######## block 1 ########
## config.mk

```make
export PLATFORM = sky130hd
export DESIGN_NAME = periph_buttons
export DESIGN_NICKNAME = d
export VERILOG_FILES = /design/src/rtl/periph_buttons_pkg.sv /design/src/rtl/periph_buttons_debounce.sv /design/src/rtl/periph_buttons.sv
export SDC_FILE = /design/constraint.sdc
export NUM_CORES = 1
export LEC_CHECK = 0
export CAP_MARGIN = 10
export CORE_AREA = 4 4 90 92
export DETAILED_ROUTE_END_ITERATION = 12
export DIE_AREA = 0 0 94 96
export PLACE_DENSITY = 0.73
export SLEW_MARGIN = 20
export SYNTH_ARGS = -nofsm -noshare
export SYNTH_HDL_FRONTEND = slang
export SYNTH_SLANG_ARGS = --single-unit
```

## constraint.sdc

```tcl
create_clock -name g_clk -period 1.45 [get_ports g_clk]
set_clock_uncertainty 0.15 [all_clocks]
set_input_delay 0.2175 -clock g_clk [delete_from_list [all_inputs] [get_ports g_clk]]
set_output_delay 0.2175 -clock g_clk [all_outputs]
set_load 0.05 [all_outputs]
```

## src/rtl/periph_buttons_pkg.sv

```systemverilog
// Shared constants for the button peripheral: register offsets, ID word and
// bus handshake state encoding.
package periph_buttons_pkg;

  localparam logic [1:0]  BTN_REG_STATE  = 2'd0;
  localparam logic [1:0]  BTN_REG_STATUS = 2'd1;
  localparam logic [1:0]  BTN_REG_MASK   = 2'd2;
  localparam logic [1:0]  BTN_REG_ID     = 2'd3;

  localparam logic [31:0] BTN_ID_VALUE   = 32'h42544E00;

  typedef enum logic [1:0] {
    BUS_IDLE = 2'd0,
    BUS_ACK  = 2'd1,
    BUS_WAIT = 2'd2
  } bus_state_e;

  typedef struct packed {
    logic        rd;
    logic        wr;
    logic [1:0]  addr;
    logic [31:0] wdata;
  } bus_req_t;

  // ID register content: base value with the button count folded into the low bits
  function automatic logic [31:0] btn_id_word(input logic [31:0] base, input int unsigned n);
    return base | 32'(n);
  endfunction

endpackage

```

## src/rtl/periph_buttons_debounce.sv

```systemverilog
// Single-bit button conditioner: 2-flop synchroniser, stability counter and
// debounced level. rise flags the edge on which the level goes 0->1.
module btn_debounce #(
  parameter int DEBOUNCE_CYCLES = 4
) (
  input  logic g_clk,
  input  logic g_rst_n,
  input  logic pin,
  output logic level,
  output logic rise
);

  localparam int             CW       = $clog2(DEBOUNCE_CYCLES + 1);
  localparam logic [CW-1:0]  CNT_LAST = CW'(DEBOUNCE_CYCLES - 1);

  logic          sync1, sync2;
  logic [CW-1:0] cnt;
  logic          settle;

  // The level flips on the edge where the counter would reach DEBOUNCE_CYCLES
  assign settle = (sync2 != level) && (cnt == CNT_LAST);
  assign rise   = settle && sync2;

  // Two-stage synchroniser for the asynchronous pin
  always_ff @(posedge g_clk or negedge g_rst_n) begin
    if (!g_rst_n) begin
      sync1 <= 1'b0;
      sync2 <= 1'b0;
    end else begin
      sync1 <= pin;
      sync2 <= sync1;
    end
  end

  // Count consecutive disagreeing cycles; any agreement restarts the count
  always_ff @(posedge g_clk or negedge g_rst_n) begin
    if (!g_rst_n) begin
      cnt   <= '0;
      level <= 1'b0;
    end else if (sync2 == level) begin
      cnt   <= '0;
    end else if (settle) begin
      cnt   <= '0;
      level <= sync2;
    end else begin
      cnt   <= cnt + CW'(1);
    end
  end

endmodule

```

## src/rtl/periph_buttons.sv

```systemverilog
// Memory-mapped button peripheral: debounced levels, sticky rising-edge
// status (W1C), interrupt mask and a one-pulse ready handshake.
module periph_buttons
  import periph_buttons_pkg::*;
#(
  parameter int          NBUTTONS        = 8,
  parameter int          DEBOUNCE_CYCLES = 4,
  parameter logic [31:0] ID_VALUE        = BTN_ID_VALUE
) (
  input  logic                g_clk,
  input  logic                g_rst_n,
  input  logic [NBUTTONS-1:0] g_buttons,
  input  logic                sel,
  input  logic [1:0]          addr,
  input  logic                read,
  input  logic                write,
  input  logic [31:0]         wdata,
  output logic [31:0]         rdata,
  output logic                ready,
  output logic                irq
);

  localparam logic [31:0] ID_WORD = btn_id_word(ID_VALUE, NBUTTONS);

  logic [NBUTTONS-1:0] level, rise, status_q, mask_q, clr;
  bus_state_e          state_q, state_d;
  bus_req_t            req;
  logic                req_vld, accept;
  logic [31:0]         rd_mux, rdata_q;
  logic                irq_q;
  logic                unused_wdata;

  assign req          = '{rd: read, wr: write, addr: addr, wdata: wdata};
  assign req_vld      = sel && (req.rd || req.wr);
  assign accept       = (state_q == BUS_IDLE) && req_vld;
  assign unused_wdata = ^req.wdata;

  for (genvar i = 0; i < NBUTTONS; i++) begin : g_btn
    btn_debounce #(
      .DEBOUNCE_CYCLES(DEBOUNCE_CYCLES)
    ) u_db (
      .g_clk  (g_clk),
      .g_rst_n(g_rst_n),
      .pin    (g_buttons[i]),
      .level  (level[i]),
      .rise   (rise[i])
    );
  end

  // Register read mux, always sampled before any write at the same edge
  always_comb begin
    rd_mux = '0;
    case (req.addr)
      BTN_REG_STATE:  rd_mux = 32'(level);
      BTN_REG_STATUS: rd_mux = 32'(status_q);
      BTN_REG_MASK:   rd_mux = 32'(mask_q);
      default:        rd_mux = ID_WORD;
    endcase
  end

  // W1C clear vector for EDGE_STATUS; a write with read also high is a write
  always_comb begin
    clr = '0;
    if (accept && req.wr && (req.addr == BTN_REG_STATUS))
      clr = req.wdata[NBUTTONS-1:0];
  end

  // Status/mask registers, registered irq and captured read data
  always_ff @(posedge g_clk or negedge g_rst_n) begin
    if (!g_rst_n) begin
      status_q <= '0;
      mask_q   <= '0;
      irq_q    <= 1'b0;
      rdata_q  <= '0;
    end else begin
      status_q <= (status_q & ~clr) | rise;   // a same-edge rise beats the clear
      if (accept && req.wr && (req.addr == BTN_REG_MASK))
        mask_q <= req.wdata[NBUTTONS-1:0];
      irq_q    <= |(status_q & mask_q);
      rdata_q  <= accept ? rd_mux : '0;      // non-zero only during the ACK cycle
    end
  end

  // Bus handshake state register
  always_ff @(posedge g_clk or negedge g_rst_n) begin
    if (!g_rst_n) state_q <= BUS_IDLE;
    else          state_q <= state_d;
  end

  // Next state and ready; WAIT holds until the request drops so it is served once
  always_comb begin
    state_d = state_q;
    ready   = 1'b0;
    case (state_q)
      BUS_IDLE: if (req_vld) state_d = BUS_ACK;
      BUS_ACK: begin
        ready   = 1'b1;
        state_d = BUS_WAIT;
      end
      BUS_WAIT: if (!req_vld) state_d = BUS_IDLE;
      default:  state_d = BUS_IDLE;
    endcase
  end

  assign rdata = rdata_q;
  assign irq   = irq_q;

endmodule

```

### Clock nets, block 1

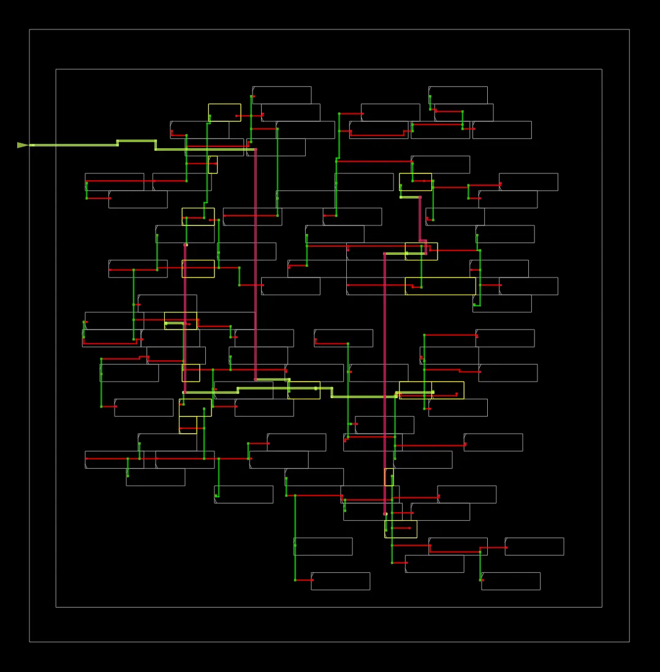
cts bufs inserted: 9
clk latency of the worst-skew pair: 0.34 ns
# clk buffers: 13
Seq cells: 76

### Routed metal, one color a layer, block 1

The bar under the picture is 20 um long.
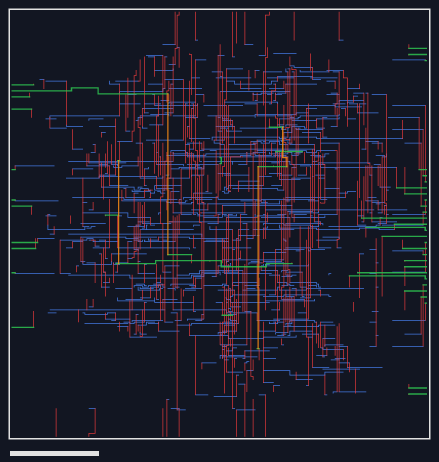
| color | layer | wire length |
|---|---|---|
| blue | metal 1 | 2560 um |
| red | metal 2 | 2860 um |
| orange | metal 4 | 110 um |
| green | metal 3 | 276 um |

==> qor.txt <==
#MultiIn Comb: 149
Via/cell ratio: 4.81
Comb/total area: 26.0%
Max Slew Vio Count: 0
Tapcells: 99
CP Capture Type: primary output
Clock network area share: 4.95%
FILL cells: 592
Final worst path period share: 110%
Largest Register: g_btn.u_db.cnt
Max-area cell share: 60.8%
Crit path kind: reg2out
Status: finished with violations
Arrival time worst endpoint: 1.22 ns
Met1 usage: 17.4%
Reg2reg setup slack: -0.09 ns
Syn Area/Cell: 12.6 sq um
Initial antenna violation count: 0
DP Cell Count: 391
Final tally of setup violations: 17
Postcts setup bufs: 2
Stage-log warning count: 52
Setup crit start kind: register
Yosys reg bits: 76
First-pass GRT wire length: 9610 um
Lkg Pwr: 1.87 nW
Num ports: 81
Final Non-Filler Cells: 412
DRT met1 WL: 2560 um
Starting Density: 43.3%
Synth top cell by count: dfrtp_1
Failing checks: negative setup slack
Yosys Instances: 249
Yosys simple share: 13.6%
Cell Area, Placed: 3830 sq um
Post-synth seq share: 60.8%
Cts hold-fix bufs: 1
CP Cell Sequence: buf_6, and2b_2, buf_12
Most instantiated logic cells after routing: dfrtp_1, clkdlybuf4s50_1, buf_12
Delay-heaviest family, CP: flip-flops
Biggest area cells: dfrtp_1, buf_4, nor3b_1
CORE AREA: 7210 sq um
Worst-path clk slew: 0.08 ns
Met3 WL post-DR: 276 um
H-tree levels: 3
Nets@finish: 363
Synth cell types: 29
Top cell excl fill/tap: dfrtp_1
Biggest Area Class: flip-flops and latches
CTS tree: built
Number of port buffers: 41
GPL Wtd Cong: 0.798
Hold Crit Class: in2async
PnR worst setup slack: -0.139 ns
Post-layout min period: 1.59 ns
Gate Count Post-Synth: 249
Setup TNS: -1.26 ns
Multi-input logic area: 1070 sq um
DP HPWL: 4340 um
### Sequential cells colored by netlist name, block 1

The bar under the picture is 20 um long. Other sequential cells in the stronger gray, the rest of the logic in the fainter gray.
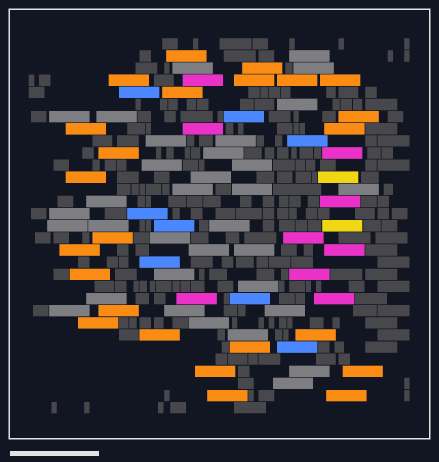
| color | netlist name | flops |
|---|---|---|
| orange | g_btn.u_db.cnt | 24 |
| yellow | state_q | 2 |
| blue | g_btn.u_db.level | 8 |
| magenta | rdata | 9 |
not colored: 33
fraction of area in registers: 46.1%
Register Area: 1900 sq um
post-layout util: 57.1%

==> power by group <==
group	leakage [nW]	internal (mW)	switching (mW)
combinational	0.817	0.918	0.909
sequential	0.958	2.67	0.400
clock	0.0959	0.891	0.733
==> final timing paths <==
check / startpoint / endpoint / cells after the start
worst max-delay path: state_q[1] / ready / 3
worst min-delay path: g_rst_n / g_btn[1].u_db.sync1 / 2
worst max register to register: state_q[1] / status_q[2] / 4
worst min register to register: g_btn[4].u_db.sync1 / g_btn[4].u_db.sync2 / 0
max in group asynchronous: g_rst_n / g_btn[2].u_db.sync1 / 3
min in group g_clk: g_buttons[6] / g_btn[6].u_db.sync1 / 1

######## block 2 ########
--- src/rtl/cache_line_ctrl.sv ---
// Memory-side line controller: writes back a dirty victim, refills the missing line
// over a word-wide req/ack port, and pulses update so the cache installs it.
module cache_line_ctrl #(
  parameter int BLOCK_WORDS = 4,
  parameter int LINE_OFFSET = 4
) (
  input  logic                        CLK,
  input  logic                        RST_N,
  input  logic                        cpu_req,
  input  logic                        miss,
  input  logic [31:0]                 cpu_addr,
  input  logic                        victim_dirty,
  input  logic [31:0]                 victim_addr,
  input  logic [BLOCK_WORDS-1:0][31:0] victim_words,
  output logic                        stall,
  output logic                        update,
  output logic [BLOCK_WORDS-1:0][31:0] fill_words,
  output logic                        mem_req,
  output logic                        mem_we,
  output logic [31:0]                 mem_addr,
  output logic [31:0]                 mem_wdata,
  input  logic                        mem_ack,
  input  logic [31:0]                 mem_rdata,
  output logic [31:0]                 fill_count,
  output logic [31:0]                 wb_count
);

  localparam int BEAT_W = (BLOCK_WORDS > 1) ? $clog2(BLOCK_WORDS) : 1;
  localparam int LINE_W = 32 - LINE_OFFSET;
  localparam int PAD_W  = LINE_OFFSET - BEAT_W;
  localparam logic [BEAT_W-1:0] LAST_BEAT = BEAT_W'(BLOCK_WORDS - 1);

  typedef enum logic [1:0] {IDLE, WB, FILL, UPD} state_t;

  state_t                        state, state_n;
  logic [BEAT_W-1:0]             beat, beat_n;
  logic [LINE_W-1:0]             wb_line, wb_line_n, fill_line, fill_line_n;
  logic [BLOCK_WORDS-1:0][31:0]  wb_words, wb_words_n;
  logic                          capture, ack, last;
  logic                          unused_low_bits;

  function automatic logic [31:0] sat_inc(input logic [31:0] c);
    return (c == 32'hFFFF_FFFF) ? c : c + 32'd1;
  endfunction

  function automatic logic [31:0] beat_addr(input logic [LINE_W-1:0] line,
                                            input logic [BEAT_W-1:0] b);
    return {line, b, {PAD_W{1'b0}}};
  endfunction

  assign capture = (state == IDLE) && cpu_req && miss;
  assign ack     = mem_req && mem_ack;
  assign last    = (beat == LAST_BEAT);
  assign stall   = (state != IDLE) || (cpu_req && miss);
  assign unused_low_bits = ^{cpu_addr[LINE_OFFSET-1:0], victim_addr[LINE_OFFSET-1:0]};

  always_comb begin
    state_n     = state;
    beat_n      = beat;
    wb_line_n   = capture ? victim_addr[31:LINE_OFFSET] : wb_line;
    fill_line_n = capture ? cpu_addr[31:LINE_OFFSET] : fill_line;
    wb_words_n  = capture ? victim_words : wb_words;
    case (state)
      IDLE: begin
        if (cpu_req && miss) begin
          state_n = victim_dirty ? WB : FILL;
          beat_n  = '0;
        end
      end
      WB: begin
        if (ack) begin
          if (last) begin
            state_n = FILL;
            beat_n  = '0;
          end else begin
            beat_n = beat + BEAT_W'(1);
          end
        end
      end
      FILL: begin
        if (ack) begin
          if (last) begin
            state_n = UPD;
            beat_n  = '0;
          end else begin
            beat_n = beat + BEAT_W'(1);
          end
        end
      end
      UPD:     state_n = IDLE;
      default: state_n = IDLE;
    endcase
  end

  always_ff @(posedge CLK or negedge RST_N) begin
    if (!RST_N) begin
      state <= IDLE;
      beat  <= '0;
    end else begin
      state <= state_n;
      beat  <= beat_n;
    end
  end

  // Memory port is registered from the next state so a beat is presented the
  // same cycle the FSM enters WB/FILL and holds until acknowledged.
  always_ff @(posedge CLK or negedge RST_N) begin
    if (!RST_N) begin
      mem_req    <= 1'b0;
      mem_we     <= 1'b0;
      mem_addr   <= '0;
      mem_wdata  <= '0;
      update     <= 1'b0;
      fill_words <= '0;
      fill_count <= '0;
      wb_count   <= '0;
    end else begin
      mem_req   <= (state_n == WB) || (state_n == FILL);
      mem_we    <= (state_n == WB);
      update    <= (state_n == UPD);
      mem_wdata <= (state_n == WB) ? wb_words_n[beat_n] : 32'd0;
      case (state_n)
        WB:      mem_addr <= beat_addr(wb_line_n, beat_n);
        FILL:    mem_addr <= beat_addr(fill_line_n, beat_n);
        default: mem_addr <= '0;
      endcase
      if (state == FILL && ack) fill_words[beat] <= mem_rdata;
      if (state == FILL && ack && last) fill_count <= sat_inc(fill_count);
      if (state == WB && ack && last) wb_count <= sat_inc(wb_count);
    end
  end

  // Line registers are pure data, loaded only when a miss is accepted.
  always_ff @(posedge CLK) begin
    wb_line   <= wb_line_n;
    fill_line <= fill_line_n;
    wb_words  <= wb_words_n;
  end

endmodule

--- config.mk ---
export PLATFORM = sky130hd
export DESIGN_NAME = cache_line_ctrl
export DESIGN_NICKNAME = d
export VERILOG_FILES = /design/src/rtl/cache_line_ctrl.sv
export SDC_FILE = /design/constraint.sdc
export NUM_CORES = 1
export LEC_CHECK = 0
export CAP_MARGIN = 10
export CORE_AREA = 2 2 191 193
export CTS_CLUSTER_DIAMETER = 30
export CTS_CLUSTER_SIZE = 40
export DETAILED_ROUTE_END_ITERATION = 10
export DIE_AREA = 0 0 193 195
export DONT_BUFFER_PORTS = 1
export PLACE_DENSITY_LB_ADDON = 0.15
export SYNTH_ARGS = -nofsm -noshare
export SYNTH_HDL_FRONTEND = slang
export SYNTH_SLANG_ARGS = --single-unit
--- constraint.sdc ---
create_clock -name CLK -period 5.95 [get_ports CLK]
set_input_delay 0.595 -clock CLK [delete_from_list [all_inputs] [get_ports CLK]]
set_output_delay 0.595 -clock CLK [all_outputs]
set_load 0.01 [all_outputs]
### Sequential cells colored by netlist name, block 2

The bar under the picture is 50 um long. Other sequential cells in the stronger gray, the rest of the logic in the fainter gray.
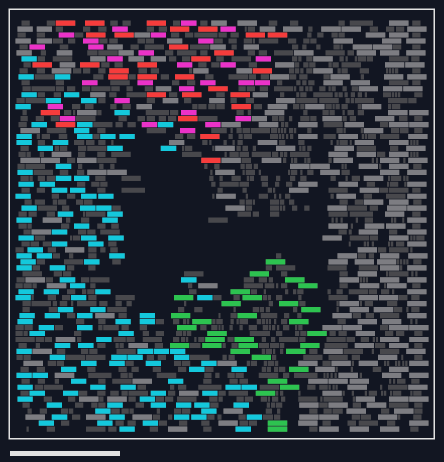
| color | netlist name | flops |
|---|---|---|
| red | mem_addr | 30 |
| green | wb_count | 32 |
| cyan | wb_words | 128 |
| magenta | wb_line | 28 |

==> qor.txt <==
Post-layout min period: 3.02 ns
Top cell excl fill/tap: mux2_2
Share of cells above drive strength 1: 33.5%
DP Cell Count: 1692
Worst slew margin: 23.4%
Cts bufs inserted: 95
Setup TNS: 0 ns
Chip height: 195 um
Top cells by count: mux2_2, dfrtp_1, dfxtp_1, nand2_1, mux2i_1
Yosys Instances: 1292
Yosys Chip Area: 17100 sq um
# diodes: 14
# clk buffers: 125
Row count: 69
Failing checks: negative hold slack
Num ports: 490
Pwr Density: 623 nW/um^2
Clock network area share: 15.8%
Biggest area cells: dfrtp_1, dfxtp_1, mux2_2
Sink Count: 445
Die area: 37600 sq um
Async S/R FF share, synth: 58.7%
Via Count: 10500
Required time of the critical path: 6.39 ns
Via/cell ratio: 5.58
Final Hold Violation Tally: 261
Gate Count Post-Synth: 1292
Hold WS: -0.305 ns
Status: finished with violations
Clk latency of the worst-skew pair: 0.60 ns
XORs/XNORs by Area: 3.02%
Synth cell types: 54
Post-DRT Antenna Nets: 0
Worst slack at placement: 2.86 ns
Overall Global Routing Usage: 22.4%
Largest net degree at the start of global routing: 262
Biggest Area Class: flip-flops and latches
Final Non-Filler Cells: 1883
Adders+Majority by Area: 0.805%
Post-layout util: 58.6%
VDD IR max: 0.000339 V
Clock Power Share: 40.5%
Clock buffer depth: 3
Endpoint of the worst register-to-register path: mem_wdata[11]
Crit path kind: reg2reg
Vias in the first global route: 11200
Post-synth EDFFs: 0
Multi-input logic area: 6520 sq um
CP max stage delay: 0.63 ns
Mapped Area: 17100 sq um
Max-Cap Viols: 0
Reg2reg setup slack: 2.93 ns
Synth warn: 0
Synthesis-to-layout area growth: 21.4%
Fmax: 0.331 GHz
Synth Flop Type: dfrtp_1
Yosys reg bits: 445
Starting Density: 48.3%
Syn Area/Cell: 13.2 sq um
Max-area cell share: 38.2%
Number of port buffers: 0
Synth top cell by count: mux2_2
Seq cells: 445
Post-synth seq share: 59.8%
## layer usage
| layer | GRT usage [%] | routed length (um) |
|---|---|---|
| met1 | 23.4 | 15400 |
| met3 | 11.1 | 5070 |
| met5 | 0 | 110 |
| met2 | 37.3 | 21200 |
| met4 | 10.9 | 1400 |
## metrics by stage
stage          power [mW]  cell area [sq um]
6_report             12.9              20800
5_1_grt              13.6              20700
4_1_cts              13.1              20700
3_5_place_dp         7.76              17400
3_3_place_gp         7.64              17400
2_1_floorplan        7.10              17100

######## block 3 ########
--- src/rtl/imem_loader_pkg.sv ---
// imem_loader_pkg: shared state encoding and error codes for the instruction memory loader.
package imem_loader_pkg;
  typedef enum logic [2:0] {LEN_HI, LEN_LO, RECV, WRITE, DONE, ERROR} state_t;
  localparam logic [1:0] ERR_NONE = 2'b00;
  localparam logic [1:0] ERR_SIZE = 2'b01;
  localparam logic [1:0] ERR_TIMEOUT = 2'b10;
endpackage

--- src/rtl/imem_loader_byte_packer.sv ---
// byte_packer: big-endian shift buffer that assembles 32-bit words from a byte stream.
module byte_packer (
  input  logic        CLK,
  input  logic        Reset,
  input  logic        clear,
  input  logic        shift,
  input  logic [7:0]  byteIn,
  output logic [31:0] word,
  output logic        lastByte
);
  logic [23:0] buffer;
  logic [1:0] byteIdx;
  // word already includes the byte being offered, so it is valid on the 4th accept
  assign word = {buffer, byteIn};
  assign lastByte = byteIdx == 2'd3;
  always_ff @(posedge CLK or negedge Reset)
    if (!Reset) begin
      buffer <= '0;
      byteIdx <= '0;
    end else if (clear) begin
      byteIdx <= '0;
    end else if (shift) begin
      buffer <= word[23:0];
      byteIdx <= byteIdx + 2'd1;
    end
endmodule

--- src/rtl/imem_loader.sv ---
// imem_loader: receives a length-prefixed byte image and writes it into instruction memory,
// holding the CPU until the image is complete.
module imem_loader
  import imem_loader_pkg::*;
#(
  parameter int unsigned DEPTH_WORDS = 128,
  parameter logic [31:0] BASE_ADDR = 32'h0000_0000,
  parameter int unsigned TIMEOUT = 1024
) (
  input  logic        CLK,
  input  logic        Reset,
  input  logic        in_valid,
  input  logic [7:0]  in_data,
  output logic        in_ready,
  input  logic        reload,
  output logic        mem_we,
  output logic [31:0] mem_addr,
  output logic [31:0] mem_wdata,
  output logic [15:0] words_loaded,
  output logic        cpu_hold,
  output logic        done,
  output logic        err,
  output logic [1:0]  err_code
);
  localparam int CW = $clog2(TIMEOUT + 1);
  state_t state, nextState;
  logic [15:0] count, newCount;
  logic [CW-1:0] idleCnt;
  logic [1:0] nextErr;
  logic [31:0] word;
  logic accept, timedOut, lastByte, finished, reloadGo;
  assign in_ready = Reset && (state == LEN_HI || state == LEN_LO || state == RECV);
  assign accept = in_valid && in_ready;
  // an accept in the same cycle as the limit is reached takes priority
  assign timedOut = !accept && idleCnt == CW'(TIMEOUT - 1);
  assign newCount = {count[15:8], in_data};
  assign finished = words_loaded + 16'd1 == count;
  assign reloadGo = reload && (state == DONE || state == ERROR);
  assign cpu_hold = state != DONE;
  assign done = state == DONE;
  assign err = state == ERROR;
  byte_packer packer (
    .CLK(CLK),
    .Reset(Reset),
    .clear(state == LEN_LO),
    .shift(accept && state == RECV),
    .byteIn(in_data),
    .word(word),
    .lastByte(lastByte)
  );
  always_comb begin
    nextState = state;
    nextErr = err_code;
    case (state)
      LEN_HI: nextState = accept ? LEN_LO : LEN_HI;
      LEN_LO: nextState = accept ? (newCount == 16'd0 ? DONE : 32'(newCount) > DEPTH_WORDS ? ERROR : RECV)
                                 : (timedOut ? ERROR : LEN_LO);
      RECV: nextState = accept ? (lastByte ? WRITE : RECV) : (timedOut ? ERROR : RECV);
      WRITE: nextState = finished ? DONE : RECV;
      DONE, ERROR: nextState = reloadGo ? LEN_HI : state;
      default: nextState = LEN_HI;
    endcase
    if (nextState == ERROR && state != ERROR) nextErr = accept ? ERR_SIZE : ERR_TIMEOUT;
    if (reloadGo) nextErr = ERR_NONE;
  end
  always_ff @(posedge CLK or negedge Reset)
    if (!Reset) begin
      state <= LEN_HI;
      count <= '0;
      idleCnt <= '0;
      mem_we <= 1'b0;
      mem_addr <= BASE_ADDR;
      mem_wdata <= '0;
      words_loaded <= '0;
      err_code <= ERR_NONE;
    end else begin
      state <= nextState;
      err_code <= nextErr;
      idleCnt <= (accept || !(state == LEN_LO || state == RECV)) ? '0 : idleCnt + 1'b1;
      if (accept && state == LEN_HI) count[15:8] <= in_data;
      if (accept && state == LEN_LO) count[7:0] <= in_data;
      mem_we <= nextState == WRITE;
      if (nextState == WRITE) begin
        mem_addr <= BASE_ADDR + {14'b0, words_loaded, 2'b00};
        mem_wdata <= word;
      end
      if (state == WRITE) words_loaded <= words_loaded + 16'd1;
      else if (reloadGo) words_loaded <= '0;
    end
endmodule
--- config.mk ---
export PLATFORM = sky130hd
export DESIGN_NAME = imem_loader
export DESIGN_NICKNAME = d
export VERILOG_FILES = /design/src/rtl/imem_loader_pkg.sv /design/src/rtl/imem_loader_byte_packer.sv /design/src/rtl/imem_loader.sv
export SDC_FILE = /design/constraint.sdc
export NUM_CORES = 1
export LEC_CHECK = 0
export ABC_AREA = 1
export ABC_CLOCK_PERIOD_IN_PS = 5320
export CAP_MARGIN = 10
export CORE_MARGIN = 5
export CORE_UTILIZATION = 35
export CTS_CLUSTER_SIZE = 20
export DETAILED_ROUTE_END_ITERATION = 10
export PLACE_DENSITY = 0.53
export SYNTH_ARGS = -nofsm -noshare
export SYNTH_HDL_FRONTEND = slang
export SYNTH_SLANG_ARGS = --single-unit
--- constraint.sdc ---
create_clock -name CLK -period 5.32 [get_ports CLK]
set_input_delay 1.596 -clock CLK [delete_from_list [all_inputs] [get_ports CLK]]
set_output_delay 1.596 -clock CLK [all_outputs]
set_load 0.02 [all_outputs]
### Routed metal, one color a layer, block 3

The bar under the picture is 50 um long.
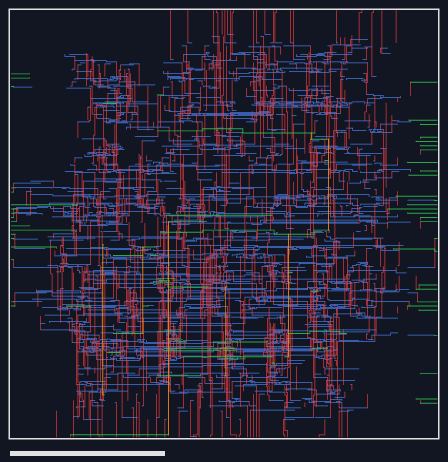
| color | layer | wire length |
|---|---|---|
| green | metal 3 | 705 um |
| orange | metal 4 | 244 um |
| red | metal 2 | 6730 um |
| blue | metal 1 | 7150 um |
routed length per instance: 15.2 um
Overall Global Routing Usage: 16.4%

### Drive-strength map, block 3

The bar under the picture is 50 um long.
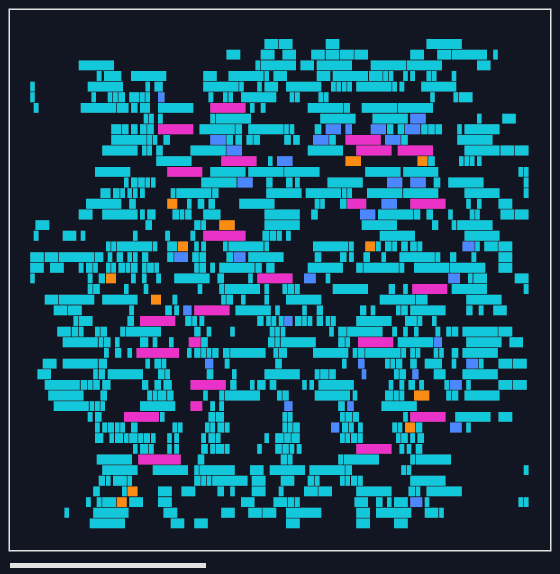
| color | size | cells | share |
|---|---|---|---|
| blue | _2 cells | 35 | 4.6% |
| magenta | _6 and larger | 23 | 3.0% |
| orange | _3 and _4 cells | 12 | 1.6% |
| cyan | _0 and _1 cells | 690 | 91% |
synthesis-to-layout area growth: 26.5%
PnR worst setup slack: 1.19 ns
count of non-CTS buffers in the layout: 88

==> qor.txt <==
Status: finished clean
Adders+Majority by Area: 0.656%
Synth top cell by count: nand2_1
Largest Register: mem_wdata
Synth Flop Type: dfrtp_1
Biggest area cells: dfrtp_1, nand2_1, nand3_1
Gate Count Post-Synth: 664
VDD IR max: 0.000232 V
DRT met1 WL: 7150 um
Required time of the critical path: 3.72 ns
Row count: 46
Post-layout min period: 4.13 ns
CP max-delay cell: clkdlybuf4s50_1
CP max stage delay: 0.64 ns
DP HPWL: 10600 um
Worst r2r path cells: 14
Num ports: 99
Mapped Area: 5720 sq um
Via Count: 4713
Hold Crit Depth: 1
Max-area cell share: 53.8%
CORE AREA: 15900 sq um
Most instantiated logic cells after routing: nand2_1, dfrtp_1, clkdlybuf4s50_1
Chip height: 138 um
Number of port buffers: 82
Clk latency of the worst-skew pair: 0.41 ns
Starting Density: 35.9%
Fraction of area in registers: 42.5%
Endpoint of the worst register-to-register path: mem_addr[15]
FILL cells: 1565
Reg2reg setup slack: 2.09 ns
Biggest Area Class: flip-flops and latches
Clock network area share: 8.10%
Max layer used: met4
Die span in x: 138 um
Max Slew Vio Count: 0
CP Cell Sequence: buf_4, nand2_1, nor2_1, clkdlybuf4s50_1
Cts hold-fix bufs: 0
Final Hold Violation Tally: 0
-- metrics by stage --
stage,cell area (sq um),instances,power [mW],setup slack (ns)
floorplan,5780,679,1.76,1.78
global placement,6660,946,2.10,1.08
detailed placement,6660,946,2.11,1.05
CTS,7240,976,3.28,1.15
global route,7240,976,3.43,1.09
finish,7240,976,3.25,1.19
-- worst max-delay path: cells and delay by family --
family,cells,cell delay [ns]
buffers and inverters,2,0.74
AND/OR/NAND/NOR,2,0.20
-- routing by layer --
metal,track usage (%),vias up
met4,5.60,0
li1,-,2305
met2,25.2,113
met5,0,-
met1,22.7,2276
met3,3.85,19

######## block 4 ########
### Port wiring, block 4

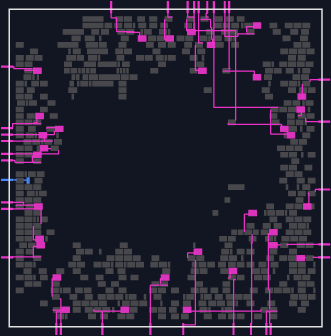
### Clock nets, block 4

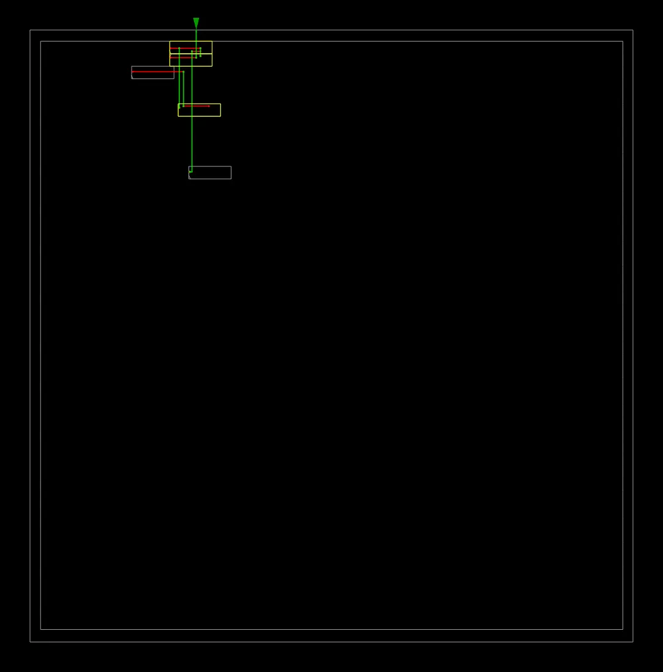
File: config.mk
export PLATFORM = sky130hd
export DESIGN_NAME = bus_arbiter
export DESIGN_NICKNAME = d
export VERILOG_FILES = /design/src/rtl/bus_arbiter.sv
export SDC_FILE = /design/constraint.sdc
export NUM_CORES = 1
export LEC_CHECK = 0
export CAP_MARGIN = 20
export CORE_AREA = 2 2 129 131
export CTS_CLUSTER_SIZE = 10
export DETAILED_ROUTE_END_ITERATION = 8
export DIE_AREA = 0 0 131 133
export GPL_ROUTABILITY_DRIVEN = 0
export PLACE_DENSITY = 0.57
export REMOVE_ABC_BUFFERS = 1
export SLEW_MARGIN = 30
export SYNTH_ARGS = -nofsm -noshare
export SYNTH_HDL_FRONTEND = slang
export SYNTH_SLANG_ARGS = --single-unit
File: constraint.sdc
create_clock -name clk -period 4.5 [get_ports clk]
set_input_delay 0.45 -clock clk [delete_from_list [all_inputs] [get_ports clk]]
set_output_delay 0.45 -clock clk [all_outputs]
set_load 0.01 [all_outputs]
File: src/rtl/bus_arbiter.sv
// Four-master round-robin bus arbiter with an optional hold limit.
// The owner's bus signals are muxed onto the shared bus with no latency.
`ifndef WORD_ADDR_BUS
`define WORD_ADDR_BUS 29:0
`endif
`ifndef WORD_DATA_BUS
`define WORD_DATA_BUS 31:0
`endif
`ifndef READ
`define READ 1'b1
`endif
`ifndef WRITE
`define WRITE 1'b0
`endif

module bus_arbiter #(
    parameter int MAX_HOLD = 0,
    parameter int HOLD_W   = 8
) (
    input  logic                 clk,
    input  logic                 reset_,
    input  logic                 M0BusReq_,
    input  logic                 M1BusReq_,
    input  logic                 M2BusReq_,
    input  logic                 M3BusReq_,
    input  logic [`WORD_ADDR_BUS] M0BusAddr,
    input  logic [`WORD_ADDR_BUS] M1BusAddr,
    input  logic [`WORD_ADDR_BUS] M2BusAddr,
    input  logic [`WORD_ADDR_BUS] M3BusAddr,
    input  logic                 M0BusAs_,
    input  logic                 M1BusAs_,
    input  logic                 M2BusAs_,
    input  logic                 M3BusAs_,
    input  logic                 M0BusRW,
    input  logic                 M1BusRW,
    input  logic                 M2BusRW,
    input  logic                 M3BusRW,
    input  logic [`WORD_DATA_BUS] M0BusWrData,
    input  logic [`WORD_DATA_BUS] M1BusWrData,
    input  logic [`WORD_DATA_BUS] M2BusWrData,
    input  logic [`WORD_DATA_BUS] M3BusWrData,
    output logic                 M0BusGrnt_,
    output logic                 M1BusGrnt_,
    output logic                 M2BusGrnt_,
    output logic                 M3BusGrnt_,
    output logic [`WORD_ADDR_BUS] SBusAddr,
    output logic                 SBusAs_,
    output logic                 SBusRW,
    output logic [`WORD_DATA_BUS] SBusWrData,
    output logic [1:0]           Owner
);

    localparam bit               HoldEn  = (MAX_HOLD > 0);
    localparam logic [HOLD_W-1:0] MaxHold = HOLD_W'(MAX_HOLD);

    logic [3:0]        req_;
    logic [3:0]        as_;
    logic [1:0]        owner;
    logic [1:0]        nextOwner;
    logic [HOLD_W-1:0] holdCnt;
    logic [HOLD_W-1:0] nextHoldCnt;
    logic [1:0]        rrOwner;
    logic              rrFound;
    logic              ownerReq;
    logic              ownerBusy;
    logic              othersWait;
    logic [3:0]        grnt_;

    assign req_ = {M3BusReq_, M2BusReq_, M1BusReq_, M0BusReq_};
    assign as_  = {M3BusAs_, M2BusAs_, M1BusAs_, M0BusAs_};

    assign ownerReq   = ~req_[owner];
    assign ownerBusy  = ~as_[owner];
    assign othersWait = |(~req_ & ~(4'b0001 << owner));

    always_ff @(posedge clk or negedge reset_) begin
        if (!reset_) begin
            owner   <= 2'd0;
            holdCnt <= '0;
        end else begin
            owner   <= nextOwner;
            holdCnt <= nextHoldCnt;
        end
    end

    // Closest requester after the owner wins, so scan from farthest to nearest.
    always_comb begin
        rrFound = 1'b0;
        rrOwner = owner;
        for (int i = 3; i >= 1; i--) begin
            if (!req_[owner + 2'(i)]) begin
                rrFound = 1'b1;
                rrOwner = owner + 2'(i);
            end
        end
    end

    always_comb begin
        nextOwner = owner;
        if (!ownerBusy) begin
            if (!ownerReq) begin
                if (rrFound) nextOwner = rrOwner;
            end else if (HoldEn && (holdCnt == MaxHold) && rrFound) begin
                nextOwner = rrOwner;
            end
        end
    end

    // Counter parks at the limit while a busy owner defers the handover.
    always_comb begin
        nextHoldCnt = holdCnt;
        if ((nextOwner != owner) || !ownerReq || !othersWait) begin
            nextHoldCnt = '0;
        end else if (HoldEn ? (holdCnt < MaxHold) : (holdCnt != '1)) begin
            nextHoldCnt = holdCnt + 1'b1;
        end
    end

    always_comb begin
        grnt_ = ~(4'b0001 << owner);
        case (owner)
            2'd0: begin
                SBusAddr = M0BusAddr; SBusAs_ = M0BusAs_;
                SBusRW = M0BusRW; SBusWrData = M0BusWrData;
            end
            2'd1: begin
                SBusAddr = M1BusAddr; SBusAs_ = M1BusAs_;
                SBusRW = M1BusRW; SBusWrData = M1BusWrData;
            end
            2'd2: begin
                SBusAddr = M2BusAddr; SBusAs_ = M2BusAs_;
                SBusRW = M2BusRW; SBusWrData = M2BusWrData;
            end
            default: begin
                SBusAddr = M3BusAddr; SBusAs_ = M3BusAs_;
                SBusRW = M3BusRW; SBusWrData = M3BusWrData;
            end
        endcase
    end

    assign M0BusGrnt_ = grnt_[0];
    assign M1BusGrnt_ = grnt_[1];
    assign M2BusGrnt_ = grnt_[2];
    assign M3BusGrnt_ = grnt_[3];
    assign Owner      = owner;

endmodule
==> qor.txt <==
Status: finished clean
Fraction of area in registers: 0.890%
Row count: 47
Signal inverters: 71
Mapped Area: 1970 sq um
Die span in x: 131 um
Endpoint of the worst register-to-register path: Owner[1]
Post-DRT Antenna Nets: 0
Comb pwr share: 93.4%
Worst r2r path cells: 4
Syn Area/Cell: 7.57 sq um
DP Cell Count: 790
Critical Path Sink: SBusWrData[29]
Yosys reg bits: 2
Biggest Area Class: non-clock buffers
Chip height: 133 um
Clock buffer depth: 2
Stage-log warning count: 29
CP Depth: 6
H-tree levels: 1
Setup TNS: 0 ns
Routed length per instance: 16.9 um
Detailed Route WL: 13400 um
Arrival time worst endpoint: 3.07 ns
Crit path kind: reg2out
PnR worst setup slack: 0.983 ns
Tapcells: 220
Synthesis-to-layout area growth: 185%
Internal Pwr Total: 1.68 mW
Cts hold-fix bufs: 0
First-pass GRT wire length: 18900 um
Global route overflow: 0
Required time of the critical path: 4.05 ns
Final Non-Filler Cells: 793
Synth Flop Type: dfrtp_1
Most instantiated logic cells after routing: clkdlybuf4s50_1, inv_1, mux2i_1
Die area: 17400 sq um
Post-layout min period: 3.52 ns
Least-Margin Pin Slew: 0.751 ns
Residual DRC: 0
RSZ-0062 raised after global routing: false
Nets@finish: 842
Clock Power Share: 4.5%
Count of non-CTS buffers in the layout: 338
FILL cells: 1634
VDD IR max: 0.000276 V
Worst-path clk slew: 0.03 ns
Yosys simple share: 3.30%
Clock root buffer: clkbuf_16
Register Area: 50.0 sq um
Post-synth seq share: 2.54%
## Picture notes: 'Port wiring' of block 4
| color | port | bits | direction | edge | end cells | buffers | wire |
|---|---|---|---|---|---|---|---|
| magenta | SBusWrData | 32 | output | 9 north, 9 west, 9 south, 5 east | 32 | 32 | 858 um |
| blue | M3BusRW | 1 | input | west | 1 | 1 | 3.80 um |

## Picture notes: 'Clock nets' of block 4
Clock group: 0.134 mW
Seq cells: 2
# clk buffers: 3
Layout Skew: 0.00107 ns
clk latency of the worst-skew pair: 0.22 ns

power groups by stage:
stage                     combinational (mW)  clock, mW  sequential (mW)
final                                   2.76      0.134           0.0597
after global placement                  2.73          0           0.0564
after CTS                               2.77      0.137           0.0597
after global routing                    2.95      0.138           0.0639
after detailed placement                2.75          0           0.0602
after floorplan                         1.33          0           0.0541
routing by layer:
| metal | track usage (%) | wire, um |
|---|---|---|
| met3 | 2.43 | 1440 |
| met2 | 26.9 | 7000 |
| met4 | 2.54 | 236 |
| met1 | 14.4 | 4720 |
| met5 | 0 | 0 |

######## block 5 ########
## config.mk

```make
export PLATFORM = sky130hd
export DESIGN_NAME = aes_inv_key_expand
export DESIGN_NICKNAME = d
export VERILOG_FILES = /design/src/rtl/aes_pkg.sv /design/src/rtl/aes_sbox.sv /design/src/rtl/aes_inv_key_expand.sv
export SDC_FILE = /design/constraint.sdc
export NUM_CORES = 1
export LEC_CHECK = 0
export CAP_MARGIN = 20
export CORE_MARGIN = 8
export CORE_UTILIZATION = 40
export DETAILED_ROUTE_END_ITERATION = 12
export PLACE_DENSITY_LB_ADDON = 0.2
export SLEW_MARGIN = 20
export SYNTH_ARGS = -nofsm -noshare
export SYNTH_HDL_FRONTEND = slang
export SYNTH_SLANG_ARGS = --single-unit
export TNS_END_PERCENT = 30
```

## constraint.sdc

```tcl
create_clock -name CLK -period 4.94 [get_ports CLK]
set_input_delay 0.988 -clock CLK [delete_from_list [all_inputs] [get_ports CLK]]
set_output_delay 0.988 -clock CLK [all_outputs]
set_load 0.01 [all_outputs]
```

## src/rtl/aes_pkg.sv

```systemverilog
// Shared AES definitions: round count, word type, S-box table, Rcon.
// Also holds the forward key-schedule step used by the encrypt path.
package aes_pkg;

    localparam int AES_NR   = 10;
    localparam int AES_RK_W = 128;

    typedef logic [31:0] word_t;

    localparam logic [0:255][7:0] SBOX = {
        8'h63, 8'h7c, 8'h77, 8'h7b, 8'hf2, 8'h6b, 8'h6f, 8'hc5, 8'h30, 8'h01, 8'h67, 8'h2b, 8'hfe, 8'hd7, 8'hab, 8'h76,
        8'hca, 8'h82, 8'hc9, 8'h7d, 8'hfa, 8'h59, 8'h47, 8'hf0, 8'had, 8'hd4, 8'ha2, 8'haf, 8'h9c, 8'ha4, 8'h72, 8'hc0,
        8'hb7, 8'hfd, 8'h93, 8'h26, 8'h36, 8'h3f, 8'hf7, 8'hcc, 8'h34, 8'ha5, 8'he5, 8'hf1, 8'h71, 8'hd8, 8'h31, 8'h15,
        8'h04, 8'hc7, 8'h23, 8'hc3, 8'h18, 8'h96, 8'h05, 8'h9a, 8'h07, 8'h12, 8'h80, 8'he2, 8'heb, 8'h27, 8'hb2, 8'h75,
        8'h09, 8'h83, 8'h2c, 8'h1a, 8'h1b, 8'h6e, 8'h5a, 8'ha0, 8'h52, 8'h3b, 8'hd6, 8'hb3, 8'h29, 8'he3, 8'h2f, 8'h84,
        8'h53, 8'hd1, 8'h00, 8'hed, 8'h20, 8'hfc, 8'hb1, 8'h5b, 8'h6a, 8'hcb, 8'hbe, 8'h39, 8'h4a, 8'h4c, 8'h58, 8'hcf,
        8'hd0, 8'hef, 8'haa, 8'hfb, 8'h43, 8'h4d, 8'h33, 8'h85, 8'h45, 8'hf9, 8'h02, 8'h7f, 8'h50, 8'h3c, 8'h9f, 8'ha8,
        8'h51, 8'ha3, 8'h40, 8'h8f, 8'h92, 8'h9d, 8'h38, 8'hf5, 8'hbc, 8'hb6, 8'hda, 8'h21, 8'h10, 8'hff, 8'hf3, 8'hd2,
        8'hcd, 8'h0c, 8'h13, 8'hec, 8'h5f, 8'h97, 8'h44, 8'h17, 8'hc4, 8'ha7, 8'h7e, 8'h3d, 8'h64, 8'h5d, 8'h19, 8'h73,
        8'h60, 8'h81, 8'h4f, 8'hdc, 8'h22, 8'h2a, 8'h90, 8'h88, 8'h46, 8'hee, 8'hb8, 8'h14, 8'hde, 8'h5e, 8'h0b, 8'hdb,
        8'he0, 8'h32, 8'h3a, 8'h0a, 8'h49, 8'h06, 8'h24, 8'h5c, 8'hc2, 8'hd3, 8'hac, 8'h62, 8'h91, 8'h95, 8'he4, 8'h79,
        8'he7, 8'hc8, 8'h37, 8'h6d, 8'h8d, 8'hd5, 8'h4e, 8'ha9, 8'h6c, 8'h56, 8'hf4, 8'hea, 8'h65, 8'h7a, 8'hae, 8'h08,
        8'hba, 8'h78, 8'h25, 8'h2e, 8'h1c, 8'ha6, 8'hb4, 8'hc6, 8'he8, 8'hdd, 8'h74, 8'h1f, 8'h4b, 8'hbd, 8'h8b, 8'h8a,
        8'h70, 8'h3e, 8'hb5, 8'h66, 8'h48, 8'h03, 8'hf6, 8'h0e, 8'h61, 8'h35, 8'h57, 8'hb9, 8'h86, 8'hc1, 8'h1d, 8'h9e,
        8'he1, 8'hf8, 8'h98, 8'h11, 8'h69, 8'hd9, 8'h8e, 8'h94, 8'h9b, 8'h1e, 8'h87, 8'he9, 8'hce, 8'h55, 8'h28, 8'hdf,
        8'h8c, 8'ha1, 8'h89, 8'h0d, 8'hbf, 8'he6, 8'h42, 8'h68, 8'h41, 8'h99, 8'h2d, 8'h0f, 8'hb0, 8'h54, 8'hbb, 8'h16
    };

    // Round constant byte for the step into/out of round r (1..10); 0 otherwise.
    function automatic logic [7:0] rcon(input logic [3:0] round);
        logic [7:0] rc;
        case (round)
            4'd1:    rc = 8'h01;
            4'd2:    rc = 8'h02;
            4'd3:    rc = 8'h04;
            4'd4:    rc = 8'h08;
            4'd5:    rc = 8'h10;
            4'd6:    rc = 8'h20;
            4'd7:    rc = 8'h40;
            4'd8:    rc = 8'h80;
            4'd9:    rc = 8'h1b;
            4'd10:   rc = 8'h36;
            default: rc = 8'h00;
        endcase
        return rc;
    endfunction

    function automatic word_t rot_word(input word_t x);
        return {x[23:0], x[31:24]};
    endfunction

    function automatic word_t sub_word(input word_t x);
        return {SBOX[x[31:24]], SBOX[x[23:16]], SBOX[x[15:8]], SBOX[x[7:0]]};
    endfunction

    // Forward schedule: key of round r-1 -> key of round r.
    function automatic logic [127:0] fwd_step(input logic [127:0] k,
                                              input logic [3:0]   round);
        word_t t;
        word_t n0;
        word_t n1;
        word_t n2;
        word_t n3;
        t  = sub_word(rot_word(k[31:0])) ^ {rcon(round), 24'h0};
        n0 = k[127:96] ^ t;
        n1 = k[95:64] ^ n0;
        n2 = k[63:32] ^ n1;
        n3 = k[31:0] ^ n2;
        return {n0, n1, n2, n3};
    endfunction

endpackage

```

## src/rtl/aes_sbox.sv

```systemverilog
// Combinational AES S-box, one byte.
// Ports: a = input byte, s = substituted byte.
module aes_sbox
    import aes_pkg::*;
(
    input  logic [7:0] a,
    output logic [7:0] s
);

    assign s = SBOX[a];

endmodule

```

## src/rtl/aes_inv_key_expand.sv

```systemverilog
// Inverse AES-128 key schedule: loads round-NR key, walks down to round 0.
// Ports: CLK, RST_N, load/key_in, rk/rk_round/rk_valid/rk_ready, done.
module aes_inv_key_expand
    import aes_pkg::*;
#(
    parameter int NR   = AES_NR,
    parameter int RK_W = AES_RK_W
) (
    input  logic            CLK,
    input  logic            RST_N,
    input  logic            load,
    input  logic [RK_W-1:0] key_in,
    output logic [RK_W-1:0] rk,
    output logic [3:0]      rk_round,
    output logic            rk_valid,
    input  logic            rk_ready,
    output logic            done
);

    typedef enum logic {
        IDLE,
        PRESENT
    } state_t;

    state_t          state;
    state_t          state_next;
    logic [RK_W-1:0] key_q;
    logic [RK_W-1:0] key_next;
    logic [3:0]      round_q;
    logic [3:0]      round_next;
    logic            done_q;
    logic            done_next;

    word_t w0;
    word_t w1;
    word_t w2;
    word_t w3;
    word_t p0;
    word_t p1;
    word_t p2;
    word_t p3;
    word_t rot;
    word_t sub;

    assign w0 = key_q[127:96];
    assign w1 = key_q[95:64];
    assign w2 = key_q[63:32];
    assign w3 = key_q[31:0];

    // Undo the forward XOR chain; w3 of the previous round feeds its g().
    assign p3  = w3 ^ w2;
    assign p2  = w2 ^ w1;
    assign p1  = w1 ^ w0;
    assign rot = rot_word(p3);

    for (genvar g = 0; g < 4; g++) begin : g_sbox
        aes_sbox u_sbox (
            .a (rot[8*g +: 8]),
            .s (sub[8*g +: 8])
        );
    end

    assign p0 = w0 ^ sub ^ {rcon(round_q), 24'h0};

    always_ff @(posedge CLK or negedge RST_N) begin
        if (!RST_N) begin
            state   <= IDLE;
            key_q   <= '0;
            round_q <= '0;
            done_q  <= 1'b0;
        end else begin
            state   <= state_next;
            key_q   <= key_next;
            round_q <= round_next;
            done_q  <= done_next;
        end
    end

    always_comb begin
        state_next = state;
        key_next   = key_q;
        round_next = round_q;
        done_next  = 1'b0;
        if (load) begin
            state_next = PRESENT;
            key_next   = key_in;
            round_next = 4'(NR);
        end else if (state == PRESENT && rk_ready) begin
            if (round_q != 4'd0) begin
                key_next   = {p0, p1, p2, p3};
                round_next = round_q - 4'd1;
            end else begin
                state_next = IDLE;
                done_next  = 1'b1;
            end
        end
    end

    assign rk       = key_q;
    assign rk_round = round_q;
    assign rk_valid = (state == PRESENT);
    assign done     = done_q;

endmodule

```

### Drive-strength map, block 5

The bar under the picture is 50 um long.
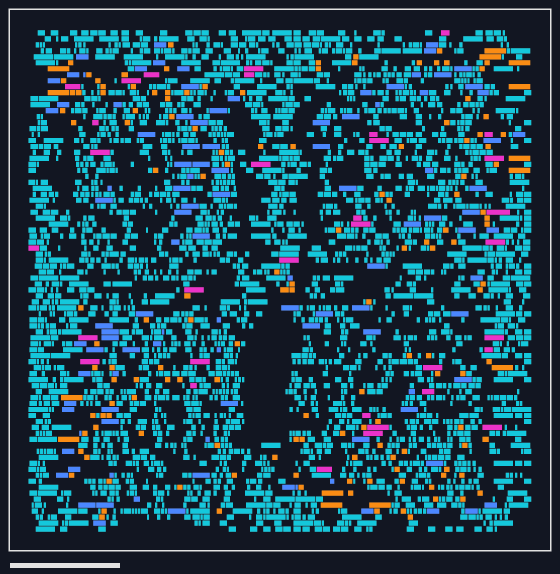
| color | size | cells | share |
|---|---|---|---|
| cyan | _0 and _1 cells | 2733 | 90% |
| blue | _2 cells | 106 | 3.5% |
| magenta | _6 and larger | 33 | 1.1% |
| orange | _3 and _4 cells | 152 | 5.0% |
synthesis-to-layout area growth: 19.1%
PnR worst setup slack: 0.785 ns
final instance area: 25100 sq um
count of non-CTS buffers in the layout: 401

### Clock nets, block 5

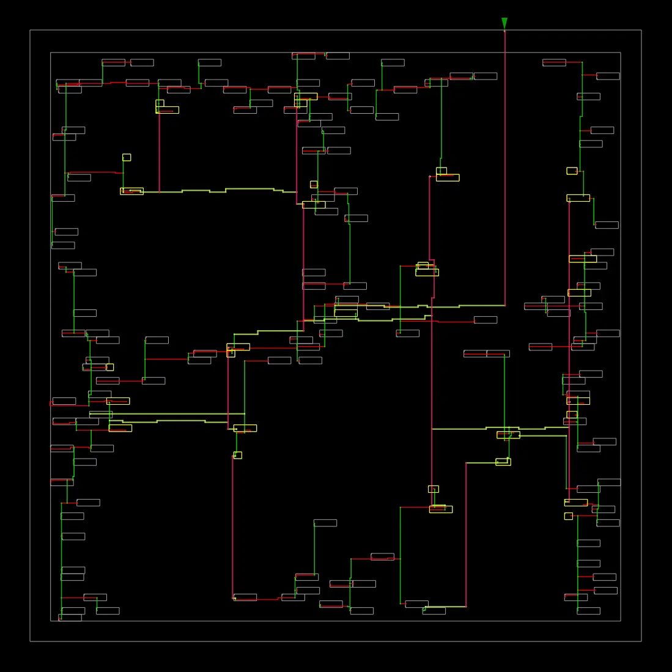
Clock group: 1.41 mW
Seq cells: 134
cts bufs inserted: 17
Layout Skew: 0.0244 ns

==> qor.txt <==
Status: finished clean
Data buffer area share: 14.9%
Critical Path Sink: rk[120]
Worst slew margin: 23.7%
RSZ-0062 raised after global routing: false
Post-synth seq share: 15.9%
Required time of the critical path: 5.27 ns
Synth logic family: AND-OR/OR-AND gates
Clock root buffer: clkbuf_16
Via Count: 26300
Die area: 60400 sq um
Mux share: 9.52%
Fmax: 0.241 GHz
CP Capture Type: register
Hold Crit Class: in2async
Comb/total area: 65.3%
Yosys simple share: 20.5%
Die span in x: 246 um
Setup TNS: 0 ns
DRT met1 WL: 43000 um
Adders+Majority by Area: 3.44%
#MultiIn Comb: 2412
Post-DRT Antenna Nets: 0
Gate Count Post-Synth: 2928
Critical Path Source: rk[16]
Delay-heaviest family, CP: AND-OR/OR-AND gates
Met2 routed WL: 47300 um
Synth cell types: 82
Tapcells: 688
Synth Flop Type: dfrtp_1
RR Startpoint: rk[16]
Global route overflow: 0
Synth Net Count: 3118
Hold WS: 0.509 ns
First-pass GRT wire length: 163000 um
GRT met3 Usage: 8.79%
Final worst path period share: 84.1%
Busiest layer in global routing: met2
CP max-delay cell: ha_1
Most instantiated logic cells after routing: nand2_1, clkdlybuf4s50_1, o21ai_0
Signal inverters: 45
Drt first pass iters: 9
Synth top cell by count: nand2_1
# diodes: 2
[sequential cells by signal, indices dropped and copies added, names as in the netlist]
register and flops:
rk_round 4, rk 128, rk_valid 1, done 1
[per-stage QoR]
step | util (%) | power (mW) | cell area, sq um
floorplan | - | 9.32 | 21100
global placement | 46.8 | 13.5 | 24500
detailed placement | 46.8 | 13.3 | 24500
CTS | 48.0 | 14.8 | 25100
global route | 48.0 | 16.0 | 25100
finish | 48.0 | 15.3 | 25100
[power breakdown]
part	switching (mW)	internal [mW]	leakage (nW)
clock	0.679	0.731	0.290
combinational	7.79	4.35	7.49
sequential	0.454	1.33	1.61

######## block 6 ########
File: config.mk
export PLATFORM = sky130hd
export DESIGN_NAME = button_switch_port_flat
export DESIGN_NICKNAME = d
export VERILOG_FILES = /design/src/rtl/button_switch_port_pkg.sv /design/src/rtl/button_switch_port_if.sv /design/src/rtl/button_switch_port_debounce_bit.sv /design/src/rtl/button_switch_port.sv /design/src/flat_wrapper.sv
export SDC_FILE = /design/constraint.sdc
export NUM_CORES = 1
export LEC_CHECK = 0
export CAP_MARGIN = 25
export CORE_MARGIN = 5
export CORE_UTILIZATION = 30
export CTS_CLUSTER_DIAMETER = 120
export DETAILED_ROUTE_END_ITERATION = 8
export PLACE_DENSITY = 0.53
export SKIP_CTS_REPAIR_TIMING = 1
export SYNTH_ARGS = -nofsm -noshare
export SYNTH_HDL_FRONTEND = slang
export SYNTH_SLANG_ARGS = --single-unit
File: constraint.sdc
create_clock -name clk -period 0.95 [get_ports clk]
set_input_delay 0.2375 -clock clk [delete_from_list [all_inputs] [get_ports clk]]
set_output_delay 0.2375 -clock clk [all_outputs]
set_load 0.1 [all_outputs]
File: src/rtl/button_switch_port_pkg.sv
// Shared CPU I/O definitions for the button/switch port: register map,
// debounce default and the counter sizing helper.
package button_switch_port_pkg;

    localparam int unsigned NUM_BUTTONS  = 4;
    localparam int unsigned NUM_SWITCHES = 10;
    localparam int unsigned DATA_W       = 8;
    localparam int unsigned ADDR_W       = 2;

    localparam int unsigned DEBOUNCE_CYCLES_DEFAULT = 4;

    localparam logic [ADDR_W-1:0] ADDR_BUTTONS = 2'd0;
    localparam logic [ADDR_W-1:0] ADDR_PENDING = 2'd1;
    localparam logic [ADDR_W-1:0] ADDR_SW_LO   = 2'd2;
    localparam logic [ADDR_W-1:0] ADDR_SW_HI   = 2'd3;

    typedef enum logic [ADDR_W-1:0] {
        REG_BUTTONS = ADDR_BUTTONS,
        REG_PENDING = ADDR_PENDING,
        REG_SW_LO   = ADDR_SW_LO,
        REG_SW_HI   = ADDR_SW_HI
    } reg_addr_e;

    // Counter only ever holds 0..cycles-1, so clog2 bits are enough.
    function automatic int unsigned counter_width(input int unsigned cycles);
        return (cycles < 2) ? 1 : $clog2(cycles);
    endfunction

endpackage

File: src/rtl/button_switch_port_if.sv
// CPU-side read bus of the button/switch port.
interface button_switch_port_if;

    logic                                     rd_en;
    logic [button_switch_port_pkg::ADDR_W-1:0] addr;
    logic [button_switch_port_pkg::DATA_W-1:0] rd_data;
    logic                                     irq;

    modport master (
        output rd_en,
        output addr,
        input  rd_data,
        input  irq
    );

    modport slave (
        input  rd_en,
        input  addr,
        output rd_data,
        output irq
    );

endinterface

File: src/rtl/button_switch_port_debounce_bit.sv
// debounce_bit: two-flop synchronizer, saturating stability counter,
// stable level and a press strobe for one active-low button.
module button_switch_port_debounce_bit
    import button_switch_port_pkg::*;
#(
    parameter int unsigned DEBOUNCE_CYCLES = DEBOUNCE_CYCLES_DEFAULT
) (
    input  logic clk,
    input  logic reset,
    input  logic raw,
    output logic stable,
    output logic press
);

    localparam int unsigned      CNT_W    = counter_width(DEBOUNCE_CYCLES);
    localparam logic [CNT_W-1:0] CNT_LAST = CNT_W'(DEBOUNCE_CYCLES - 1);

    logic             meta_reg;
    logic             sync_reg;
    logic             stable_reg;
    logic [CNT_W-1:0] count_reg;

    logic differ;
    logic accept;

    assign differ = (sync_reg != stable_reg);
    // The edge on which the counter would reach DEBOUNCE_CYCLES.
    assign accept = differ && (count_reg == CNT_LAST);

    always_ff @(posedge clk) begin
        if (!reset) begin
            meta_reg   <= 1'b1;
            sync_reg   <= 1'b1;
            stable_reg <= 1'b1;
            count_reg  <= '0;
        end else begin
            meta_reg <= raw;
            sync_reg <= meta_reg;
            if (!differ) begin
                count_reg <= '0;
            end else if (accept) begin
                stable_reg <= sync_reg;
                count_reg  <= '0;
            end else begin
                count_reg <= count_reg + CNT_W'(1);
            end
        end
    end

    assign stable = stable_reg;
    // Driven only from registers, so the press lands on the same edge the
    // stable level falls without any input-to-output path.
    assign press  = accept && !sync_reg;

endmodule

File: src/rtl/button_switch_port.sv
// Memory-mapped button/switch port: debounced buttons with sticky press
// flags and interrupt, synchronized switches, registered CPU read.
module button_switch_port
    import button_switch_port_pkg::*;
#(
    parameter int unsigned DEBOUNCE_CYCLES = DEBOUNCE_CYCLES_DEFAULT
) (
    input  logic                    clk,
    input  logic                    reset,
    input  logic [NUM_BUTTONS-1:0]  buttons,
    input  logic [NUM_SWITCHES-1:0] switches,
    button_switch_port_if.slave     bus
);

    logic [NUM_BUTTONS-1:0]  stable;
    logic [NUM_BUTTONS-1:0]  press;

    logic [NUM_SWITCHES-1:0] sw_meta_reg;
    logic [NUM_SWITCHES-1:0] sw_sync_reg;

    logic [NUM_BUTTONS-1:0]  pending_reg;
    logic [NUM_BUTTONS-1:0]  pending_next;
    logic [NUM_BUTTONS-1:0]  clear_mask;
    logic [DATA_W-1:0]       rd_data_reg;
    logic [DATA_W-1:0]       rd_data_next;
    logic                    irq_reg;

    generate
        for (genvar gi = 0; gi < NUM_BUTTONS; gi++) begin : g_btn
            button_switch_port_debounce_bit #(
                .DEBOUNCE_CYCLES(DEBOUNCE_CYCLES)
            ) u_debounce_bit (
                .clk    (clk),
                .reset  (reset),
                .raw    (buttons[gi]),
                .stable (stable[gi]),
                .press  (press[gi])
            );
        end
    endgenerate

    // Clear only what the CPU is handed; a press on the same edge wins.
    always_comb begin
        clear_mask = '0;
        if (bus.rd_en && (bus.addr == ADDR_PENDING)) begin
            clear_mask = pending_reg;
        end
        pending_next = (pending_reg & ~clear_mask) | press;
    end

    always_comb begin
        rd_data_next = rd_data_reg;
        if (bus.rd_en) begin
            case (reg_addr_e'(bus.addr))
                REG_BUTTONS: rd_data_next = {{(DATA_W-NUM_BUTTONS){1'b0}}, ~stable};
                REG_PENDING: rd_data_next = {{(DATA_W-NUM_BUTTONS){1'b0}}, pending_reg};
                REG_SW_LO:   rd_data_next = sw_sync_reg[DATA_W-1:0];
                REG_SW_HI:   rd_data_next = {{(2*DATA_W-NUM_SWITCHES){1'b0}},
                                             sw_sync_reg[NUM_SWITCHES-1:DATA_W]};
                default:     rd_data_next = rd_data_reg;
            endcase
        end
    end

    always_ff @(posedge clk) begin
        if (!reset) begin
            sw_meta_reg <= '0;
            sw_sync_reg <= '0;
            pending_reg <= '0;
            rd_data_reg <= '0;
            irq_reg     <= 1'b0;
        end else begin
            sw_meta_reg <= switches;
            sw_sync_reg <= sw_meta_reg;
            pending_reg <= pending_next;
            rd_data_reg <= rd_data_next;
            irq_reg     <= |pending_reg;
        end
    end

    assign bus.rd_data = rd_data_reg;
    assign bus.irq     = irq_reg;

endmodule

File: src/flat_wrapper.sv
// flat-port wrapper written by rule: the top's interface ports become plain ports
module button_switch_port_flat import button_switch_port_pkg::*;
#(
    parameter int unsigned DEBOUNCE_CYCLES = DEBOUNCE_CYCLES_DEFAULT
)
  (clk, reset, buttons, switches, bus_rd_en, bus_addr, bus_rd_data, bus_irq);
  button_switch_port_if bus_i ();
  input  logic clk;
  input  logic reset;
  input  logic [NUM_BUTTONS-1:0] buttons;
  input  logic [NUM_SWITCHES-1:0] switches;
  input wire logic [$bits(bus_i.rd_en)-1:0] bus_rd_en;
  input wire logic [$bits(bus_i.addr)-1:0] bus_addr;
  output wire logic [$bits(bus_i.rd_data)-1:0] bus_rd_data;
  output wire logic [$bits(bus_i.irq)-1:0] bus_irq;
  assign bus_i.rd_en = bus_rd_en;
  assign bus_i.addr = bus_addr;
  assign bus_rd_data = bus_i.rd_data;
  assign bus_irq = bus_i.irq;
  button_switch_port #(.DEBOUNCE_CYCLES(DEBOUNCE_CYCLES)) u_core (.clk(clk), .reset(reset), .buttons(buttons), .switches(switches), .bus(bus_i));
endmodule
### Clock nets, block 6

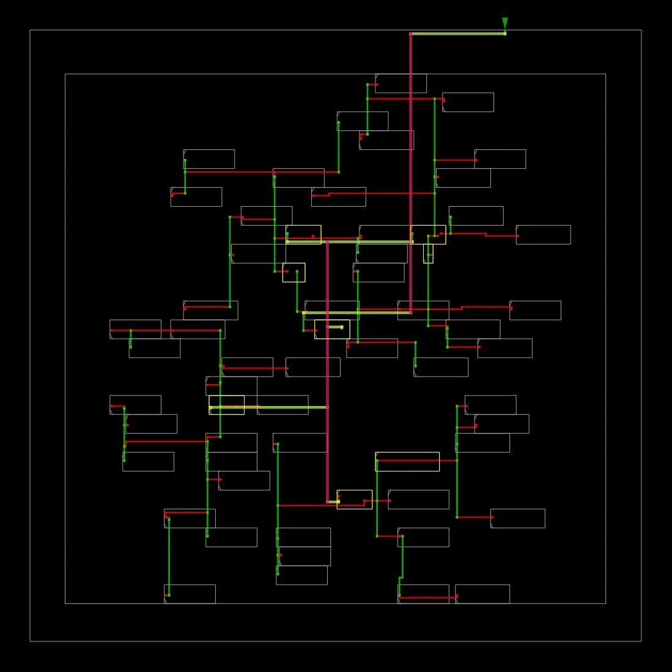
Layout Skew: 0.00903 ns
Sink Count: 53
Seq cells: 53
# clk buffers: 7
cts bufs inserted: 5

==> qor.txt <==
Fraction of area in registers: 40.1%
Worst-path clk slew: 0.10 ns
RR Startpoint: u_core.g_btn[2].u_debounce_bit.count_reg[0]
Synthesis-to-layout area growth: 49.2%
Max layer used: met4
Cell Area, Placed: 2380 sq um
Synth cell types: 30
CP max-delay cell: dfxtp_2
Chip height: 87.9 um
Yosys aoi share: 8.59%
Status: finished with violations
DP HPWL: 2260 um
Met2 routed WL: 1610 um
CP Capture Type: primary output
Critical path buffers and inverters: 1
Synth logic family: simple AND/OR/NAND/NOR gates
VDD IR max: 0.000670 V
Via/cell ratio: 4.34
Final worst path period share: 114%
Num ports: 28
# diodes: 0
Via Count: 1236
Most instantiated logic cells after routing: dfxtp_1, and2_1, dfxtp_2
Critical Path Source: u_core.bus.rd_data[0]
Top cells by count: dfxtp_1, and2_1, nand2b_1, nor2b_1
Synth area leader: dfxtp_1
Synth warn: 0
Final Hold Violation Tally: 0
Clock network area share: 3.91%
Reg2reg setup slack: 0.01 ns
Starting Density: 30.8%
Signal inverters: 0
Comb/total area: 32.1%
Post-synth seq share: 58.2%
Initial antenna violation count: 0
Async S/R FF share, synth: 0%
DP Cell Count: 273
Arrival time worst endpoint: 0.84 ns
Endpoint of the worst register-to-register path: u_core.pending_reg[2]
Syn Area/Cell: 11.0 sq um
Clock root buffer: clkbuf_8
CP Depth: 1
Hold Crit Class: in2reg
Failing checks: negative setup slack
Tapcells: 75
Max Slew Vio Count: 0
Mux share: 1.10%
Overall Global Routing Usage: 9.12%
GRT met3 Usage: 2.63%
Busiest layer in global routing: met2
Setup crit start kind: register
Lkg Pwr: 1.03 nW
Critical Path Sink: bus_rd_data[0]
Max-area cell share: 58.2%
Yosys Instances: 165
PnR worst setup slack: -0.132 ns
RSZ-0062 raised after global routing: true
Gate Count Post-Synth: 165
Final Non-Filler Cells: 285
Top cell excl fill/tap: dfxtp_1
Die span in x: 87.9 um
GPL Wtd Cong: 0.708
Final tally of setup violations: 9
Global route overflow: 0
Vias in the first global route: 1223
Crit path kind: reg2out
Routed length per instance: 12.0 um
Setup TNS: -1.12 ns
==> worst register-to-register path, cell delays in order, from the launching register on <==
cell     delay, ns
dfxtp_2       0.35
ha_4          0.16
nor2b_4       0.12
a22oi_1       0.16
nor2b_1       0.06
==> where the power goes <==
part	internal [mW]	total (mW)	leakage [nW]	switching, mW
Clock	0.686	1.42	0.0536	0.730
Combinational	0.208	0.359	0.536	0.150
Sequential	2.29	2.32	0.440	0.0351
Total	3.18	4.10	1.03	0.916

######## block 7 ########
===== src/rtl/bitstream_packer.sv =====
// MSB-first JPEG bit packer with 0xFF/0x00 stuffing and 1-padded frame flush.
// Define BS_BYTE_CNT_EN to add the per-frame bs_byte_cnt output.
module bitstream_packer #(
  parameter int DATA_W = 32,
  parameter int LEN_W  = 6,
  parameter int ACC_W  = 64
) (
  input  logic              clk,
  input  logic              rst,
  input  logic              bs_load_i,
  input  logic [DATA_W-1:0] bs_data_in_i,
  input  logic [LEN_W-1:0]  bs_data_len_i,
  input  logic              ee_frame_ready_i,
  output logic              data_valid,
  output logic [7:0]        data_out,
  output logic              bs_frame_ready,
`ifdef BS_BYTE_CNT_EN
  output logic [31:0]       bs_byte_cnt,
`endif
  output logic              err_o
);

  localparam int CNT_W = $clog2(ACC_W + 1);
  localparam int SUM_W = $clog2(ACC_W + (1 << LEN_W));
  localparam logic [CNT_W-1:0] EIGHT = CNT_W'(8);
  localparam logic [SUM_W-1:0] CAP   = SUM_W'(ACC_W);

  logic [ACC_W-1:0]  acc_q, acc_d, acc_sh, ld_bits;
  logic [CNT_W-1:0]  cnt_q, cnt_d, cnt_sh;
  logic [SUM_W-1:0]  sum, shamt;
  logic [DATA_W-1:0] mask;
  logic [7:0]        top, pad;
  logic [7:0]        data_q, data_d;
  logic              stuff_q, stuff_d;
  logic              flush_q, flush_d;
  logic              valid_q, valid_d;
  logic              frame_q, frame_d;
  logic              err_q, err_d;
  logic              ld, fin;

  assign top     = acc_q[ACC_W-1 -: 8];
  assign pad     = top | (8'hFF >> cnt_q);
  assign ld      = bs_load_i && (bs_data_len_i != '0);
  assign mask    = ~({DATA_W{1'b1}} << bs_data_len_i);
  assign sum     = SUM_W'(cnt_sh) + SUM_W'(bs_data_len_i);
  assign shamt   = CAP - sum;
  assign ld_bits = {{(ACC_W-DATA_W){1'b0}},
                    bs_data_in_i & mask} << shamt;

  // Emission decision uses only registered state.
  always_comb begin
    acc_sh  = acc_q;
    cnt_sh  = cnt_q;
    stuff_d = stuff_q;
    data_d  = data_q;
    valid_d = 1'b0;
    fin     = 1'b0;
    if (stuff_q) begin
      data_d  = 8'h00;
      valid_d = 1'b1;
      stuff_d = 1'b0;
    end else if (cnt_q >= EIGHT) begin
      data_d  = top;
      valid_d = 1'b1;
      acc_sh  = acc_q << 8;
      cnt_sh  = cnt_q - EIGHT;
      stuff_d = &top;
    end else if (flush_q && cnt_q != '0) begin
      data_d  = pad;
      valid_d = 1'b1;
      acc_sh  = '0;
      cnt_sh  = '0;
      stuff_d = &pad;
    end else if (flush_q) begin
      fin    = 1'b1;
      acc_sh = '0;
    end
  end

  always_comb begin
    acc_d   = acc_sh;
    cnt_d   = cnt_sh;
    err_d   = err_q;
    flush_d = flush_q & ~fin;
    frame_d = fin;
    if (ld) begin
      if (flush_q || sum > CAP) begin
        err_d = 1'b1;
      end else begin
        acc_d = acc_sh | ld_bits;
        cnt_d = sum[CNT_W-1:0];
      end
    end
    // An empty frame completes without entering flush.
    if (ee_frame_ready_i && !flush_q) begin
      if (!ld && !stuff_q && cnt_q == '0)
        frame_d = 1'b1;
      else
        flush_d = 1'b1;
    end
  end

  always_ff @(posedge clk) begin
    if (rst) begin
      acc_q   <= '0;
      cnt_q   <= '0;
      stuff_q <= 1'b0;
      flush_q <= 1'b0;
      data_q  <= 8'h00;
      valid_q <= 1'b0;
      frame_q <= 1'b0;
      err_q   <= 1'b0;
    end else begin
      acc_q   <= acc_d;
      cnt_q   <= cnt_d;
      stuff_q <= stuff_d;
      flush_q <= flush_d;
      data_q  <= data_d;
      valid_q <= valid_d;
      frame_q <= frame_d;
      err_q   <= err_d;
    end
  end

  assign data_valid     = valid_q;
  assign data_out       = data_q;
  assign bs_frame_ready = frame_q;
  assign err_o          = err_q;

`ifdef BS_BYTE_CNT_EN
  logic [31:0] bc_q, bc_d;

  assign bc_d = frame_q ? 32'd0 : bc_q + {31'd0, valid_d};

  always_ff @(posedge clk) begin
    if (rst) bc_q <= '0;
    else     bc_q <= bc_d;
  end

  assign bs_byte_cnt = bc_q;
`endif

endmodule


===== config.mk =====
export PLATFORM = sky130hd
export DESIGN_NAME = bitstream_packer
export DESIGN_NICKNAME = d
export VERILOG_FILES = /design/src/rtl/bitstream_packer.sv
export SDC_FILE = /design/constraint.sdc
export NUM_CORES = 1
export LEC_CHECK = 0
export CORE_MARGIN = 2
export CORE_UTILIZATION = 55
export CTS_CLUSTER_SIZE = 40
export DETAILED_ROUTE_END_ITERATION = 10
export PLACE_DENSITY = 0.76
export SKIP_CTS_REPAIR_TIMING = 1
export SYNTH_ARGS = -nofsm -noshare
export SYNTH_HDL_FRONTEND = slang
export SYNTH_SLANG_ARGS = --single-unit

===== constraint.sdc =====
create_clock -name clk -period 14.9 [get_ports clk]
set_clock_uncertainty 0.2 [all_clocks]
set_input_delay 2.98 -clock clk [delete_from_list [all_inputs] [get_ports clk]]
set_output_delay 2.98 -clock clk [all_outputs]
set_load 0.02 [all_outputs]

### Routed metal, one color a layer, block 7

The bar under the picture is 20 um long.
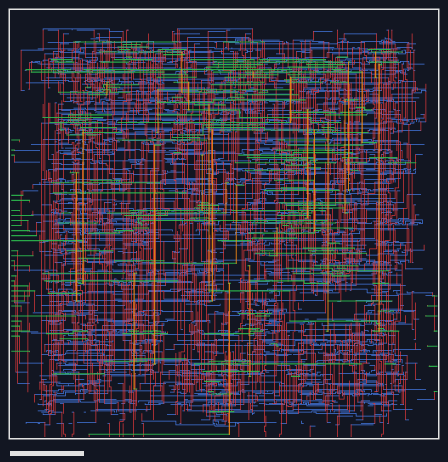
| color | layer | wire length |
|---|---|---|
| green | metal 3 | 2380 um |
| orange | metal 4 | 709 um |
| blue | metal 1 | 10100 um |
| red | metal 2 | 10700 um |

==> qor.txt <==
Synth area leader: dfxtp_1
Arrival time worst endpoint: 8.32 ns
H-tree levels: 3
Drt first pass iters: 6
Adders+Majority by Area: 1.93%
Mux share: 10.2%
Delay-heaviest family, CP: adder cells
Post-DRT Antenna Nets: 0
Register Area: 1680 sq um
Biggest Area Class: multi-input combinational cells
Detailed Route WL: 23800 um
Async S/R FF share, synth: 0%
Initial antenna violation count: 0
Final instance area: 7760 sq um
Synth warn: 0
# diodes: 0
Gate Count Post-Synth: 880
Fraction of area in registers: 21.7%
Cts bufs inserted: 9
Global route overflow: 0
Synth logic family: AND-OR/OR-AND gates
DP Cell Count: 1036
Die area: 13400 sq um
Clk latency of the worst-skew pair: 0.35 ns
FILL cells: 1072
Yosys reg bits: 84
Number of port buffers: 52
# clk buffers: 9
Met2 routed WL: 10700 um
Num ports: 53
Busiest layer in global routing: met2
Final Non-Filler Cells: 1052
Seq cells: 84
Synth cell types: 84
XORs/XNORs by Area: 1.91%
Required time of the critical path: 14.93 ns
Yosys Chip Area: 6870 sq um
Post-synth EDFFs: 0
Status: finished clean
Clock buffer depth: 2
==> worst paths after layout <==
path,from,end,depth (start not counted)
hold / removal,acc_q[0],acc_q[0],2
setup / recovery,bs_data_len_i[0],acc_q[32],11
setup reg to reg,cnt_q[4],acc_q[32],16
hold reg to reg,acc_q[0],acc_q[0],2

######## block 8 ########
### Clock nets, block 8

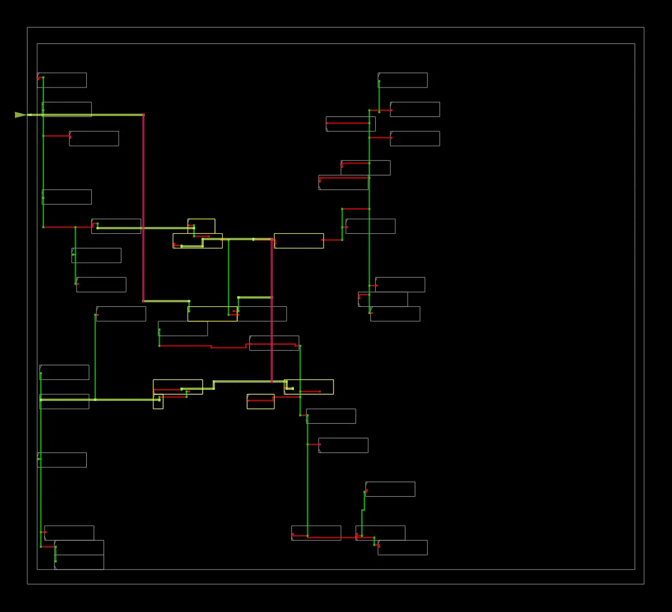
### Port wiring, block 8

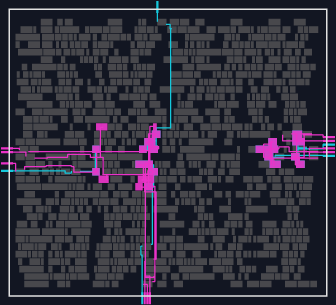
### Sequential cells colored by netlist name, block 8

The bar under the picture is 20 um long. Other sequential cells in the stronger gray, the rest of the logic in the fainter gray.
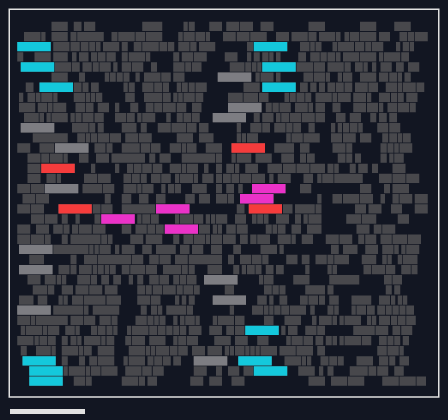
File: src/rtl/issue_arbiter.sv
// Issue arbiter: per-FU-port round-robin selection of ready reservation-station
// entries, with a registered EMPTY/HOLD presentation stage and an ack back to the RS.
module issue_arbiter #(
    parameter int unsigned N_ENT = 5,
    parameter int unsigned N_FU  = 4,
    localparam int unsigned IDX_W = (N_ENT > 1) ? $clog2(N_ENT) : 1
) (
    input  logic                             clk_i,
    input  logic                             rst_ni,
    input  logic [N_ENT-1:0]                 ent_ready_i,
    input  logic [N_ENT-1:0][1:0]            ent_fu_i,
    input  logic                             flush_i,
    input  logic [N_FU-1:0]                  fu_ready_i,
    output logic [N_FU-1:0]                  fu_valid_o,
    output logic [N_FU-1:0][IDX_W-1:0]       fu_idx_o,
    output logic [N_ENT-1:0]                 issue_ack_o
);

    typedef enum logic {
        ST_EMPTY = 1'b0,
        ST_HOLD  = 1'b1
    } port_state_e;

    port_state_e                 state_q [N_FU];
    port_state_e                 state_d [N_FU];
    logic [N_FU-1:0][IDX_W-1:0]  fu_idx_q, fu_idx_d;
    logic [N_FU-1:0][IDX_W-1:0]  rr_ptr_q, rr_ptr_d;
    logic [N_ENT-1:0]            ack_q, ack_d;

    logic [N_FU-1:0]             hold_s;
    logic [N_FU-1:0]             load_s;
    logic [N_FU-1:0][N_ENT-1:0]  elig_s;
    logic [N_FU-1:0]             found_s;
    logic [N_FU-1:0][IDX_W-1:0]  sel_s;
    logic [N_ENT-1:0]            issue_ack_s;

    function automatic int wrap_idx(input int v);
        return (v >= int'(N_ENT)) ? (v - int'(N_ENT)) : v;
    endfunction

    // Eligibility masks and round-robin pick per port.
    always_comb begin
        hold_s  = {N_FU{1'b0}};
        load_s  = {N_FU{1'b0}};
        elig_s  = {(N_FU*N_ENT){1'b0}};
        found_s = {N_FU{1'b0}};
        sel_s   = {(N_FU*IDX_W){1'b0}};
        for (int c = 0; c < int'(N_FU); c++) begin
            hold_s[c] = (state_q[c] == ST_HOLD);
            load_s[c] = !flush_i && (!hold_s[c] || fu_ready_i[c]);
            // The held entry is excluded so a handshake never reloads the same index.
            for (int i = 0; i < int'(N_ENT); i++) begin
                elig_s[c][i] = ent_ready_i[i] && (ent_fu_i[i] == 2'(c)) && !ack_q[i]
                               && !(hold_s[c] && (fu_idx_q[c] == IDX_W'(i)));
            end
            for (int j = 0; j < int'(N_ENT); j++) begin
                if (!found_s[c] && elig_s[c][wrap_idx(int'(rr_ptr_q[c]) + j)]) begin
                    found_s[c] = 1'b1;
                    sel_s[c]   = IDX_W'(wrap_idx(int'(rr_ptr_q[c]) + j));
                end else begin
                    found_s[c] = found_s[c];
                end
            end
        end
    end

    // Per-port EMPTY/HOLD next state, presented index and round-robin pointer.
    always_comb begin
        fu_idx_d = fu_idx_q;
        rr_ptr_d = rr_ptr_q;
        for (int c = 0; c < int'(N_FU); c++) begin
            state_d[c] = state_q[c];
            if (flush_i) begin
                state_d[c] = ST_EMPTY;
            end else if (load_s[c]) begin
                if (found_s[c]) begin
                    state_d[c]  = ST_HOLD;
                    fu_idx_d[c] = sel_s[c];
                    rr_ptr_d[c] = (sel_s[c] == IDX_W'(N_ENT - 1)) ? {IDX_W{1'b0}}
                                                                 : sel_s[c] + IDX_W'(1);
                end else begin
                    state_d[c] = ST_EMPTY;
                end
            end else begin
                state_d[c] = state_q[c];
            end
        end
    end

    // Handshake acknowledge back to the reservation station, squashed by flush.
    always_comb begin
        issue_ack_s = {N_ENT{1'b0}};
        for (int c = 0; c < int'(N_FU); c++) begin
            for (int i = 0; i < int'(N_ENT); i++) begin
                issue_ack_s[i] = issue_ack_s[i] | (hold_s[c] && fu_ready_i[c] && !flush_i
                                                   && (fu_idx_q[c] == IDX_W'(i)));
            end
        end
        ack_d = flush_i ? {N_ENT{1'b0}} : issue_ack_s;
    end

    // State, index, pointer and ack-mask registers.
    always_ff @(posedge clk_i or negedge rst_ni) begin
        if (!rst_ni) begin
            for (int c = 0; c < int'(N_FU); c++) begin
                state_q[c] <= ST_EMPTY;
            end
            fu_idx_q <= {(N_FU*IDX_W){1'b0}};
            rr_ptr_q <= {(N_FU*IDX_W){1'b0}};
            ack_q    <= {N_ENT{1'b0}};
        end else begin
            for (int c = 0; c < int'(N_FU); c++) begin
                state_q[c] <= state_d[c];
            end
            fu_idx_q <= fu_idx_d;
            rr_ptr_q <= rr_ptr_d;
            ack_q    <= ack_d;
        end
    end

    assign fu_valid_o  = hold_s;
    assign fu_idx_o    = fu_idx_q;
    assign issue_ack_o = issue_ack_s;

endmodule
File: config.mk
export PLATFORM = sky130hd
export DESIGN_NAME = issue_arbiter
export DESIGN_NICKNAME = d
export VERILOG_FILES = /design/src/rtl/issue_arbiter.sv
export SDC_FILE = /design/constraint.sdc
export NUM_CORES = 1
export LEC_CHECK = 0
export CAP_MARGIN = 20
export CORE_ASPECT_RATIO = 0.9
export CORE_MARGIN = 1.5
export CORE_UTILIZATION = 60
export CTS_CLUSTER_DIAMETER = 100
export CTS_CLUSTER_SIZE = 24
export DETAILED_ROUTE_END_ITERATION = 10
export GPL_TIMING_DRIVEN = 0
export HOLD_SLACK_MARGIN = 0.08
export PLACE_DENSITY = 0.81
export SLEW_MARGIN = 5
export SYNTH_ARGS = -nofsm -noshare
export SYNTH_HDL_FRONTEND = slang
export SYNTH_SLANG_ARGS = --single-unit
export TNS_END_PERCENT = 30
File: constraint.sdc
create_clock -name clk_i -period 5.2 [get_ports clk_i]
set_input_delay 0.52 -clock clk_i [delete_from_list [all_inputs] [get_ports clk_i]]
set_output_delay 0.52 -clock clk_i [all_outputs]
set_load 0.02 [all_outputs]
==> qor.txt <==
Status: finished clean
Num ports: 43
CTS tree: built
Clock root buffer: clkbuf_16
Post-synth seq share: 12.2%
Number of port buffers: 42
VDD IR max: 0.000502 V
DRT met1 WL: 8790 um
Mux share: 10.5%
Row count: 36
Post-layout min period: 4.58 ns
Yosys simple share: 26.9%
Adders+Majority by Area: 10.6%
First-pass GRT wire length: 32500 um
Arrival time worst endpoint: 4.77 ns
Critical path buffers and inverters: 4
Met1 usage: 46.4%
Via/cell ratio: 6.74
Max-Cap Viols: 0
DP HPWL: 15600 um
Drt first pass iters: 6
About 'Clock nets' of block 8:
Seq cells: 33
Sink Count: 33
Layout Skew: 0.00455 ns
Clock group: 0.320 mW

About 'Port wiring' of block 8:
| color | port | bits | direction | edge | end cells | buffers | wire |
|---|---|---|---|---|---|---|---|
| magenta | ent_fu_i | 10 | input | 4 east, 3 south, 3 west | 26 | 10 | 535 um |
| cyan | ent_ready_i | 5 | input | 2 east, 1 south, 1 north, 1 west | 19 | 5 | 229 um |

About 'Sequential cells colored by netlist name' of block 8:
| color | netlist name | flops |
|---|---|---|
| red | fu_valid_o | 4 |
| cyan | rr_ptr_q | 12 |
| magenta | ack_q | 5 |
Register Area: 826 sq um
fraction of area in registers: 11.0%
sequential power: 0.523 mW
post-layout util: 69.0%

==> how the worst max path moves through the flow <==
stage,from,to,slack [ns]
after floorplan,rr_ptr_q[10],rr_ptr_q[11],1.38
after global placement,ent_ready_i[1],rr_ptr_q[2],0.83
final,rr_ptr_q[10],rr_ptr_q[9],0.62
after detailed placement,rr_ptr_q[7],rr_ptr_q[8],0.71
after global routing,rr_ptr_q[10],rr_ptr_q[9],0.29
after CTS,rr_ptr_q[7],rr_ptr_q[8],0.69
==> through the flow <==
step	std cells	area, sq um
floorplan	846	6760
global placement	1040	7370
detailed placement	1040	7360
CTS	1048	7520
global route	1048	7520
finish	1048	7520

######## block 9 ########
### Clock nets, block 9

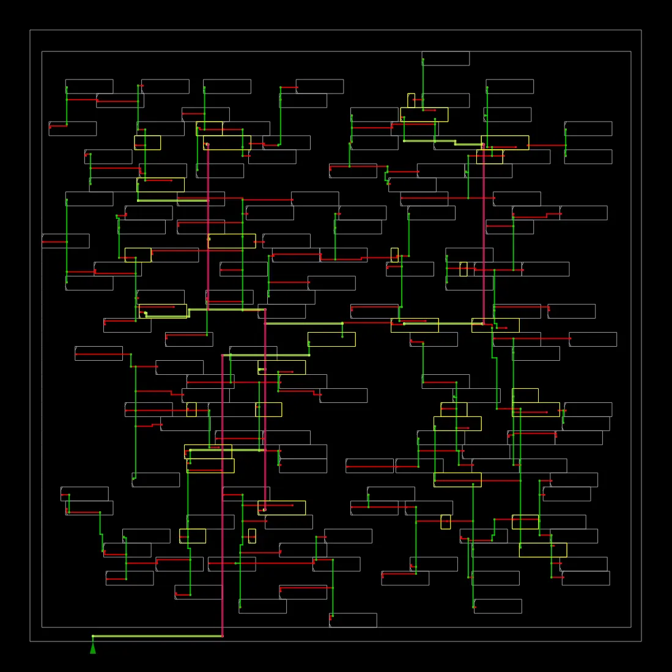
### Drive-strength map, block 9

The bar under the picture is 20 um long.
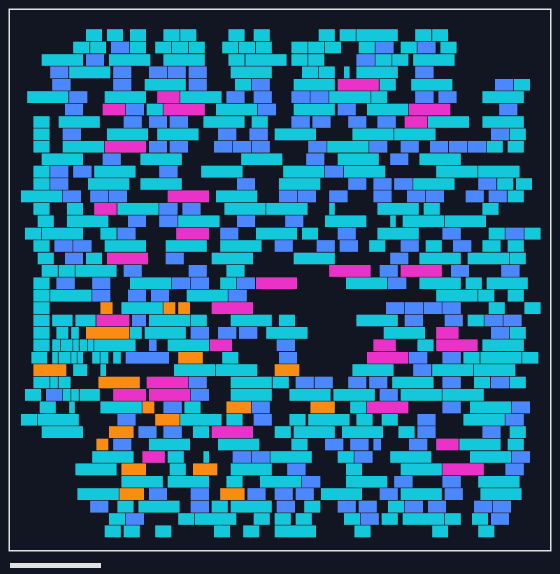
<file path="config.mk">
export PLATFORM = sky130hd
export DESIGN_NAME = pl_skid_latch_flat
export DESIGN_NICKNAME = d
export VERILOG_FILES = /design/src/rtl/pl_skid_latch_pkg.sv /design/src/rtl/pl_skid_latch_if.sv /design/src/rtl/pl_skid_latch_sat_counter.sv /design/src/rtl/pl_skid_latch.sv /design/src/flat_wrapper.sv
export SDC_FILE = /design/constraint.sdc
export NUM_CORES = 1
export LEC_CHECK = 0
export CORE_MARGIN = 2
export CORE_UTILIZATION = 45
export CTS_CLUSTER_DIAMETER = 80
export DETAILED_ROUTE_END_ITERATION = 8
export PLACE_DENSITY = 0.7
export SETUP_SLACK_MARGIN = 0.4
export SLEW_MARGIN = 20
export SYNTH_ARGS = -nofsm -noshare
export SYNTH_HDL_FRONTEND = slang
export SYNTH_SLANG_ARGS = --single-unit
</file>
<file path="constraint.sdc">
create_clock -name CLK -period 3.2 [get_ports CLK]
set_input_delay 0.64 -clock CLK [delete_from_list [all_inputs] [get_ports CLK]]
set_output_delay 0.64 -clock CLK [all_outputs]
set_load 0.02 [all_outputs]
</file>
<file path="src/rtl/pl_skid_latch_pkg.sv">
// Shared types for the pipeline skid latch.
// cpu_types_pkg supplies the machine word; pl_pkg builds latch types on it.
package cpu_types_pkg;
    typedef logic [31:0] word_t;
endpackage

package pl_pkg;
    import cpu_types_pkg::word_t;

    typedef enum logic [1:0] {
        EMPTY = 2'd0,
        BUSY  = 2'd1,
        FULL  = 2'd2
    } pl_state_t;

    typedef struct packed {
        word_t instruction;
        word_t next_address;
    } ifid_payload_t;

    localparam int IFID_W = $bits(ifid_payload_t);
endpackage

</file>
<file path="src/rtl/pl_skid_latch_if.sv">
// Handshake bundle between two pipeline stages through the skid latch.
// slave: latch side; master: the surrounding stages / driver side.
interface pl_skid_latch_if #(
    parameter int DATA_W = 64
);
    logic              flush;
    logic              in_valid;
    logic              in_ready;
    logic [DATA_W-1:0] in_data;
    logic              out_valid;
    logic              out_ready;
    logic [DATA_W-1:0] out_data;
    logic [1:0]        occupancy;

    modport slave (
        input  flush, in_valid, in_data, out_ready,
        output in_ready, out_valid, out_data, occupancy
    );

    modport master (
        output flush, in_valid, in_data, out_ready,
        input  in_ready, out_valid, out_data, occupancy
    );
endinterface

</file>
<file path="src/rtl/pl_skid_latch_sat_counter.sv">
// Saturating up-counter: adds 'amount' when 'inc' is high, sticks at all-ones.
// Needs CNT_W >= 2 so the one-bit-wider sum cannot wrap.
module pl_sat_counter #(
    parameter int CNT_W = 16,
    parameter int AMT_W = 2
) (
    input  logic             CLK,
    input  logic             nRST,
    input  logic             inc,
    input  logic [AMT_W-1:0] amount,
    output logic [CNT_W-1:0] count
);
    logic [CNT_W-1:0] r_cnt;
    logic [CNT_W:0]   w_sum;

    assign w_sum = {1'b0, r_cnt} + {{(CNT_W + 1 - AMT_W){1'b0}}, amount};
    assign count = r_cnt;

    // Accumulate, clamping to the maximum on overflow.
    always_ff @(posedge CLK or negedge nRST) begin
        if (!nRST)
            r_cnt <= '0;
        else if (inc)
            r_cnt <= w_sum[CNT_W] ? {CNT_W{1'b1}} : w_sum[CNT_W-1:0];
    end
endmodule

</file>
<file path="src/rtl/pl_skid_latch.sv">
// Pipeline latch with valid/ready handshake, 2-entry skid buffer and flush.
// in_ready and out_valid come straight from flops, so neither side sees a
// combinational path through the latch. Optional perf counters are built
// when PL_SKID_PERF_EN is defined.
module pl_skid_latch
    import pl_pkg::*;
#(
    parameter int DATA_W = IFID_W
`ifdef PL_SKID_PERF_EN
    , parameter int CNT_W = 16
`endif
) (
    input  logic             CLK,
    input  logic             nRST,
    pl_skid_latch_if.slave   bus
`ifdef PL_SKID_PERF_EN
    , output logic [CNT_W-1:0] stall_cnt
    , output logic [CNT_W-1:0] flush_cnt
`endif
);
    pl_state_t         r_state;
    logic [DATA_W-1:0] r_main;
    logic [DATA_W-1:0] r_skid;
    logic              r_out_valid;
    logic              r_in_ready;
    logic [1:0]        r_occ;

    logic w_in_fire;
    logic w_out_fire;

    assign w_in_fire  = bus.in_valid & r_in_ready;
    assign w_out_fire = r_out_valid & bus.out_ready;

    assign bus.in_ready  = r_in_ready;
    assign bus.out_valid = r_out_valid;
    assign bus.out_data  = r_main;
    assign bus.occupancy = r_occ;

    // EMPTY/BUSY/FULL controller; flush beats every transition, data regs hold on flush.
    always_ff @(posedge CLK or negedge nRST) begin
        if (!nRST) begin
            r_state     <= EMPTY;
            r_main      <= '0;
            r_skid      <= '0;
            r_out_valid <= 1'b0;
            r_in_ready  <= 1'b1;
            r_occ       <= 2'd0;
        end else if (bus.flush) begin
            r_state     <= EMPTY;
            r_out_valid <= 1'b0;
            r_in_ready  <= 1'b1;
            r_occ       <= 2'd0;
        end else begin
            case (r_state)
                EMPTY: if (w_in_fire) begin
                    r_main      <= bus.in_data;
                    r_state     <= BUSY;
                    r_out_valid <= 1'b1;
                    r_occ       <= 2'd1;
                end
                BUSY: case ({w_in_fire, w_out_fire})
                    2'b11: r_main <= bus.in_data;
                    2'b10: begin
                        r_skid     <= bus.in_data;
                        r_state    <= FULL;
                        r_in_ready <= 1'b0;
                        r_occ      <= 2'd2;
                    end
                    2'b01: begin
                        r_state     <= EMPTY;
                        r_out_valid <= 1'b0;
                        r_occ       <= 2'd0;
                    end
                    default: ;
                endcase
                FULL: if (w_out_fire) begin
                    r_main     <= r_skid;
                    r_state    <= BUSY;
                    r_in_ready <= 1'b1;
                    r_occ      <= 2'd1;
                end
                default: begin
                    r_state     <= EMPTY;
                    r_out_valid <= 1'b0;
                    r_in_ready  <= 1'b1;
                    r_occ       <= 2'd0;
                end
            endcase
        end
    end

`ifdef PL_SKID_PERF_EN
    logic       w_stall;
    logic [1:0] w_killed;
    logic [1:0] w_flush_amt;

    assign w_stall = r_out_valid & ~bus.out_ready & ~bus.flush;

    // Entries still held after any same-cycle delivery are the ones a flush kills.
    always_comb begin
        w_killed = 2'd0;
        case (r_state)
            BUSY:    w_killed = w_out_fire ? 2'd0 : 2'd1;
            FULL:    w_killed = w_out_fire ? 2'd1 : 2'd2;
            default: w_killed = 2'd0;
        endcase
    end

    assign w_flush_amt = w_killed + {1'b0, w_in_fire};

    pl_sat_counter #(.CNT_W(CNT_W), .AMT_W(2)) u_stall_cnt (
        .CLK    (CLK),
        .nRST   (nRST),
        .inc    (w_stall),
        .amount (2'd1),
        .count  (stall_cnt)
    );

    pl_sat_counter #(.CNT_W(CNT_W), .AMT_W(2)) u_flush_cnt (
        .CLK    (CLK),
        .nRST   (nRST),
        .inc    (bus.flush),
        .amount (w_flush_amt),
        .count  (flush_cnt)
    );
`endif
endmodule
</file>
<file path="src/flat_wrapper.sv">
// flat-port wrapper written by rule: the top's interface ports become plain ports
module pl_skid_latch_flat import pl_pkg::*;
#(
    parameter int DATA_W = IFID_W

)
  (CLK, nRST, bus_flush, bus_in_valid, bus_in_data, bus_out_ready, bus_in_ready, bus_out_valid, bus_out_data, bus_occupancy);
  pl_skid_latch_if #(.DATA_W(DATA_W)) bus_i ();
  input  logic CLK;
  input  logic nRST;
  input wire logic [$bits(bus_i.flush)-1:0] bus_flush;
  input wire logic [$bits(bus_i.in_valid)-1:0] bus_in_valid;
  input wire logic [$bits(bus_i.in_data)-1:0] bus_in_data;
  input wire logic [$bits(bus_i.out_ready)-1:0] bus_out_ready;
  output wire logic [$bits(bus_i.in_ready)-1:0] bus_in_ready;
  output wire logic [$bits(bus_i.out_valid)-1:0] bus_out_valid;
  output wire logic [$bits(bus_i.out_data)-1:0] bus_out_data;
  output wire logic [$bits(bus_i.occupancy)-1:0] bus_occupancy;
  assign bus_i.flush = bus_flush;
  assign bus_i.in_valid = bus_in_valid;
  assign bus_i.in_data = bus_in_data;
  assign bus_i.out_ready = bus_out_ready;
  assign bus_in_ready = bus_i.in_ready;
  assign bus_out_valid = bus_i.out_valid;
  assign bus_out_data = bus_i.out_data;
  assign bus_occupancy = bus_i.occupancy;
  pl_skid_latch #(.DATA_W(DATA_W)) u_core (.CLK(CLK), .nRST(nRST), .bus(bus_i));
endmodule
</file>
==> qor.txt <==
Status: finished clean
Post-layout min period: 2.50 ns
Vias in the first global route: 3941
CP Cell Sequence: clkdlybuf4s50_1, nand2_1, inv_1, ha_1, a21oi_1, a221oi_4, buf_4, mux2_2
XORs/XNORs by Area: 0%
Clk latency of the worst-skew pair: 0.41 ns
Met2 routed WL: 6000 um
Adders+Majority by Area: 0.637%
Global route overflow: 0
RR Startpoint: u_core.bus.in_ready
Synth top cell by count: mux2_2
Top cell excl fill/tap: mux2_2
Synth logic family: multiplexers
Routed length per instance: 17.1 um
DP HPWL: 7860 um
Synth warn: 0
Final tally of setup violations: 0
Clock network area share: 7.19%
CP Capture Type: register
Fraction of area in registers: 41.4%
Sequential share of power: 39.2%
Async S/R FF share, synth: 100%
#MultiIn Comb: 219
Endpoint of the worst register-to-register path: u_core.bus.out_data[22]
Sequential power: 2.94 mW
Comb pwr share: 36.3%
Multi-input logic area: 2430 sq um
Synth Flop Type: dfrtp_1
Fmax: 0.400 GHz
Max-area cell share: 55.7%
Worst slew margin: 65.9%
Die area: 14000 sq um
CTS resizes: 0
# clk buffers: 30
RSZ-0062 raised after global routing: false
Starting Density: 46.3%
Setup TNS: 0 ns
Mapped Area: 5890 sq um
Residual DRC: 0
Chip height: 118 um
Top cells by count: mux2_2, dfrtp_1, buf_2, mux2_4, buf_6
PnR worst setup slack: 0.698 ns
Synth cell types: 25
CTS tree: built
Met3 WL post-DR: 549 um
Worst-path clk slew: 0.05 ns
Seq cells: 132
Clock buffer depth: 2
Synthesis-to-layout area growth: 35.7%
Detailed Route WL: 12000 um
DP Cell Count: 669
Share of cells above drive strength 1: 43.9%
Pwr Density: 937 nW/um^2
Yosys Instances: 376
Via Count: 3581
Yosys Chip Area: 5890 sq um
## Picture notes: 'Clock nets' of block 9
Clock group: 1.83 mW
cts bufs inserted: 17
Sink Count: 132
Layout Skew: 0.00640 ns

## Picture notes: 'Drive-strength map' of block 9
| color | size | cells | share |
|---|---|---|---|
| cyan | _0 and _1 cells | 297 | 56% |
| magenta | _6 and larger | 29 | 5.5% |
| orange | _3 and _4 cells | 18 | 3.4% |
| blue | _2 cells | 185 | 35% |

worst max path at each step:
stage / startpoint / to / slack [ns]
detailed placement: bus_in_valid / u_core.bus.out_data[22] / 0.27
global placement: bus_in_valid / u_core.bus.out_data[47] / 0.35
CTS: bus_in_valid / u_core.bus.out_data[22] / 0.71
floorplan: u_core.bus.in_ready / u_core.bus.out_data[10] / 1.01
global route: bus_in_valid / u_core.bus.out_data[45] / 0.56
finish: bus_out_ready / u_core.bus.out_data[22] / 0.70

######## block 10 ########
`config.mk`:
```
export PLATFORM = sky130hd
export DESIGN_NAME = fetch
export DESIGN_NICKNAME = d
export VERILOG_FILES = /design/src/rtl/fetch_pkg.sv /design/src/rtl/fetch_buf.sv /design/src/rtl/fetch.sv
export SDC_FILE = /design/constraint.sdc
export NUM_CORES = 1
export LEC_CHECK = 0
export CAP_MARGIN = 20
export CORE_ASPECT_RATIO = 0.8
export CORE_UTILIZATION = 46
export DETAILED_ROUTE_END_ITERATION = 7
export HOLD_SLACK_MARGIN = 0.06
export PLACE_DENSITY = 0.89
export SKIP_LAST_GASP = 1
export SLEW_MARGIN = 20
export SYNTH_ARGS = -nofsm -noshare
export SYNTH_HDL_FRONTEND = slang
export SYNTH_HIERARCHICAL = 1
export SYNTH_SLANG_ARGS = --single-unit
```
`constraint.sdc`:
```
create_clock -name clk_i -period 2.6 [get_ports clk_i]
set_clock_uncertainty 0.05 [all_clocks]
set_input_delay 0.65 -clock clk_i [delete_from_list [all_inputs] [get_ports clk_i]]
set_output_delay 0.65 -clock clk_i [all_outputs]
set_load 0.1 [all_outputs]
```
`src/rtl/fetch_pkg.sv`:
```
// Shared types for the instruction fetch unit: FSM states and the fetch buffer entry.
package fetch_pkg;

    localparam int unsigned FETCH_INST_BYTES = 4;
    localparam int unsigned FETCH_ADDR_W     = 32;
    localparam int unsigned FETCH_DATA_W     = 32;

    typedef enum logic [1:0] {
        FETCH_IDLE,
        FETCH_REQ,
        FETCH_WAIT
    } fetch_state_t;

    typedef struct packed {
        logic                    valid;
        logic [FETCH_ADDR_W-1:0] addr;
        logic [FETCH_DATA_W-1:0] data;
        logic                    err;
    } fetch_ent_t;

endpackage

```
`src/rtl/fetch_buf.sv`:
```
// One fetch buffer entry with an address-match output. A write takes priority
// over an invalidate issued in the same cycle.
module fetch_buf
    import fetch_pkg::*;
(
    input  logic                    clk_i,
    input  logic                    reset_n_i,
    input  logic                    wr_i,
    input  fetch_ent_t              ent_i,
    input  logic                    inv_i,
    input  logic [FETCH_ADDR_W-1:0] addr_i,
    output fetch_ent_t              ent_o,
    output logic                    hit_o
);

    always_ff @(posedge clk_i or negedge reset_n_i) begin
        if (!reset_n_i) begin
            ent_o <= '0;
        end else if (wr_i) begin
            ent_o <= ent_i;
        end else if (inv_i) begin
            ent_o.valid <= 1'b0;
        end
    end

    assign hit_o = ent_o.valid && (ent_o.addr == addr_i);

endmodule

```
`src/rtl/fetch.sv`:
```
// Instruction fetch unit: buffers the instruction at pc_i and masters the imem bus.
// Define FETCH_PREFETCH_EN to add a second entry that prefetches pc_i+4.
module fetch
    import fetch_pkg::*;
#(
    parameter int unsigned ADDR_LEN = 32,
    parameter int unsigned INST_LEN = 32
) (
    input  logic                clk_i,
    input  logic                reset_n_i,
    input  logic [ADDR_LEN-1:0] pc_i,
    output logic [INST_LEN-1:0] inst_o,
    output logic                inst_valid_o,
    output logic                fetch_fault_o,
    output logic                imem_req_o,
    output logic [ADDR_LEN-1:0] imem_addr_o,
    input  logic                imem_gnt_i,
    input  logic                imem_rvalid_i,
    input  logic [INST_LEN-1:0] imem_rdata_i,
    input  logic                imem_err_i
);

    // The buffer entry layout is fixed by the package, so widths must agree with it.
    if (INST_LEN != FETCH_DATA_W || ADDR_LEN != FETCH_ADDR_W) begin : g_bad_cfg
        $error("fetch: INST_LEN must be 32 and ADDR_LEN must equal FETCH_ADDR_W");
    end

    fetch_state_t        state, state_d;
    logic [ADDR_LEN-1:0] addr_d;
    fetch_ent_t          cur, cur_in, rsp, sel;
    logic                cur_hit, cur_wr, cur_inv, sel_hit;
    logic                misaligned, rsp_take;

    assign misaligned = pc_i[1:0] != 2'b00;
    assign rsp_take   = (state == FETCH_WAIT) && imem_rvalid_i;
    assign rsp        = '{valid: 1'b1, addr: imem_addr_o, data: imem_rdata_i, err: imem_err_i};
    assign imem_req_o = (state == FETCH_REQ);
    assign cur_inv    = 1'b0;

    fetch_buf u_cur (
        .clk_i     (clk_i),
        .reset_n_i (reset_n_i),
        .wr_i      (cur_wr),
        .ent_i     (cur_in),
        .inv_i     (cur_inv),
        .addr_i    (pc_i),
        .ent_o     (cur),
        .hit_o     (cur_hit)
    );

`ifdef FETCH_PREFETCH_EN
    fetch_ent_t          nxt;
    logic                nxt_hit, nxt_seq, pf, pf_d;
    logic [ADDR_LEN-1:0] pc_seq;

    assign pc_seq  = pc_i + ADDR_LEN'(FETCH_INST_BYTES);
    assign nxt_seq = nxt.valid && (nxt.addr == pc_seq);

    // Promotion of nxt into cur wins over a demand response landing in cur the same cycle.
    assign cur_wr  = nxt_hit || (rsp_take && !pf);
    assign cur_in  = nxt_hit ? nxt : rsp;
    assign sel     = nxt_hit ? nxt : cur;
    assign sel_hit = cur_hit || nxt_hit;

    fetch_buf u_nxt (
        .clk_i     (clk_i),
        .reset_n_i (reset_n_i),
        .wr_i      (rsp_take && pf),
        .ent_i     (rsp),
        .inv_i     (nxt_hit),
        .addr_i    (pc_i),
        .ent_o     (nxt),
        .hit_o     (nxt_hit)
    );
`else
    assign cur_wr  = rsp_take;
    assign cur_in  = rsp;
    assign sel     = cur;
    assign sel_hit = cur_hit;
`endif

    assign inst_o        = sel.data;
    assign inst_valid_o  = sel_hit && !sel.err;
    assign fetch_fault_o = misaligned || (sel_hit && sel.err);

    always_comb begin
        state_d = state;
        addr_d  = imem_addr_o;
`ifdef FETCH_PREFETCH_EN
        pf_d    = pf;
`endif
        unique case (state)
            FETCH_IDLE: begin
                if (!misaligned && !sel_hit) begin
                    state_d = FETCH_REQ;
                    addr_d  = pc_i;
`ifdef FETCH_PREFETCH_EN
                    pf_d    = 1'b0;
                end else if (sel_hit && !nxt_seq) begin
                    state_d = FETCH_REQ;
                    addr_d  = pc_seq;
                    pf_d    = 1'b1;
`endif
                end
            end
            FETCH_REQ: begin
                if (imem_gnt_i) state_d = FETCH_WAIT;
            end
            FETCH_WAIT: begin
                if (imem_rvalid_i) state_d = FETCH_IDLE;
            end
            default: state_d = FETCH_IDLE;
        endcase
    end

    always_ff @(posedge clk_i or negedge reset_n_i) begin
        if (!reset_n_i) begin
            state       <= FETCH_IDLE;
            imem_addr_o <= '0;
`ifdef FETCH_PREFETCH_EN
            pf          <= 1'b0;
`endif
        end else begin
            state       <= state_d;
            imem_addr_o <= addr_d;
`ifdef FETCH_PREFETCH_EN
            pf          <= pf_d;
`endif
        end
    end

endmodule

```
==> qor.txt <==
Synth area leader: dfrtp_1
Residual DRC: 0
Final tally of setup violations: 2
Critical Path Source: pc_i[21]
Clock buffer depth: 2
Detailed Route WL: 8740 um
Arrival time worst endpoint: 2.16 ns
Yosys reg bits: 100
Hold WS: 0.184 ns
PnR worst setup slack: -0.265 ns
Failing checks: negative setup slack
Synth warn: 6
Mux share: 27.0%
Status: finished with violations
-- layer usage --
metal / part of all wire [%] / wire length, um / global-route usage [%]
met1: 44 / 3870 / 26.0
met2: 50 / 4390 / 31.6
met3: 4.9 / 428 / 5.06
met4: 0.66 / 58 / 5.09
met5: 0 / 0 / 0
-- critical path, cell delays in order --
cell,delay [ns]
dlygate4sd2_1,0.26
xor2_1,0.16
nor4_2,0.33
nand3_4,0.12
nor3_4,0.26
nor2b_4,0.20
buf_12,0.18
-- state kept, by name (all words and copies together), names as in the netlist --
signal / count
imem_addr_o: 32
state: 2
u_cur/ent_o: 66
### Routed metal, one color a layer, block 10

The bar under the picture is 20 um long.
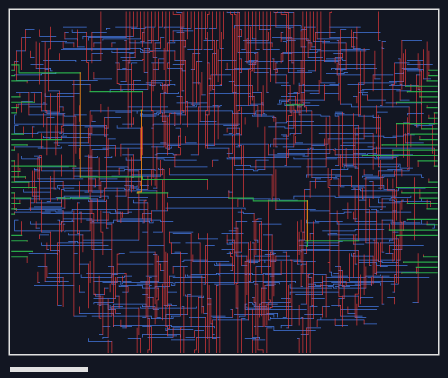
| color | layer | wire length |
|---|---|---|
| green | metal 3 | 428 um |
| blue | metal 1 | 3870 um |
| red | metal 2 | 4390 um |
| orange | metal 4 | 58.7 um |

### Port wiring, block 10

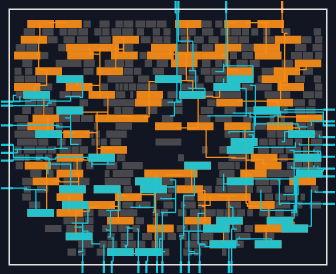
| color | port | bits | direction | edge | end cells | buffers | wire |
|---|---|---|---|---|---|---|---|
| cyan | imem_addr_o | 32 | output | 12 south, 10 east, 7 west, 3 north | 32 | 32 | 1160 um |
| orange | reset_n_i | 1 | input | north | 100 | 3 | 685 um |


######## block 11 ########
===== src/rtl/ysyx_23060136_exu_div.sv =====
// Multi-cycle 32-bit divider for DIV/DIVU/REM/REMU: restoring radix-2, one quotient bit per cycle.
// Divide-by-zero and signed overflow complete in a single cycle.
`ifndef ysyx_23060136_BITS_W
`define ysyx_23060136_BITS_W 32
`endif

module ysyx_23060136_exu_div (
  input  logic                               clk,
  input  logic                               rst,
  input  logic                               DIV_valid_i,
  output logic                               DIV_ready_o,
  input  logic [1:0]                         DIV_op,
  input  logic [`ysyx_23060136_BITS_W-1:0]   DIV_da,
  input  logic [`ysyx_23060136_BITS_W-1:0]   DIV_db,
  input  logic                               DIV_flush,
  output logic                               DIV_valid_o,
  input  logic                               DIV_ready_i,
  output logic [`ysyx_23060136_BITS_W-1:0]   DIV_result
);

  localparam int W = `ysyx_23060136_BITS_W;

  typedef enum logic [1:0] {IDLE, CALC, DONE} state_t;

  state_t         state_reg;
  logic [5:0]     cnt_reg;
  logic [1:0]     op_reg;
  logic [W-1:0]   rem_reg;
  logic [W-1:0]   quo_reg;
  logic [W-1:0]   dvs_reg;
  logic           q_neg_reg;
  logic           r_neg_reg;

  // Operand preparation at accept time; op[0]==0 selects the signed variants.
  logic           is_signed;
  logic           a_neg;
  logic           b_neg;
  logic [W-1:0]   abs_a;
  logic [W-1:0]   abs_b;
  logic           overflow;

  assign is_signed = ~DIV_op[0];
  assign a_neg     = is_signed & DIV_da[W-1];
  assign b_neg     = is_signed & DIV_db[W-1];
  assign abs_a     = a_neg ? (~DIV_da + 1'b1) : DIV_da;
  assign abs_b     = b_neg ? (~DIV_db + 1'b1) : DIV_db;
  assign overflow  = is_signed && (DIV_da == {1'b1, {(W-1){1'b0}}}) && (DIV_db == {W{1'b1}});

  // One restoring step: shift {rem,quo} left, subtract divisor when it fits.
  logic [W:0]     shifted;
  logic [W:0]     diff;
  logic           fits;
  logic [W-1:0]   rem_step;
  logic [W-1:0]   quo_step;

  assign shifted  = {rem_reg, quo_reg[W-1]};
  assign diff     = shifted - {1'b0, dvs_reg};
  assign fits     = ~diff[W];
  assign rem_step = fits ? diff[W-1:0] : shifted[W-1:0];
  assign quo_step = {quo_reg[W-2:0], fits};

  always_ff @(posedge clk or posedge rst) begin
    if (rst) begin
      state_reg <= IDLE;
      cnt_reg   <= '0;
      op_reg    <= '0;
      rem_reg   <= '0;
      quo_reg   <= '0;
      dvs_reg   <= '0;
      q_neg_reg <= 1'b0;
      r_neg_reg <= 1'b0;
    end else if (DIV_flush) begin
      state_reg <= IDLE;
    end else begin
      case (state_reg)
        IDLE: begin
          if (DIV_valid_i) begin
            op_reg    <= DIV_op;
            cnt_reg   <= '0;
            q_neg_reg <= a_neg ^ b_neg;
            r_neg_reg <= a_neg;
            dvs_reg   <= abs_b;
            if (DIV_db == '0) begin
              quo_reg   <= {W{1'b1}};
              rem_reg   <= DIV_da;
              state_reg <= DONE;
            end else if (overflow) begin
              quo_reg   <= {1'b1, {(W-1){1'b0}}};
              rem_reg   <= '0;
              state_reg <= DONE;
            end else begin
              quo_reg   <= abs_a;
              rem_reg   <= '0;
              state_reg <= CALC;
            end
          end
        end
        CALC: begin
          cnt_reg <= cnt_reg + 6'd1;
          if (cnt_reg == 6'd31) begin
            quo_reg   <= q_neg_reg ? (~quo_step + 1'b1) : quo_step;
            rem_reg   <= r_neg_reg ? (~rem_step + 1'b1) : rem_step;
            state_reg <= DONE;
          end else begin
            quo_reg <= quo_step;
            rem_reg <= rem_step;
          end
        end
        DONE: begin
          if (DIV_ready_i) state_reg <= IDLE;
        end
        default: state_reg <= IDLE;
      endcase
    end
  end

  assign DIV_ready_o = (state_reg == IDLE);
  assign DIV_valid_o = (state_reg == DONE);
  assign DIV_result  = op_reg[1] ? rem_reg : quo_reg;

endmodule


===== config.mk =====
export PLATFORM = sky130hd
export DESIGN_NAME = ysyx_23060136_exu_div
export DESIGN_NICKNAME = d
export VERILOG_FILES = /design/src/rtl/ysyx_23060136_exu_div.sv
export SDC_FILE = /design/constraint.sdc
export NUM_CORES = 1
export LEC_CHECK = 0
export CORE_ASPECT_RATIO = 0.8
export CORE_MARGIN = 2
export CORE_UTILIZATION = 64
export DETAILED_ROUTE_END_ITERATION = 12
export PLACE_DENSITY = 0.88
export SLEW_MARGIN = 20
export SYNTH_ARGS = -nofsm -noshare
export SYNTH_HDL_FRONTEND = slang
export SYNTH_SLANG_ARGS = --single-unit

===== constraint.sdc =====
create_clock -name clk -period 8.31 [get_ports clk]
set_clock_uncertainty 0.2 [all_clocks]
set_input_delay 1.662 -clock clk [delete_from_list [all_inputs] [get_ports clk]]
set_output_delay 1.662 -clock clk [all_outputs]
set_load 0.01 [all_outputs]

### Drive-strength map, block 11

The bar under the picture is 50 um long.
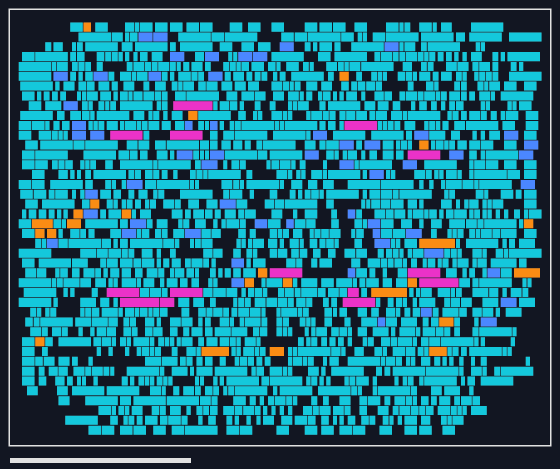
| color | size | cells | share |
|---|---|---|---|
| orange | _3 and _4 cells | 24 | 1.6% |
| magenta | _6 and larger | 14 | 0.93% |
| blue | _2 cells | 58 | 3.9% |
| cyan | _0 and _1 cells | 1406 | 94% |

### Sequential cells colored by netlist name, block 11

The bar under the picture is 50 um long. Other sequential cells in the stronger gray, the rest of the logic in the fainter gray.
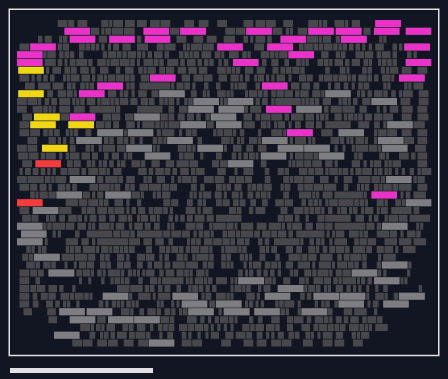
| color | netlist name | flops |
|---|---|---|
| yellow | cnt_reg | 6 |
| red | state_reg | 2 |
| magenta | quo_reg | 32 |

### Port wiring, block 11

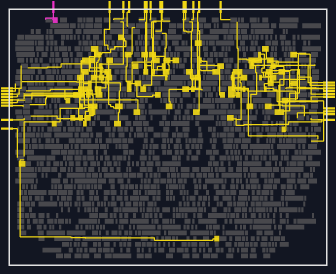
| color | port | bits | direction | edge | end cells | buffers | wire |
|---|---|---|---|---|---|---|---|
| magenta | rst | 1 | input | north | 1 | 1 | 8.40 um |
| yellow | DIV_da | 32 | input | 13 north, 10 east, 9 west | 101 | 32 | 2280 um |
number of port buffers: 104
num ports: 105

==> qor.txt <==
Residual DRC: 0
Top cells by count: nor2_1, nand2_1, o21ai_0, a21oi_1, dfrtp_1
Clock buffer depth: 2
Clock network area share: 2.76%
Status: finished clean
Post-layout min period: 5.72 ns
Count of non-CTS buffers in the layout: 118
Max-area cell share: 24.7%
Yosys aoi share: 26.5%
Row count: 42
Synthesis-to-layout area growth: 13.3%
Chip height: 120 um
CP Max Fanout: 56
Final Non-Filler Cells: 1722
Routed length per instance: 20.4 um
Final tally of setup violations: 0
Mux share: 4.40%
CP max-delay cell: buf_4
final timing paths:
check / endpoint / from / slack [ns] / depth (start not counted)
min in group asynchronous: quo_reg[23] / rst / 1.50 / 2
setup / recovery: rem_reg[14] / quo_reg[31] / 2.59 / 22
hold / removal: dvs_reg[26] / dvs_reg[26] / 0.29 / 2
setup reg to reg: rem_reg[14] / quo_reg[31] / 2.59 / 22
hold reg to reg: dvs_reg[26] / dvs_reg[26] / 0.29 / 2
max in group asynchronous: quo_reg[20] / rst / 5.12 / 3
power by group:
part	switching [mW]	internal (mW)
registers	0.179	0.629
logic	1.39	0.883
clock network	0.220	0.297
total	1.79	1.81

######## block 12 ########
### Routed metal, one color a layer, block 12

The bar under the picture is 10 um long.
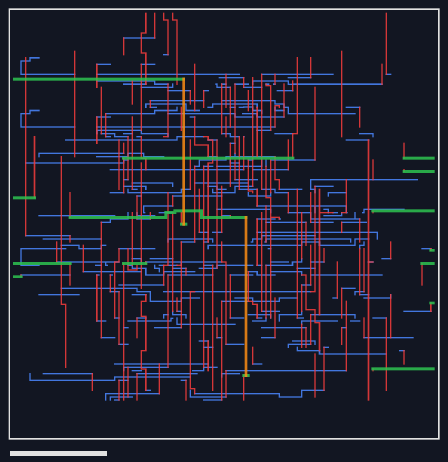
### Port wiring, block 12

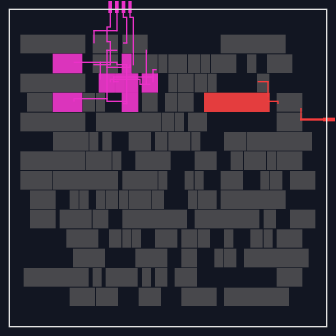
===== src/rtl/mux_scan_pkg.sv =====
// Shared types and constants for the multiplexer scan sequencer.
package mux_scan_pkg;

    localparam int unsigned SettleCntWidth = 4;
    localparam int unsigned NumChannels    = 4;
    localparam int unsigned ChanWidth      = 2;

    typedef enum logic [1:0] {
        StIdle,
        StSettle,
        StSample,
        StDone
    } state_e;

endpackage


===== src/rtl/mux_scan_sequencer_if.sv =====
// Control, multiplexer-select and result signals of the scan sequencer.
interface mux_scan_sequencer_if;

    logic                                 start;
    logic [mux_scan_pkg::NumChannels-1:0] mask;
    logic                                 mux_out;
    logic                                 address0;
    logic                                 address1;
    logic                                 busy;
    logic                                 done;
    logic [mux_scan_pkg::NumChannels-1:0] result;

    modport master (
        output start, mask, mux_out,
        input  address0, address1, busy, done, result
    );

    modport slave (
        input  start, mask, mux_out,
        output address0, address1, busy, done, result
    );

endinterface


===== src/rtl/settle_counter.sv =====
// Settle timer: counts while enabled, terminal count at Cycles-1, cleared to zero on clr_i.
module settle_counter
    import mux_scan_pkg::*;
#(
    parameter int unsigned Cycles = 3
) (
    input  logic clk_i,
    input  logic rst_ni,
    input  logic clr_i,
    input  logic en_i,
    output logic tc_o
);

    logic [SettleCntWidth-1:0] cnt_q, cnt_d;

    always_comb begin
        cnt_d = cnt_q;
        if (clr_i) begin
            cnt_d = '0;
        end else if (en_i) begin
            cnt_d = cnt_q + 1'b1;
        end
    end

    always_ff @(posedge clk_i or negedge rst_ni) begin
        if (!rst_ni) begin
            cnt_q <= '0;
        end else begin
            cnt_q <= cnt_d;
        end
    end

    assign tc_o = (cnt_q == SettleCntWidth'(Cycles - 1));

endmodule


===== src/rtl/mux_scan_sequencer.sv =====
// Walks the enabled channels of a 4:1 mux, letting each address settle before sampling mux_out.
module mux_scan_sequencer
    import mux_scan_pkg::*;
#(
    parameter int unsigned SETTLE_CYCLES = 3
) (
    input  logic                 clk,
    input  logic                 rst_n,
    mux_scan_sequencer_if.slave  bus
);

    state_e                 state_q, state_d;
    logic [NumChannels-1:0] mask_q, mask_d;
    logic [NumChannels-1:0] result_q, result_d;
    logic [ChanWidth-1:0]   addr_q, addr_d;

    logic                   cnt_clr, cnt_en, cnt_tc;
    logic [ChanWidth-1:0]   first_ch, next_ch;
    logic                   next_found;

    settle_counter #(
        .Cycles (SETTLE_CYCLES)
    ) u_settle_counter (
        .clk_i  (clk),
        .rst_ni (rst_n),
        .clr_i  (cnt_clr),
        .en_i   (cnt_en),
        .tc_o   (cnt_tc)
    );

    // Descending loop: the last hit is the lowest qualifying channel.
    always_comb begin
        first_ch   = '0;
        next_ch    = '0;
        next_found = 1'b0;
        for (int i = NumChannels - 1; i >= 0; i--) begin
            if (bus.mask[i]) begin
                first_ch = ChanWidth'(i);
            end
            if (mask_q[i] && (i > int'(addr_q))) begin
                next_ch    = ChanWidth'(i);
                next_found = 1'b1;
            end
        end
    end

    always_comb begin
        state_d  = state_q;
        mask_d   = mask_q;
        result_d = result_q;
        addr_d   = addr_q;
        cnt_clr  = 1'b1;
        cnt_en   = 1'b0;
        unique case (state_q)
            StIdle: begin
                if (bus.start) begin
                    mask_d   = bus.mask;
                    result_d = '0;
                    if (|bus.mask) begin
                        addr_d  = first_ch;
                        state_d = StSettle;
                    end else begin
                        state_d = StDone;
                    end
                end
            end
            StSettle: begin
                cnt_clr = 1'b0;
                cnt_en  = !cnt_tc;
                if (cnt_tc) begin
                    state_d = StSample;
                end
            end
            StSample: begin
                result_d[addr_q] = bus.mux_out;
                if (next_found) begin
                    addr_d  = next_ch;
                    state_d = StSettle;
                end else begin
                    state_d = StDone;
                end
            end
            StDone: begin
                state_d = StIdle;
            end
            default: begin
                state_d = StIdle;
            end
        endcase
    end

    always_ff @(posedge clk or negedge rst_n) begin
        if (!rst_n) begin
            state_q  <= StIdle;
            mask_q   <= '0;
            result_q <= '0;
            addr_q   <= '0;
        end else begin
            state_q  <= state_d;
            mask_q   <= mask_d;
            result_q <= result_d;
            addr_q   <= addr_d;
        end
    end

    assign bus.address0 = addr_q[0];
    assign bus.address1 = addr_q[1];
    assign bus.busy     = (state_q == StSettle) || (state_q == StSample);
    assign bus.done     = (state_q == StDone);
    assign bus.result   = result_q;

endmodule

===== src/flat_wrapper.sv =====
// flat-port wrapper written by rule: the top's interface ports become plain ports
module mux_scan_sequencer_flat import mux_scan_pkg::*;
#(
    parameter int unsigned SETTLE_CYCLES = 3
)
  (clk, rst_n, bus_start, bus_mask, bus_mux_out, bus_address0, bus_address1, bus_busy, bus_done, bus_result);
  mux_scan_sequencer_if bus_i ();
  input  logic clk;
  input  logic rst_n;
  input wire logic [$bits(bus_i.start)-1:0] bus_start;
  input wire logic [$bits(bus_i.mask)-1:0] bus_mask;
  input wire logic [$bits(bus_i.mux_out)-1:0] bus_mux_out;
  output wire logic [$bits(bus_i.address0)-1:0] bus_address0;
  output wire logic [$bits(bus_i.address1)-1:0] bus_address1;
  output wire logic [$bits(bus_i.busy)-1:0] bus_busy;
  output wire logic [$bits(bus_i.done)-1:0] bus_done;
  output wire logic [$bits(bus_i.result)-1:0] bus_result;
  assign bus_i.start = bus_start;
  assign bus_i.mask = bus_mask;
  assign bus_i.mux_out = bus_mux_out;
  assign bus_address0 = bus_i.address0;
  assign bus_address1 = bus_i.address1;
  assign bus_busy = bus_i.busy;
  assign bus_done = bus_i.done;
  assign bus_result = bus_i.result;
  mux_scan_sequencer #(.SETTLE_CYCLES(SETTLE_CYCLES)) u_core (.clk(clk), .rst_n(rst_n), .bus(bus_i));
endmodule

===== config.mk =====
export PLATFORM = sky130hd
export DESIGN_NAME = mux_scan_sequencer_flat
export DESIGN_NICKNAME = d
export VERILOG_FILES = /design/src/rtl/mux_scan_pkg.sv /design/src/rtl/mux_scan_sequencer_if.sv /design/src/rtl/settle_counter.sv /design/src/rtl/mux_scan_sequencer.sv /design/src/flat_wrapper.sv
export SDC_FILE = /design/constraint.sdc
export NUM_CORES = 1
export LEC_CHECK = 0
export CAP_MARGIN = 20
export CORE_UTILIZATION = 50
export CTS_BUF_LIST = sky130_fd_sc_hd__clkbuf_8 sky130_fd_sc_hd__clkbuf_16
export CTS_CLUSTER_SIZE = 30
export DETAILED_ROUTE_END_ITERATION = 12
export GPL_TIMING_DRIVEN = 0
export PLACE_DENSITY = 0.77
export SYNTH_ARGS = -nofsm -noshare
export SYNTH_HDL_FRONTEND = slang
export SYNTH_SLANG_ARGS = --single-unit
export TNS_END_PERCENT = 5

===== constraint.sdc =====
create_clock -name clk -period 2.1 [get_ports clk]
set_input_delay 0.315 -clock clk [delete_from_list [all_inputs] [get_ports clk]]
set_output_delay 0.315 -clock clk [all_outputs]
set_load 0.02 [all_outputs]

==> qor.txt <==
Detailed Route WL: 1720 um
Delay-heaviest family, CP: buffers and inverters
CORE AREA: 1580 sq um
PnR worst setup slack: 0.194 ns
Critical Path Sink: bus_busy
Worst slew margin: 55.6%
Status: finished clean
CP max stage delay: 0.59 ns
Drt first pass iters: 6
Crit path kind: reg2out
Worst slack at placement: 0.376 ns
Lkg Pwr: 0.515 nW
Sequential share of power: 30.3%
Postcts setup bufs: 0
# clk buffers: 3
CTS tree: built
Mux share: 5.20%
CP Max Fanout: 4
Overall Global Routing Usage: 21.6%
Arrival time worst endpoint: 1.59 ns
Top cells by count: dfrtp_1, nand2_1, inv_1, nor2_1, o21ai_0
Yosys simple share: 15.0%
Final Non-Filler Cells: 132
Pwr Density: 1510 nW/um^2
GPL Wtd Cong: 0.774
Final worst path period share: 90.8%
Async S/R FF share, synth: 100%
Yosys Chip Area: 891 sq um
Via/cell ratio: 5.61
Critical path buffers and inverters: 2
Nets@finish: 131
Final tally of setup violations: 0
Global route overflow: 0
Share of cells above drive strength 1: 10.3%
Fmax: 0.525 GHz
CP Capture Type: primary output
Via Count: 741
Cell Area, Placed: 1060 sq um
Routed length per instance: 13.0 um
Internal Pwr Total: 0.954 mW
Sink Count: 15
Least-Margin Pin Slew: 0.663 ns
DR iter-0 viols: 28
#MultiIn Comb: 69
Hold WS: 0.467 ns
Tapcells: 16
Post-synth EDFFs: 0
Notes on 'Routed metal, one color a layer' of block 12 above:
| color | layer | wire length |
|---|---|---|
| blue | metal 1 | 813 um |
| orange | metal 4 | 31.3 um |
| green | metal 3 | 85.8 um |
| red | metal 2 | 793 um |

Notes on 'Port wiring' of block 12 above:
| color | port | bits | direction | edge | end cells | buffers | wire |
|---|---|---|---|---|---|---|---|
| magenta | bus_mask | 4 | input | north | 8 | 4 | 87.3 um |
| red | bus_address1 | 1 | output | east | 1 | 1 | 9.70 um |
number of port buffers: 15
num ports: 16

per-layer routing:
layer	GRT usage [%]	vias up	wire length (um)
li1	-	373	-
met1	28.4	346	812
met2	33.5	18	792
met3	6.12	4	85
met4	9.09	0	31
met5	0	-	0
power groups by stage:
stage	Combinational, mW	Sequential [mW]	Clock (mW)
2_1_floorplan	0.608	0.546	0
3_5_place_dp	0.923	0.511	0
5_1_grt	1.04	0.520	0.251
6_report	0.929	0.507	0.235
4_1_cts	0.933	0.505	0.241
3_3_place_gp	0.910	0.502	0


==> screenshots <==
Clock nets.
(a)
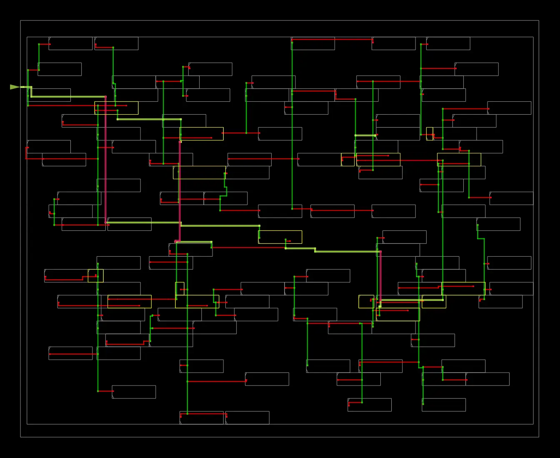
(b)
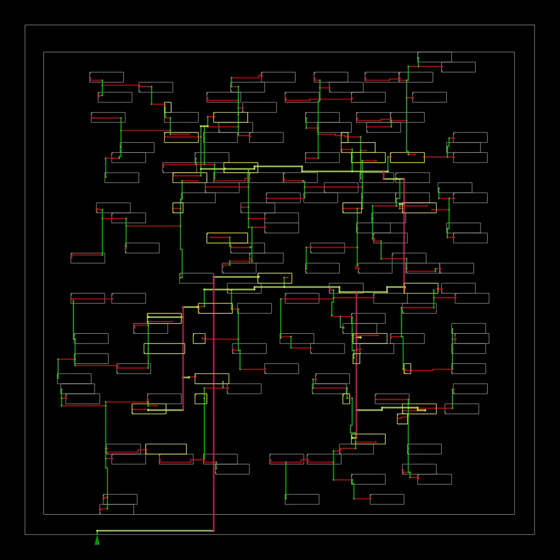
(c)
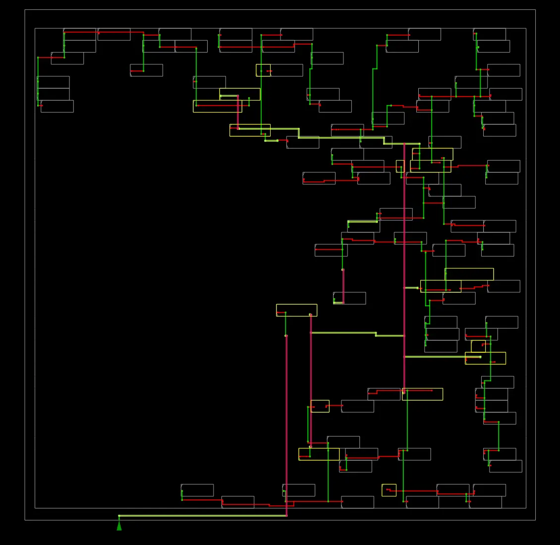
(d)
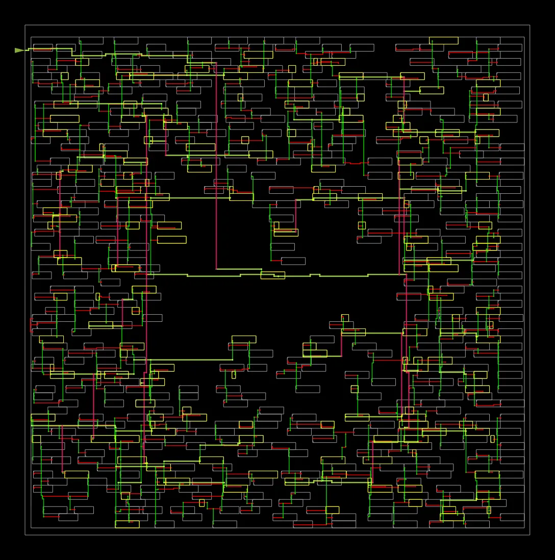
(e)
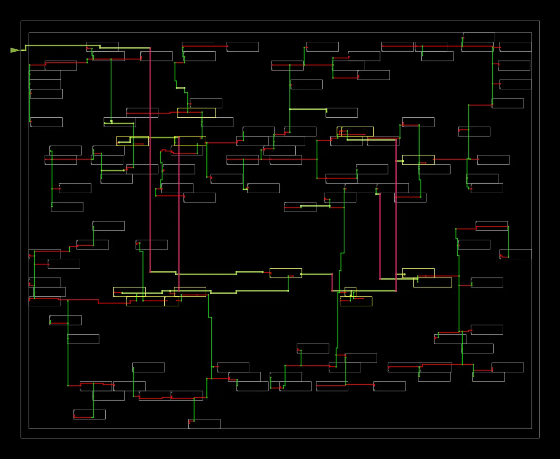
Of these, most sequential cells: (d)
Of these, most clock buffers: (d)
| picture | from |
|---|---|
| (c) | block 7 |
| (e) | block 11 |
| (b) | block 3 |
| (a) | block 10 |
| (d) | block 2 |


## Gallery

Drive-strength map.
image #1
The bar under the picture is 50 um long.
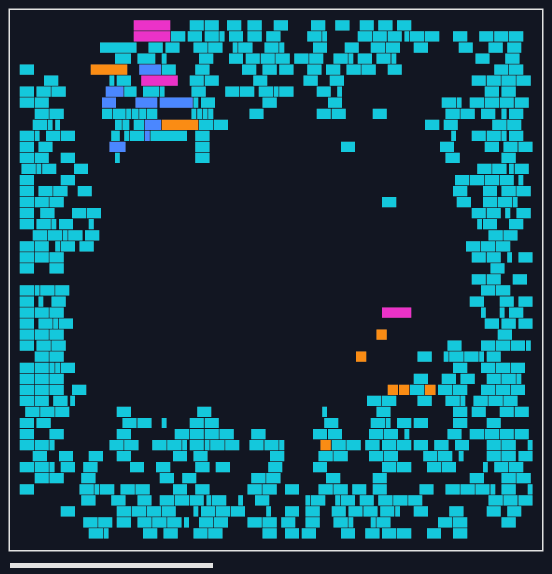
image #2
The bar under the picture is 20 um long.
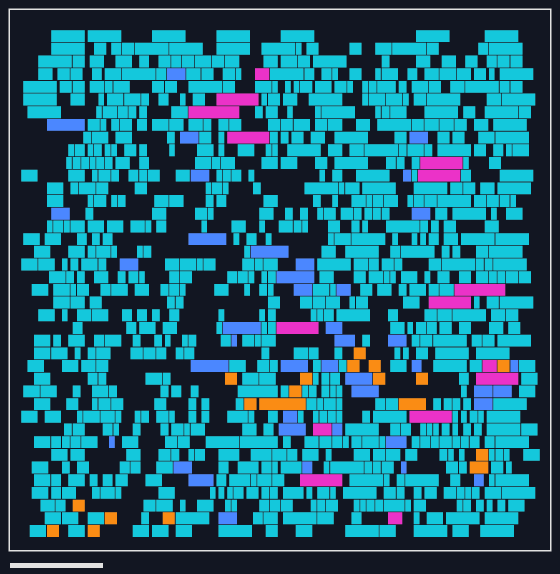
image #3
The bar under the picture is 50 um long.
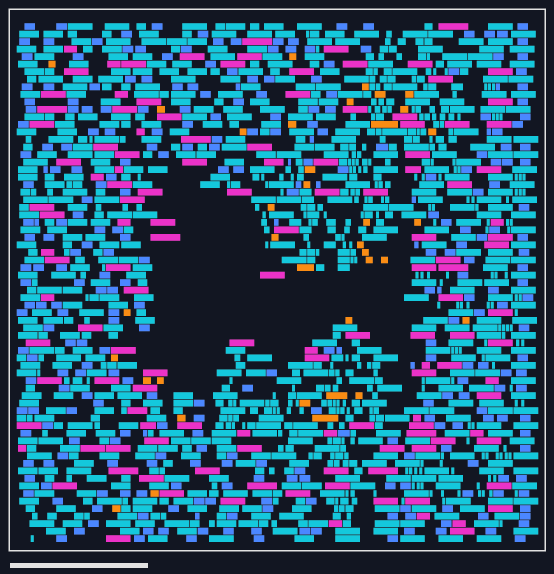
image #4
The bar under the picture is 20 um long.
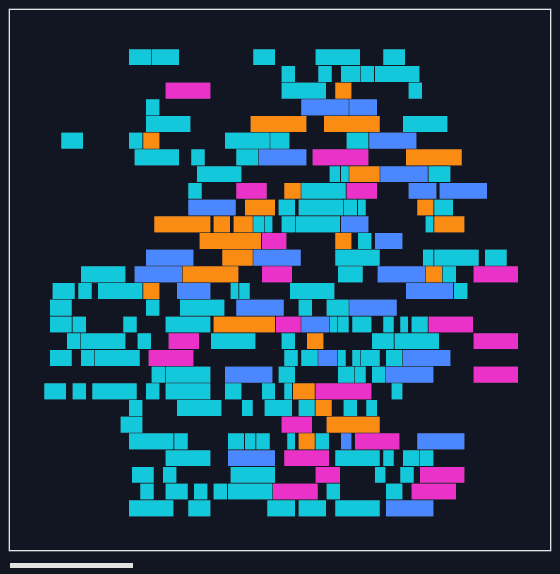
image #5
The bar under the picture is 10 um long.
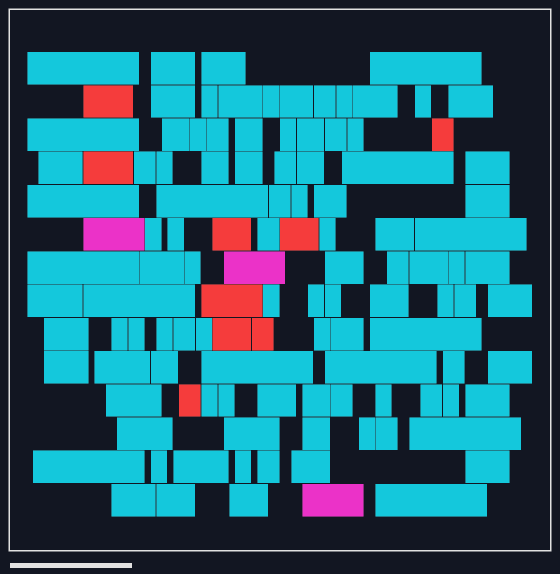
- image #4 = block 6
- image #5 = block 12
- image #1 = block 4
- image #3 = block 2
- image #2 = block 7
Of these, largest die: image #3

Power is estimated from default activity; no workload was simulated.
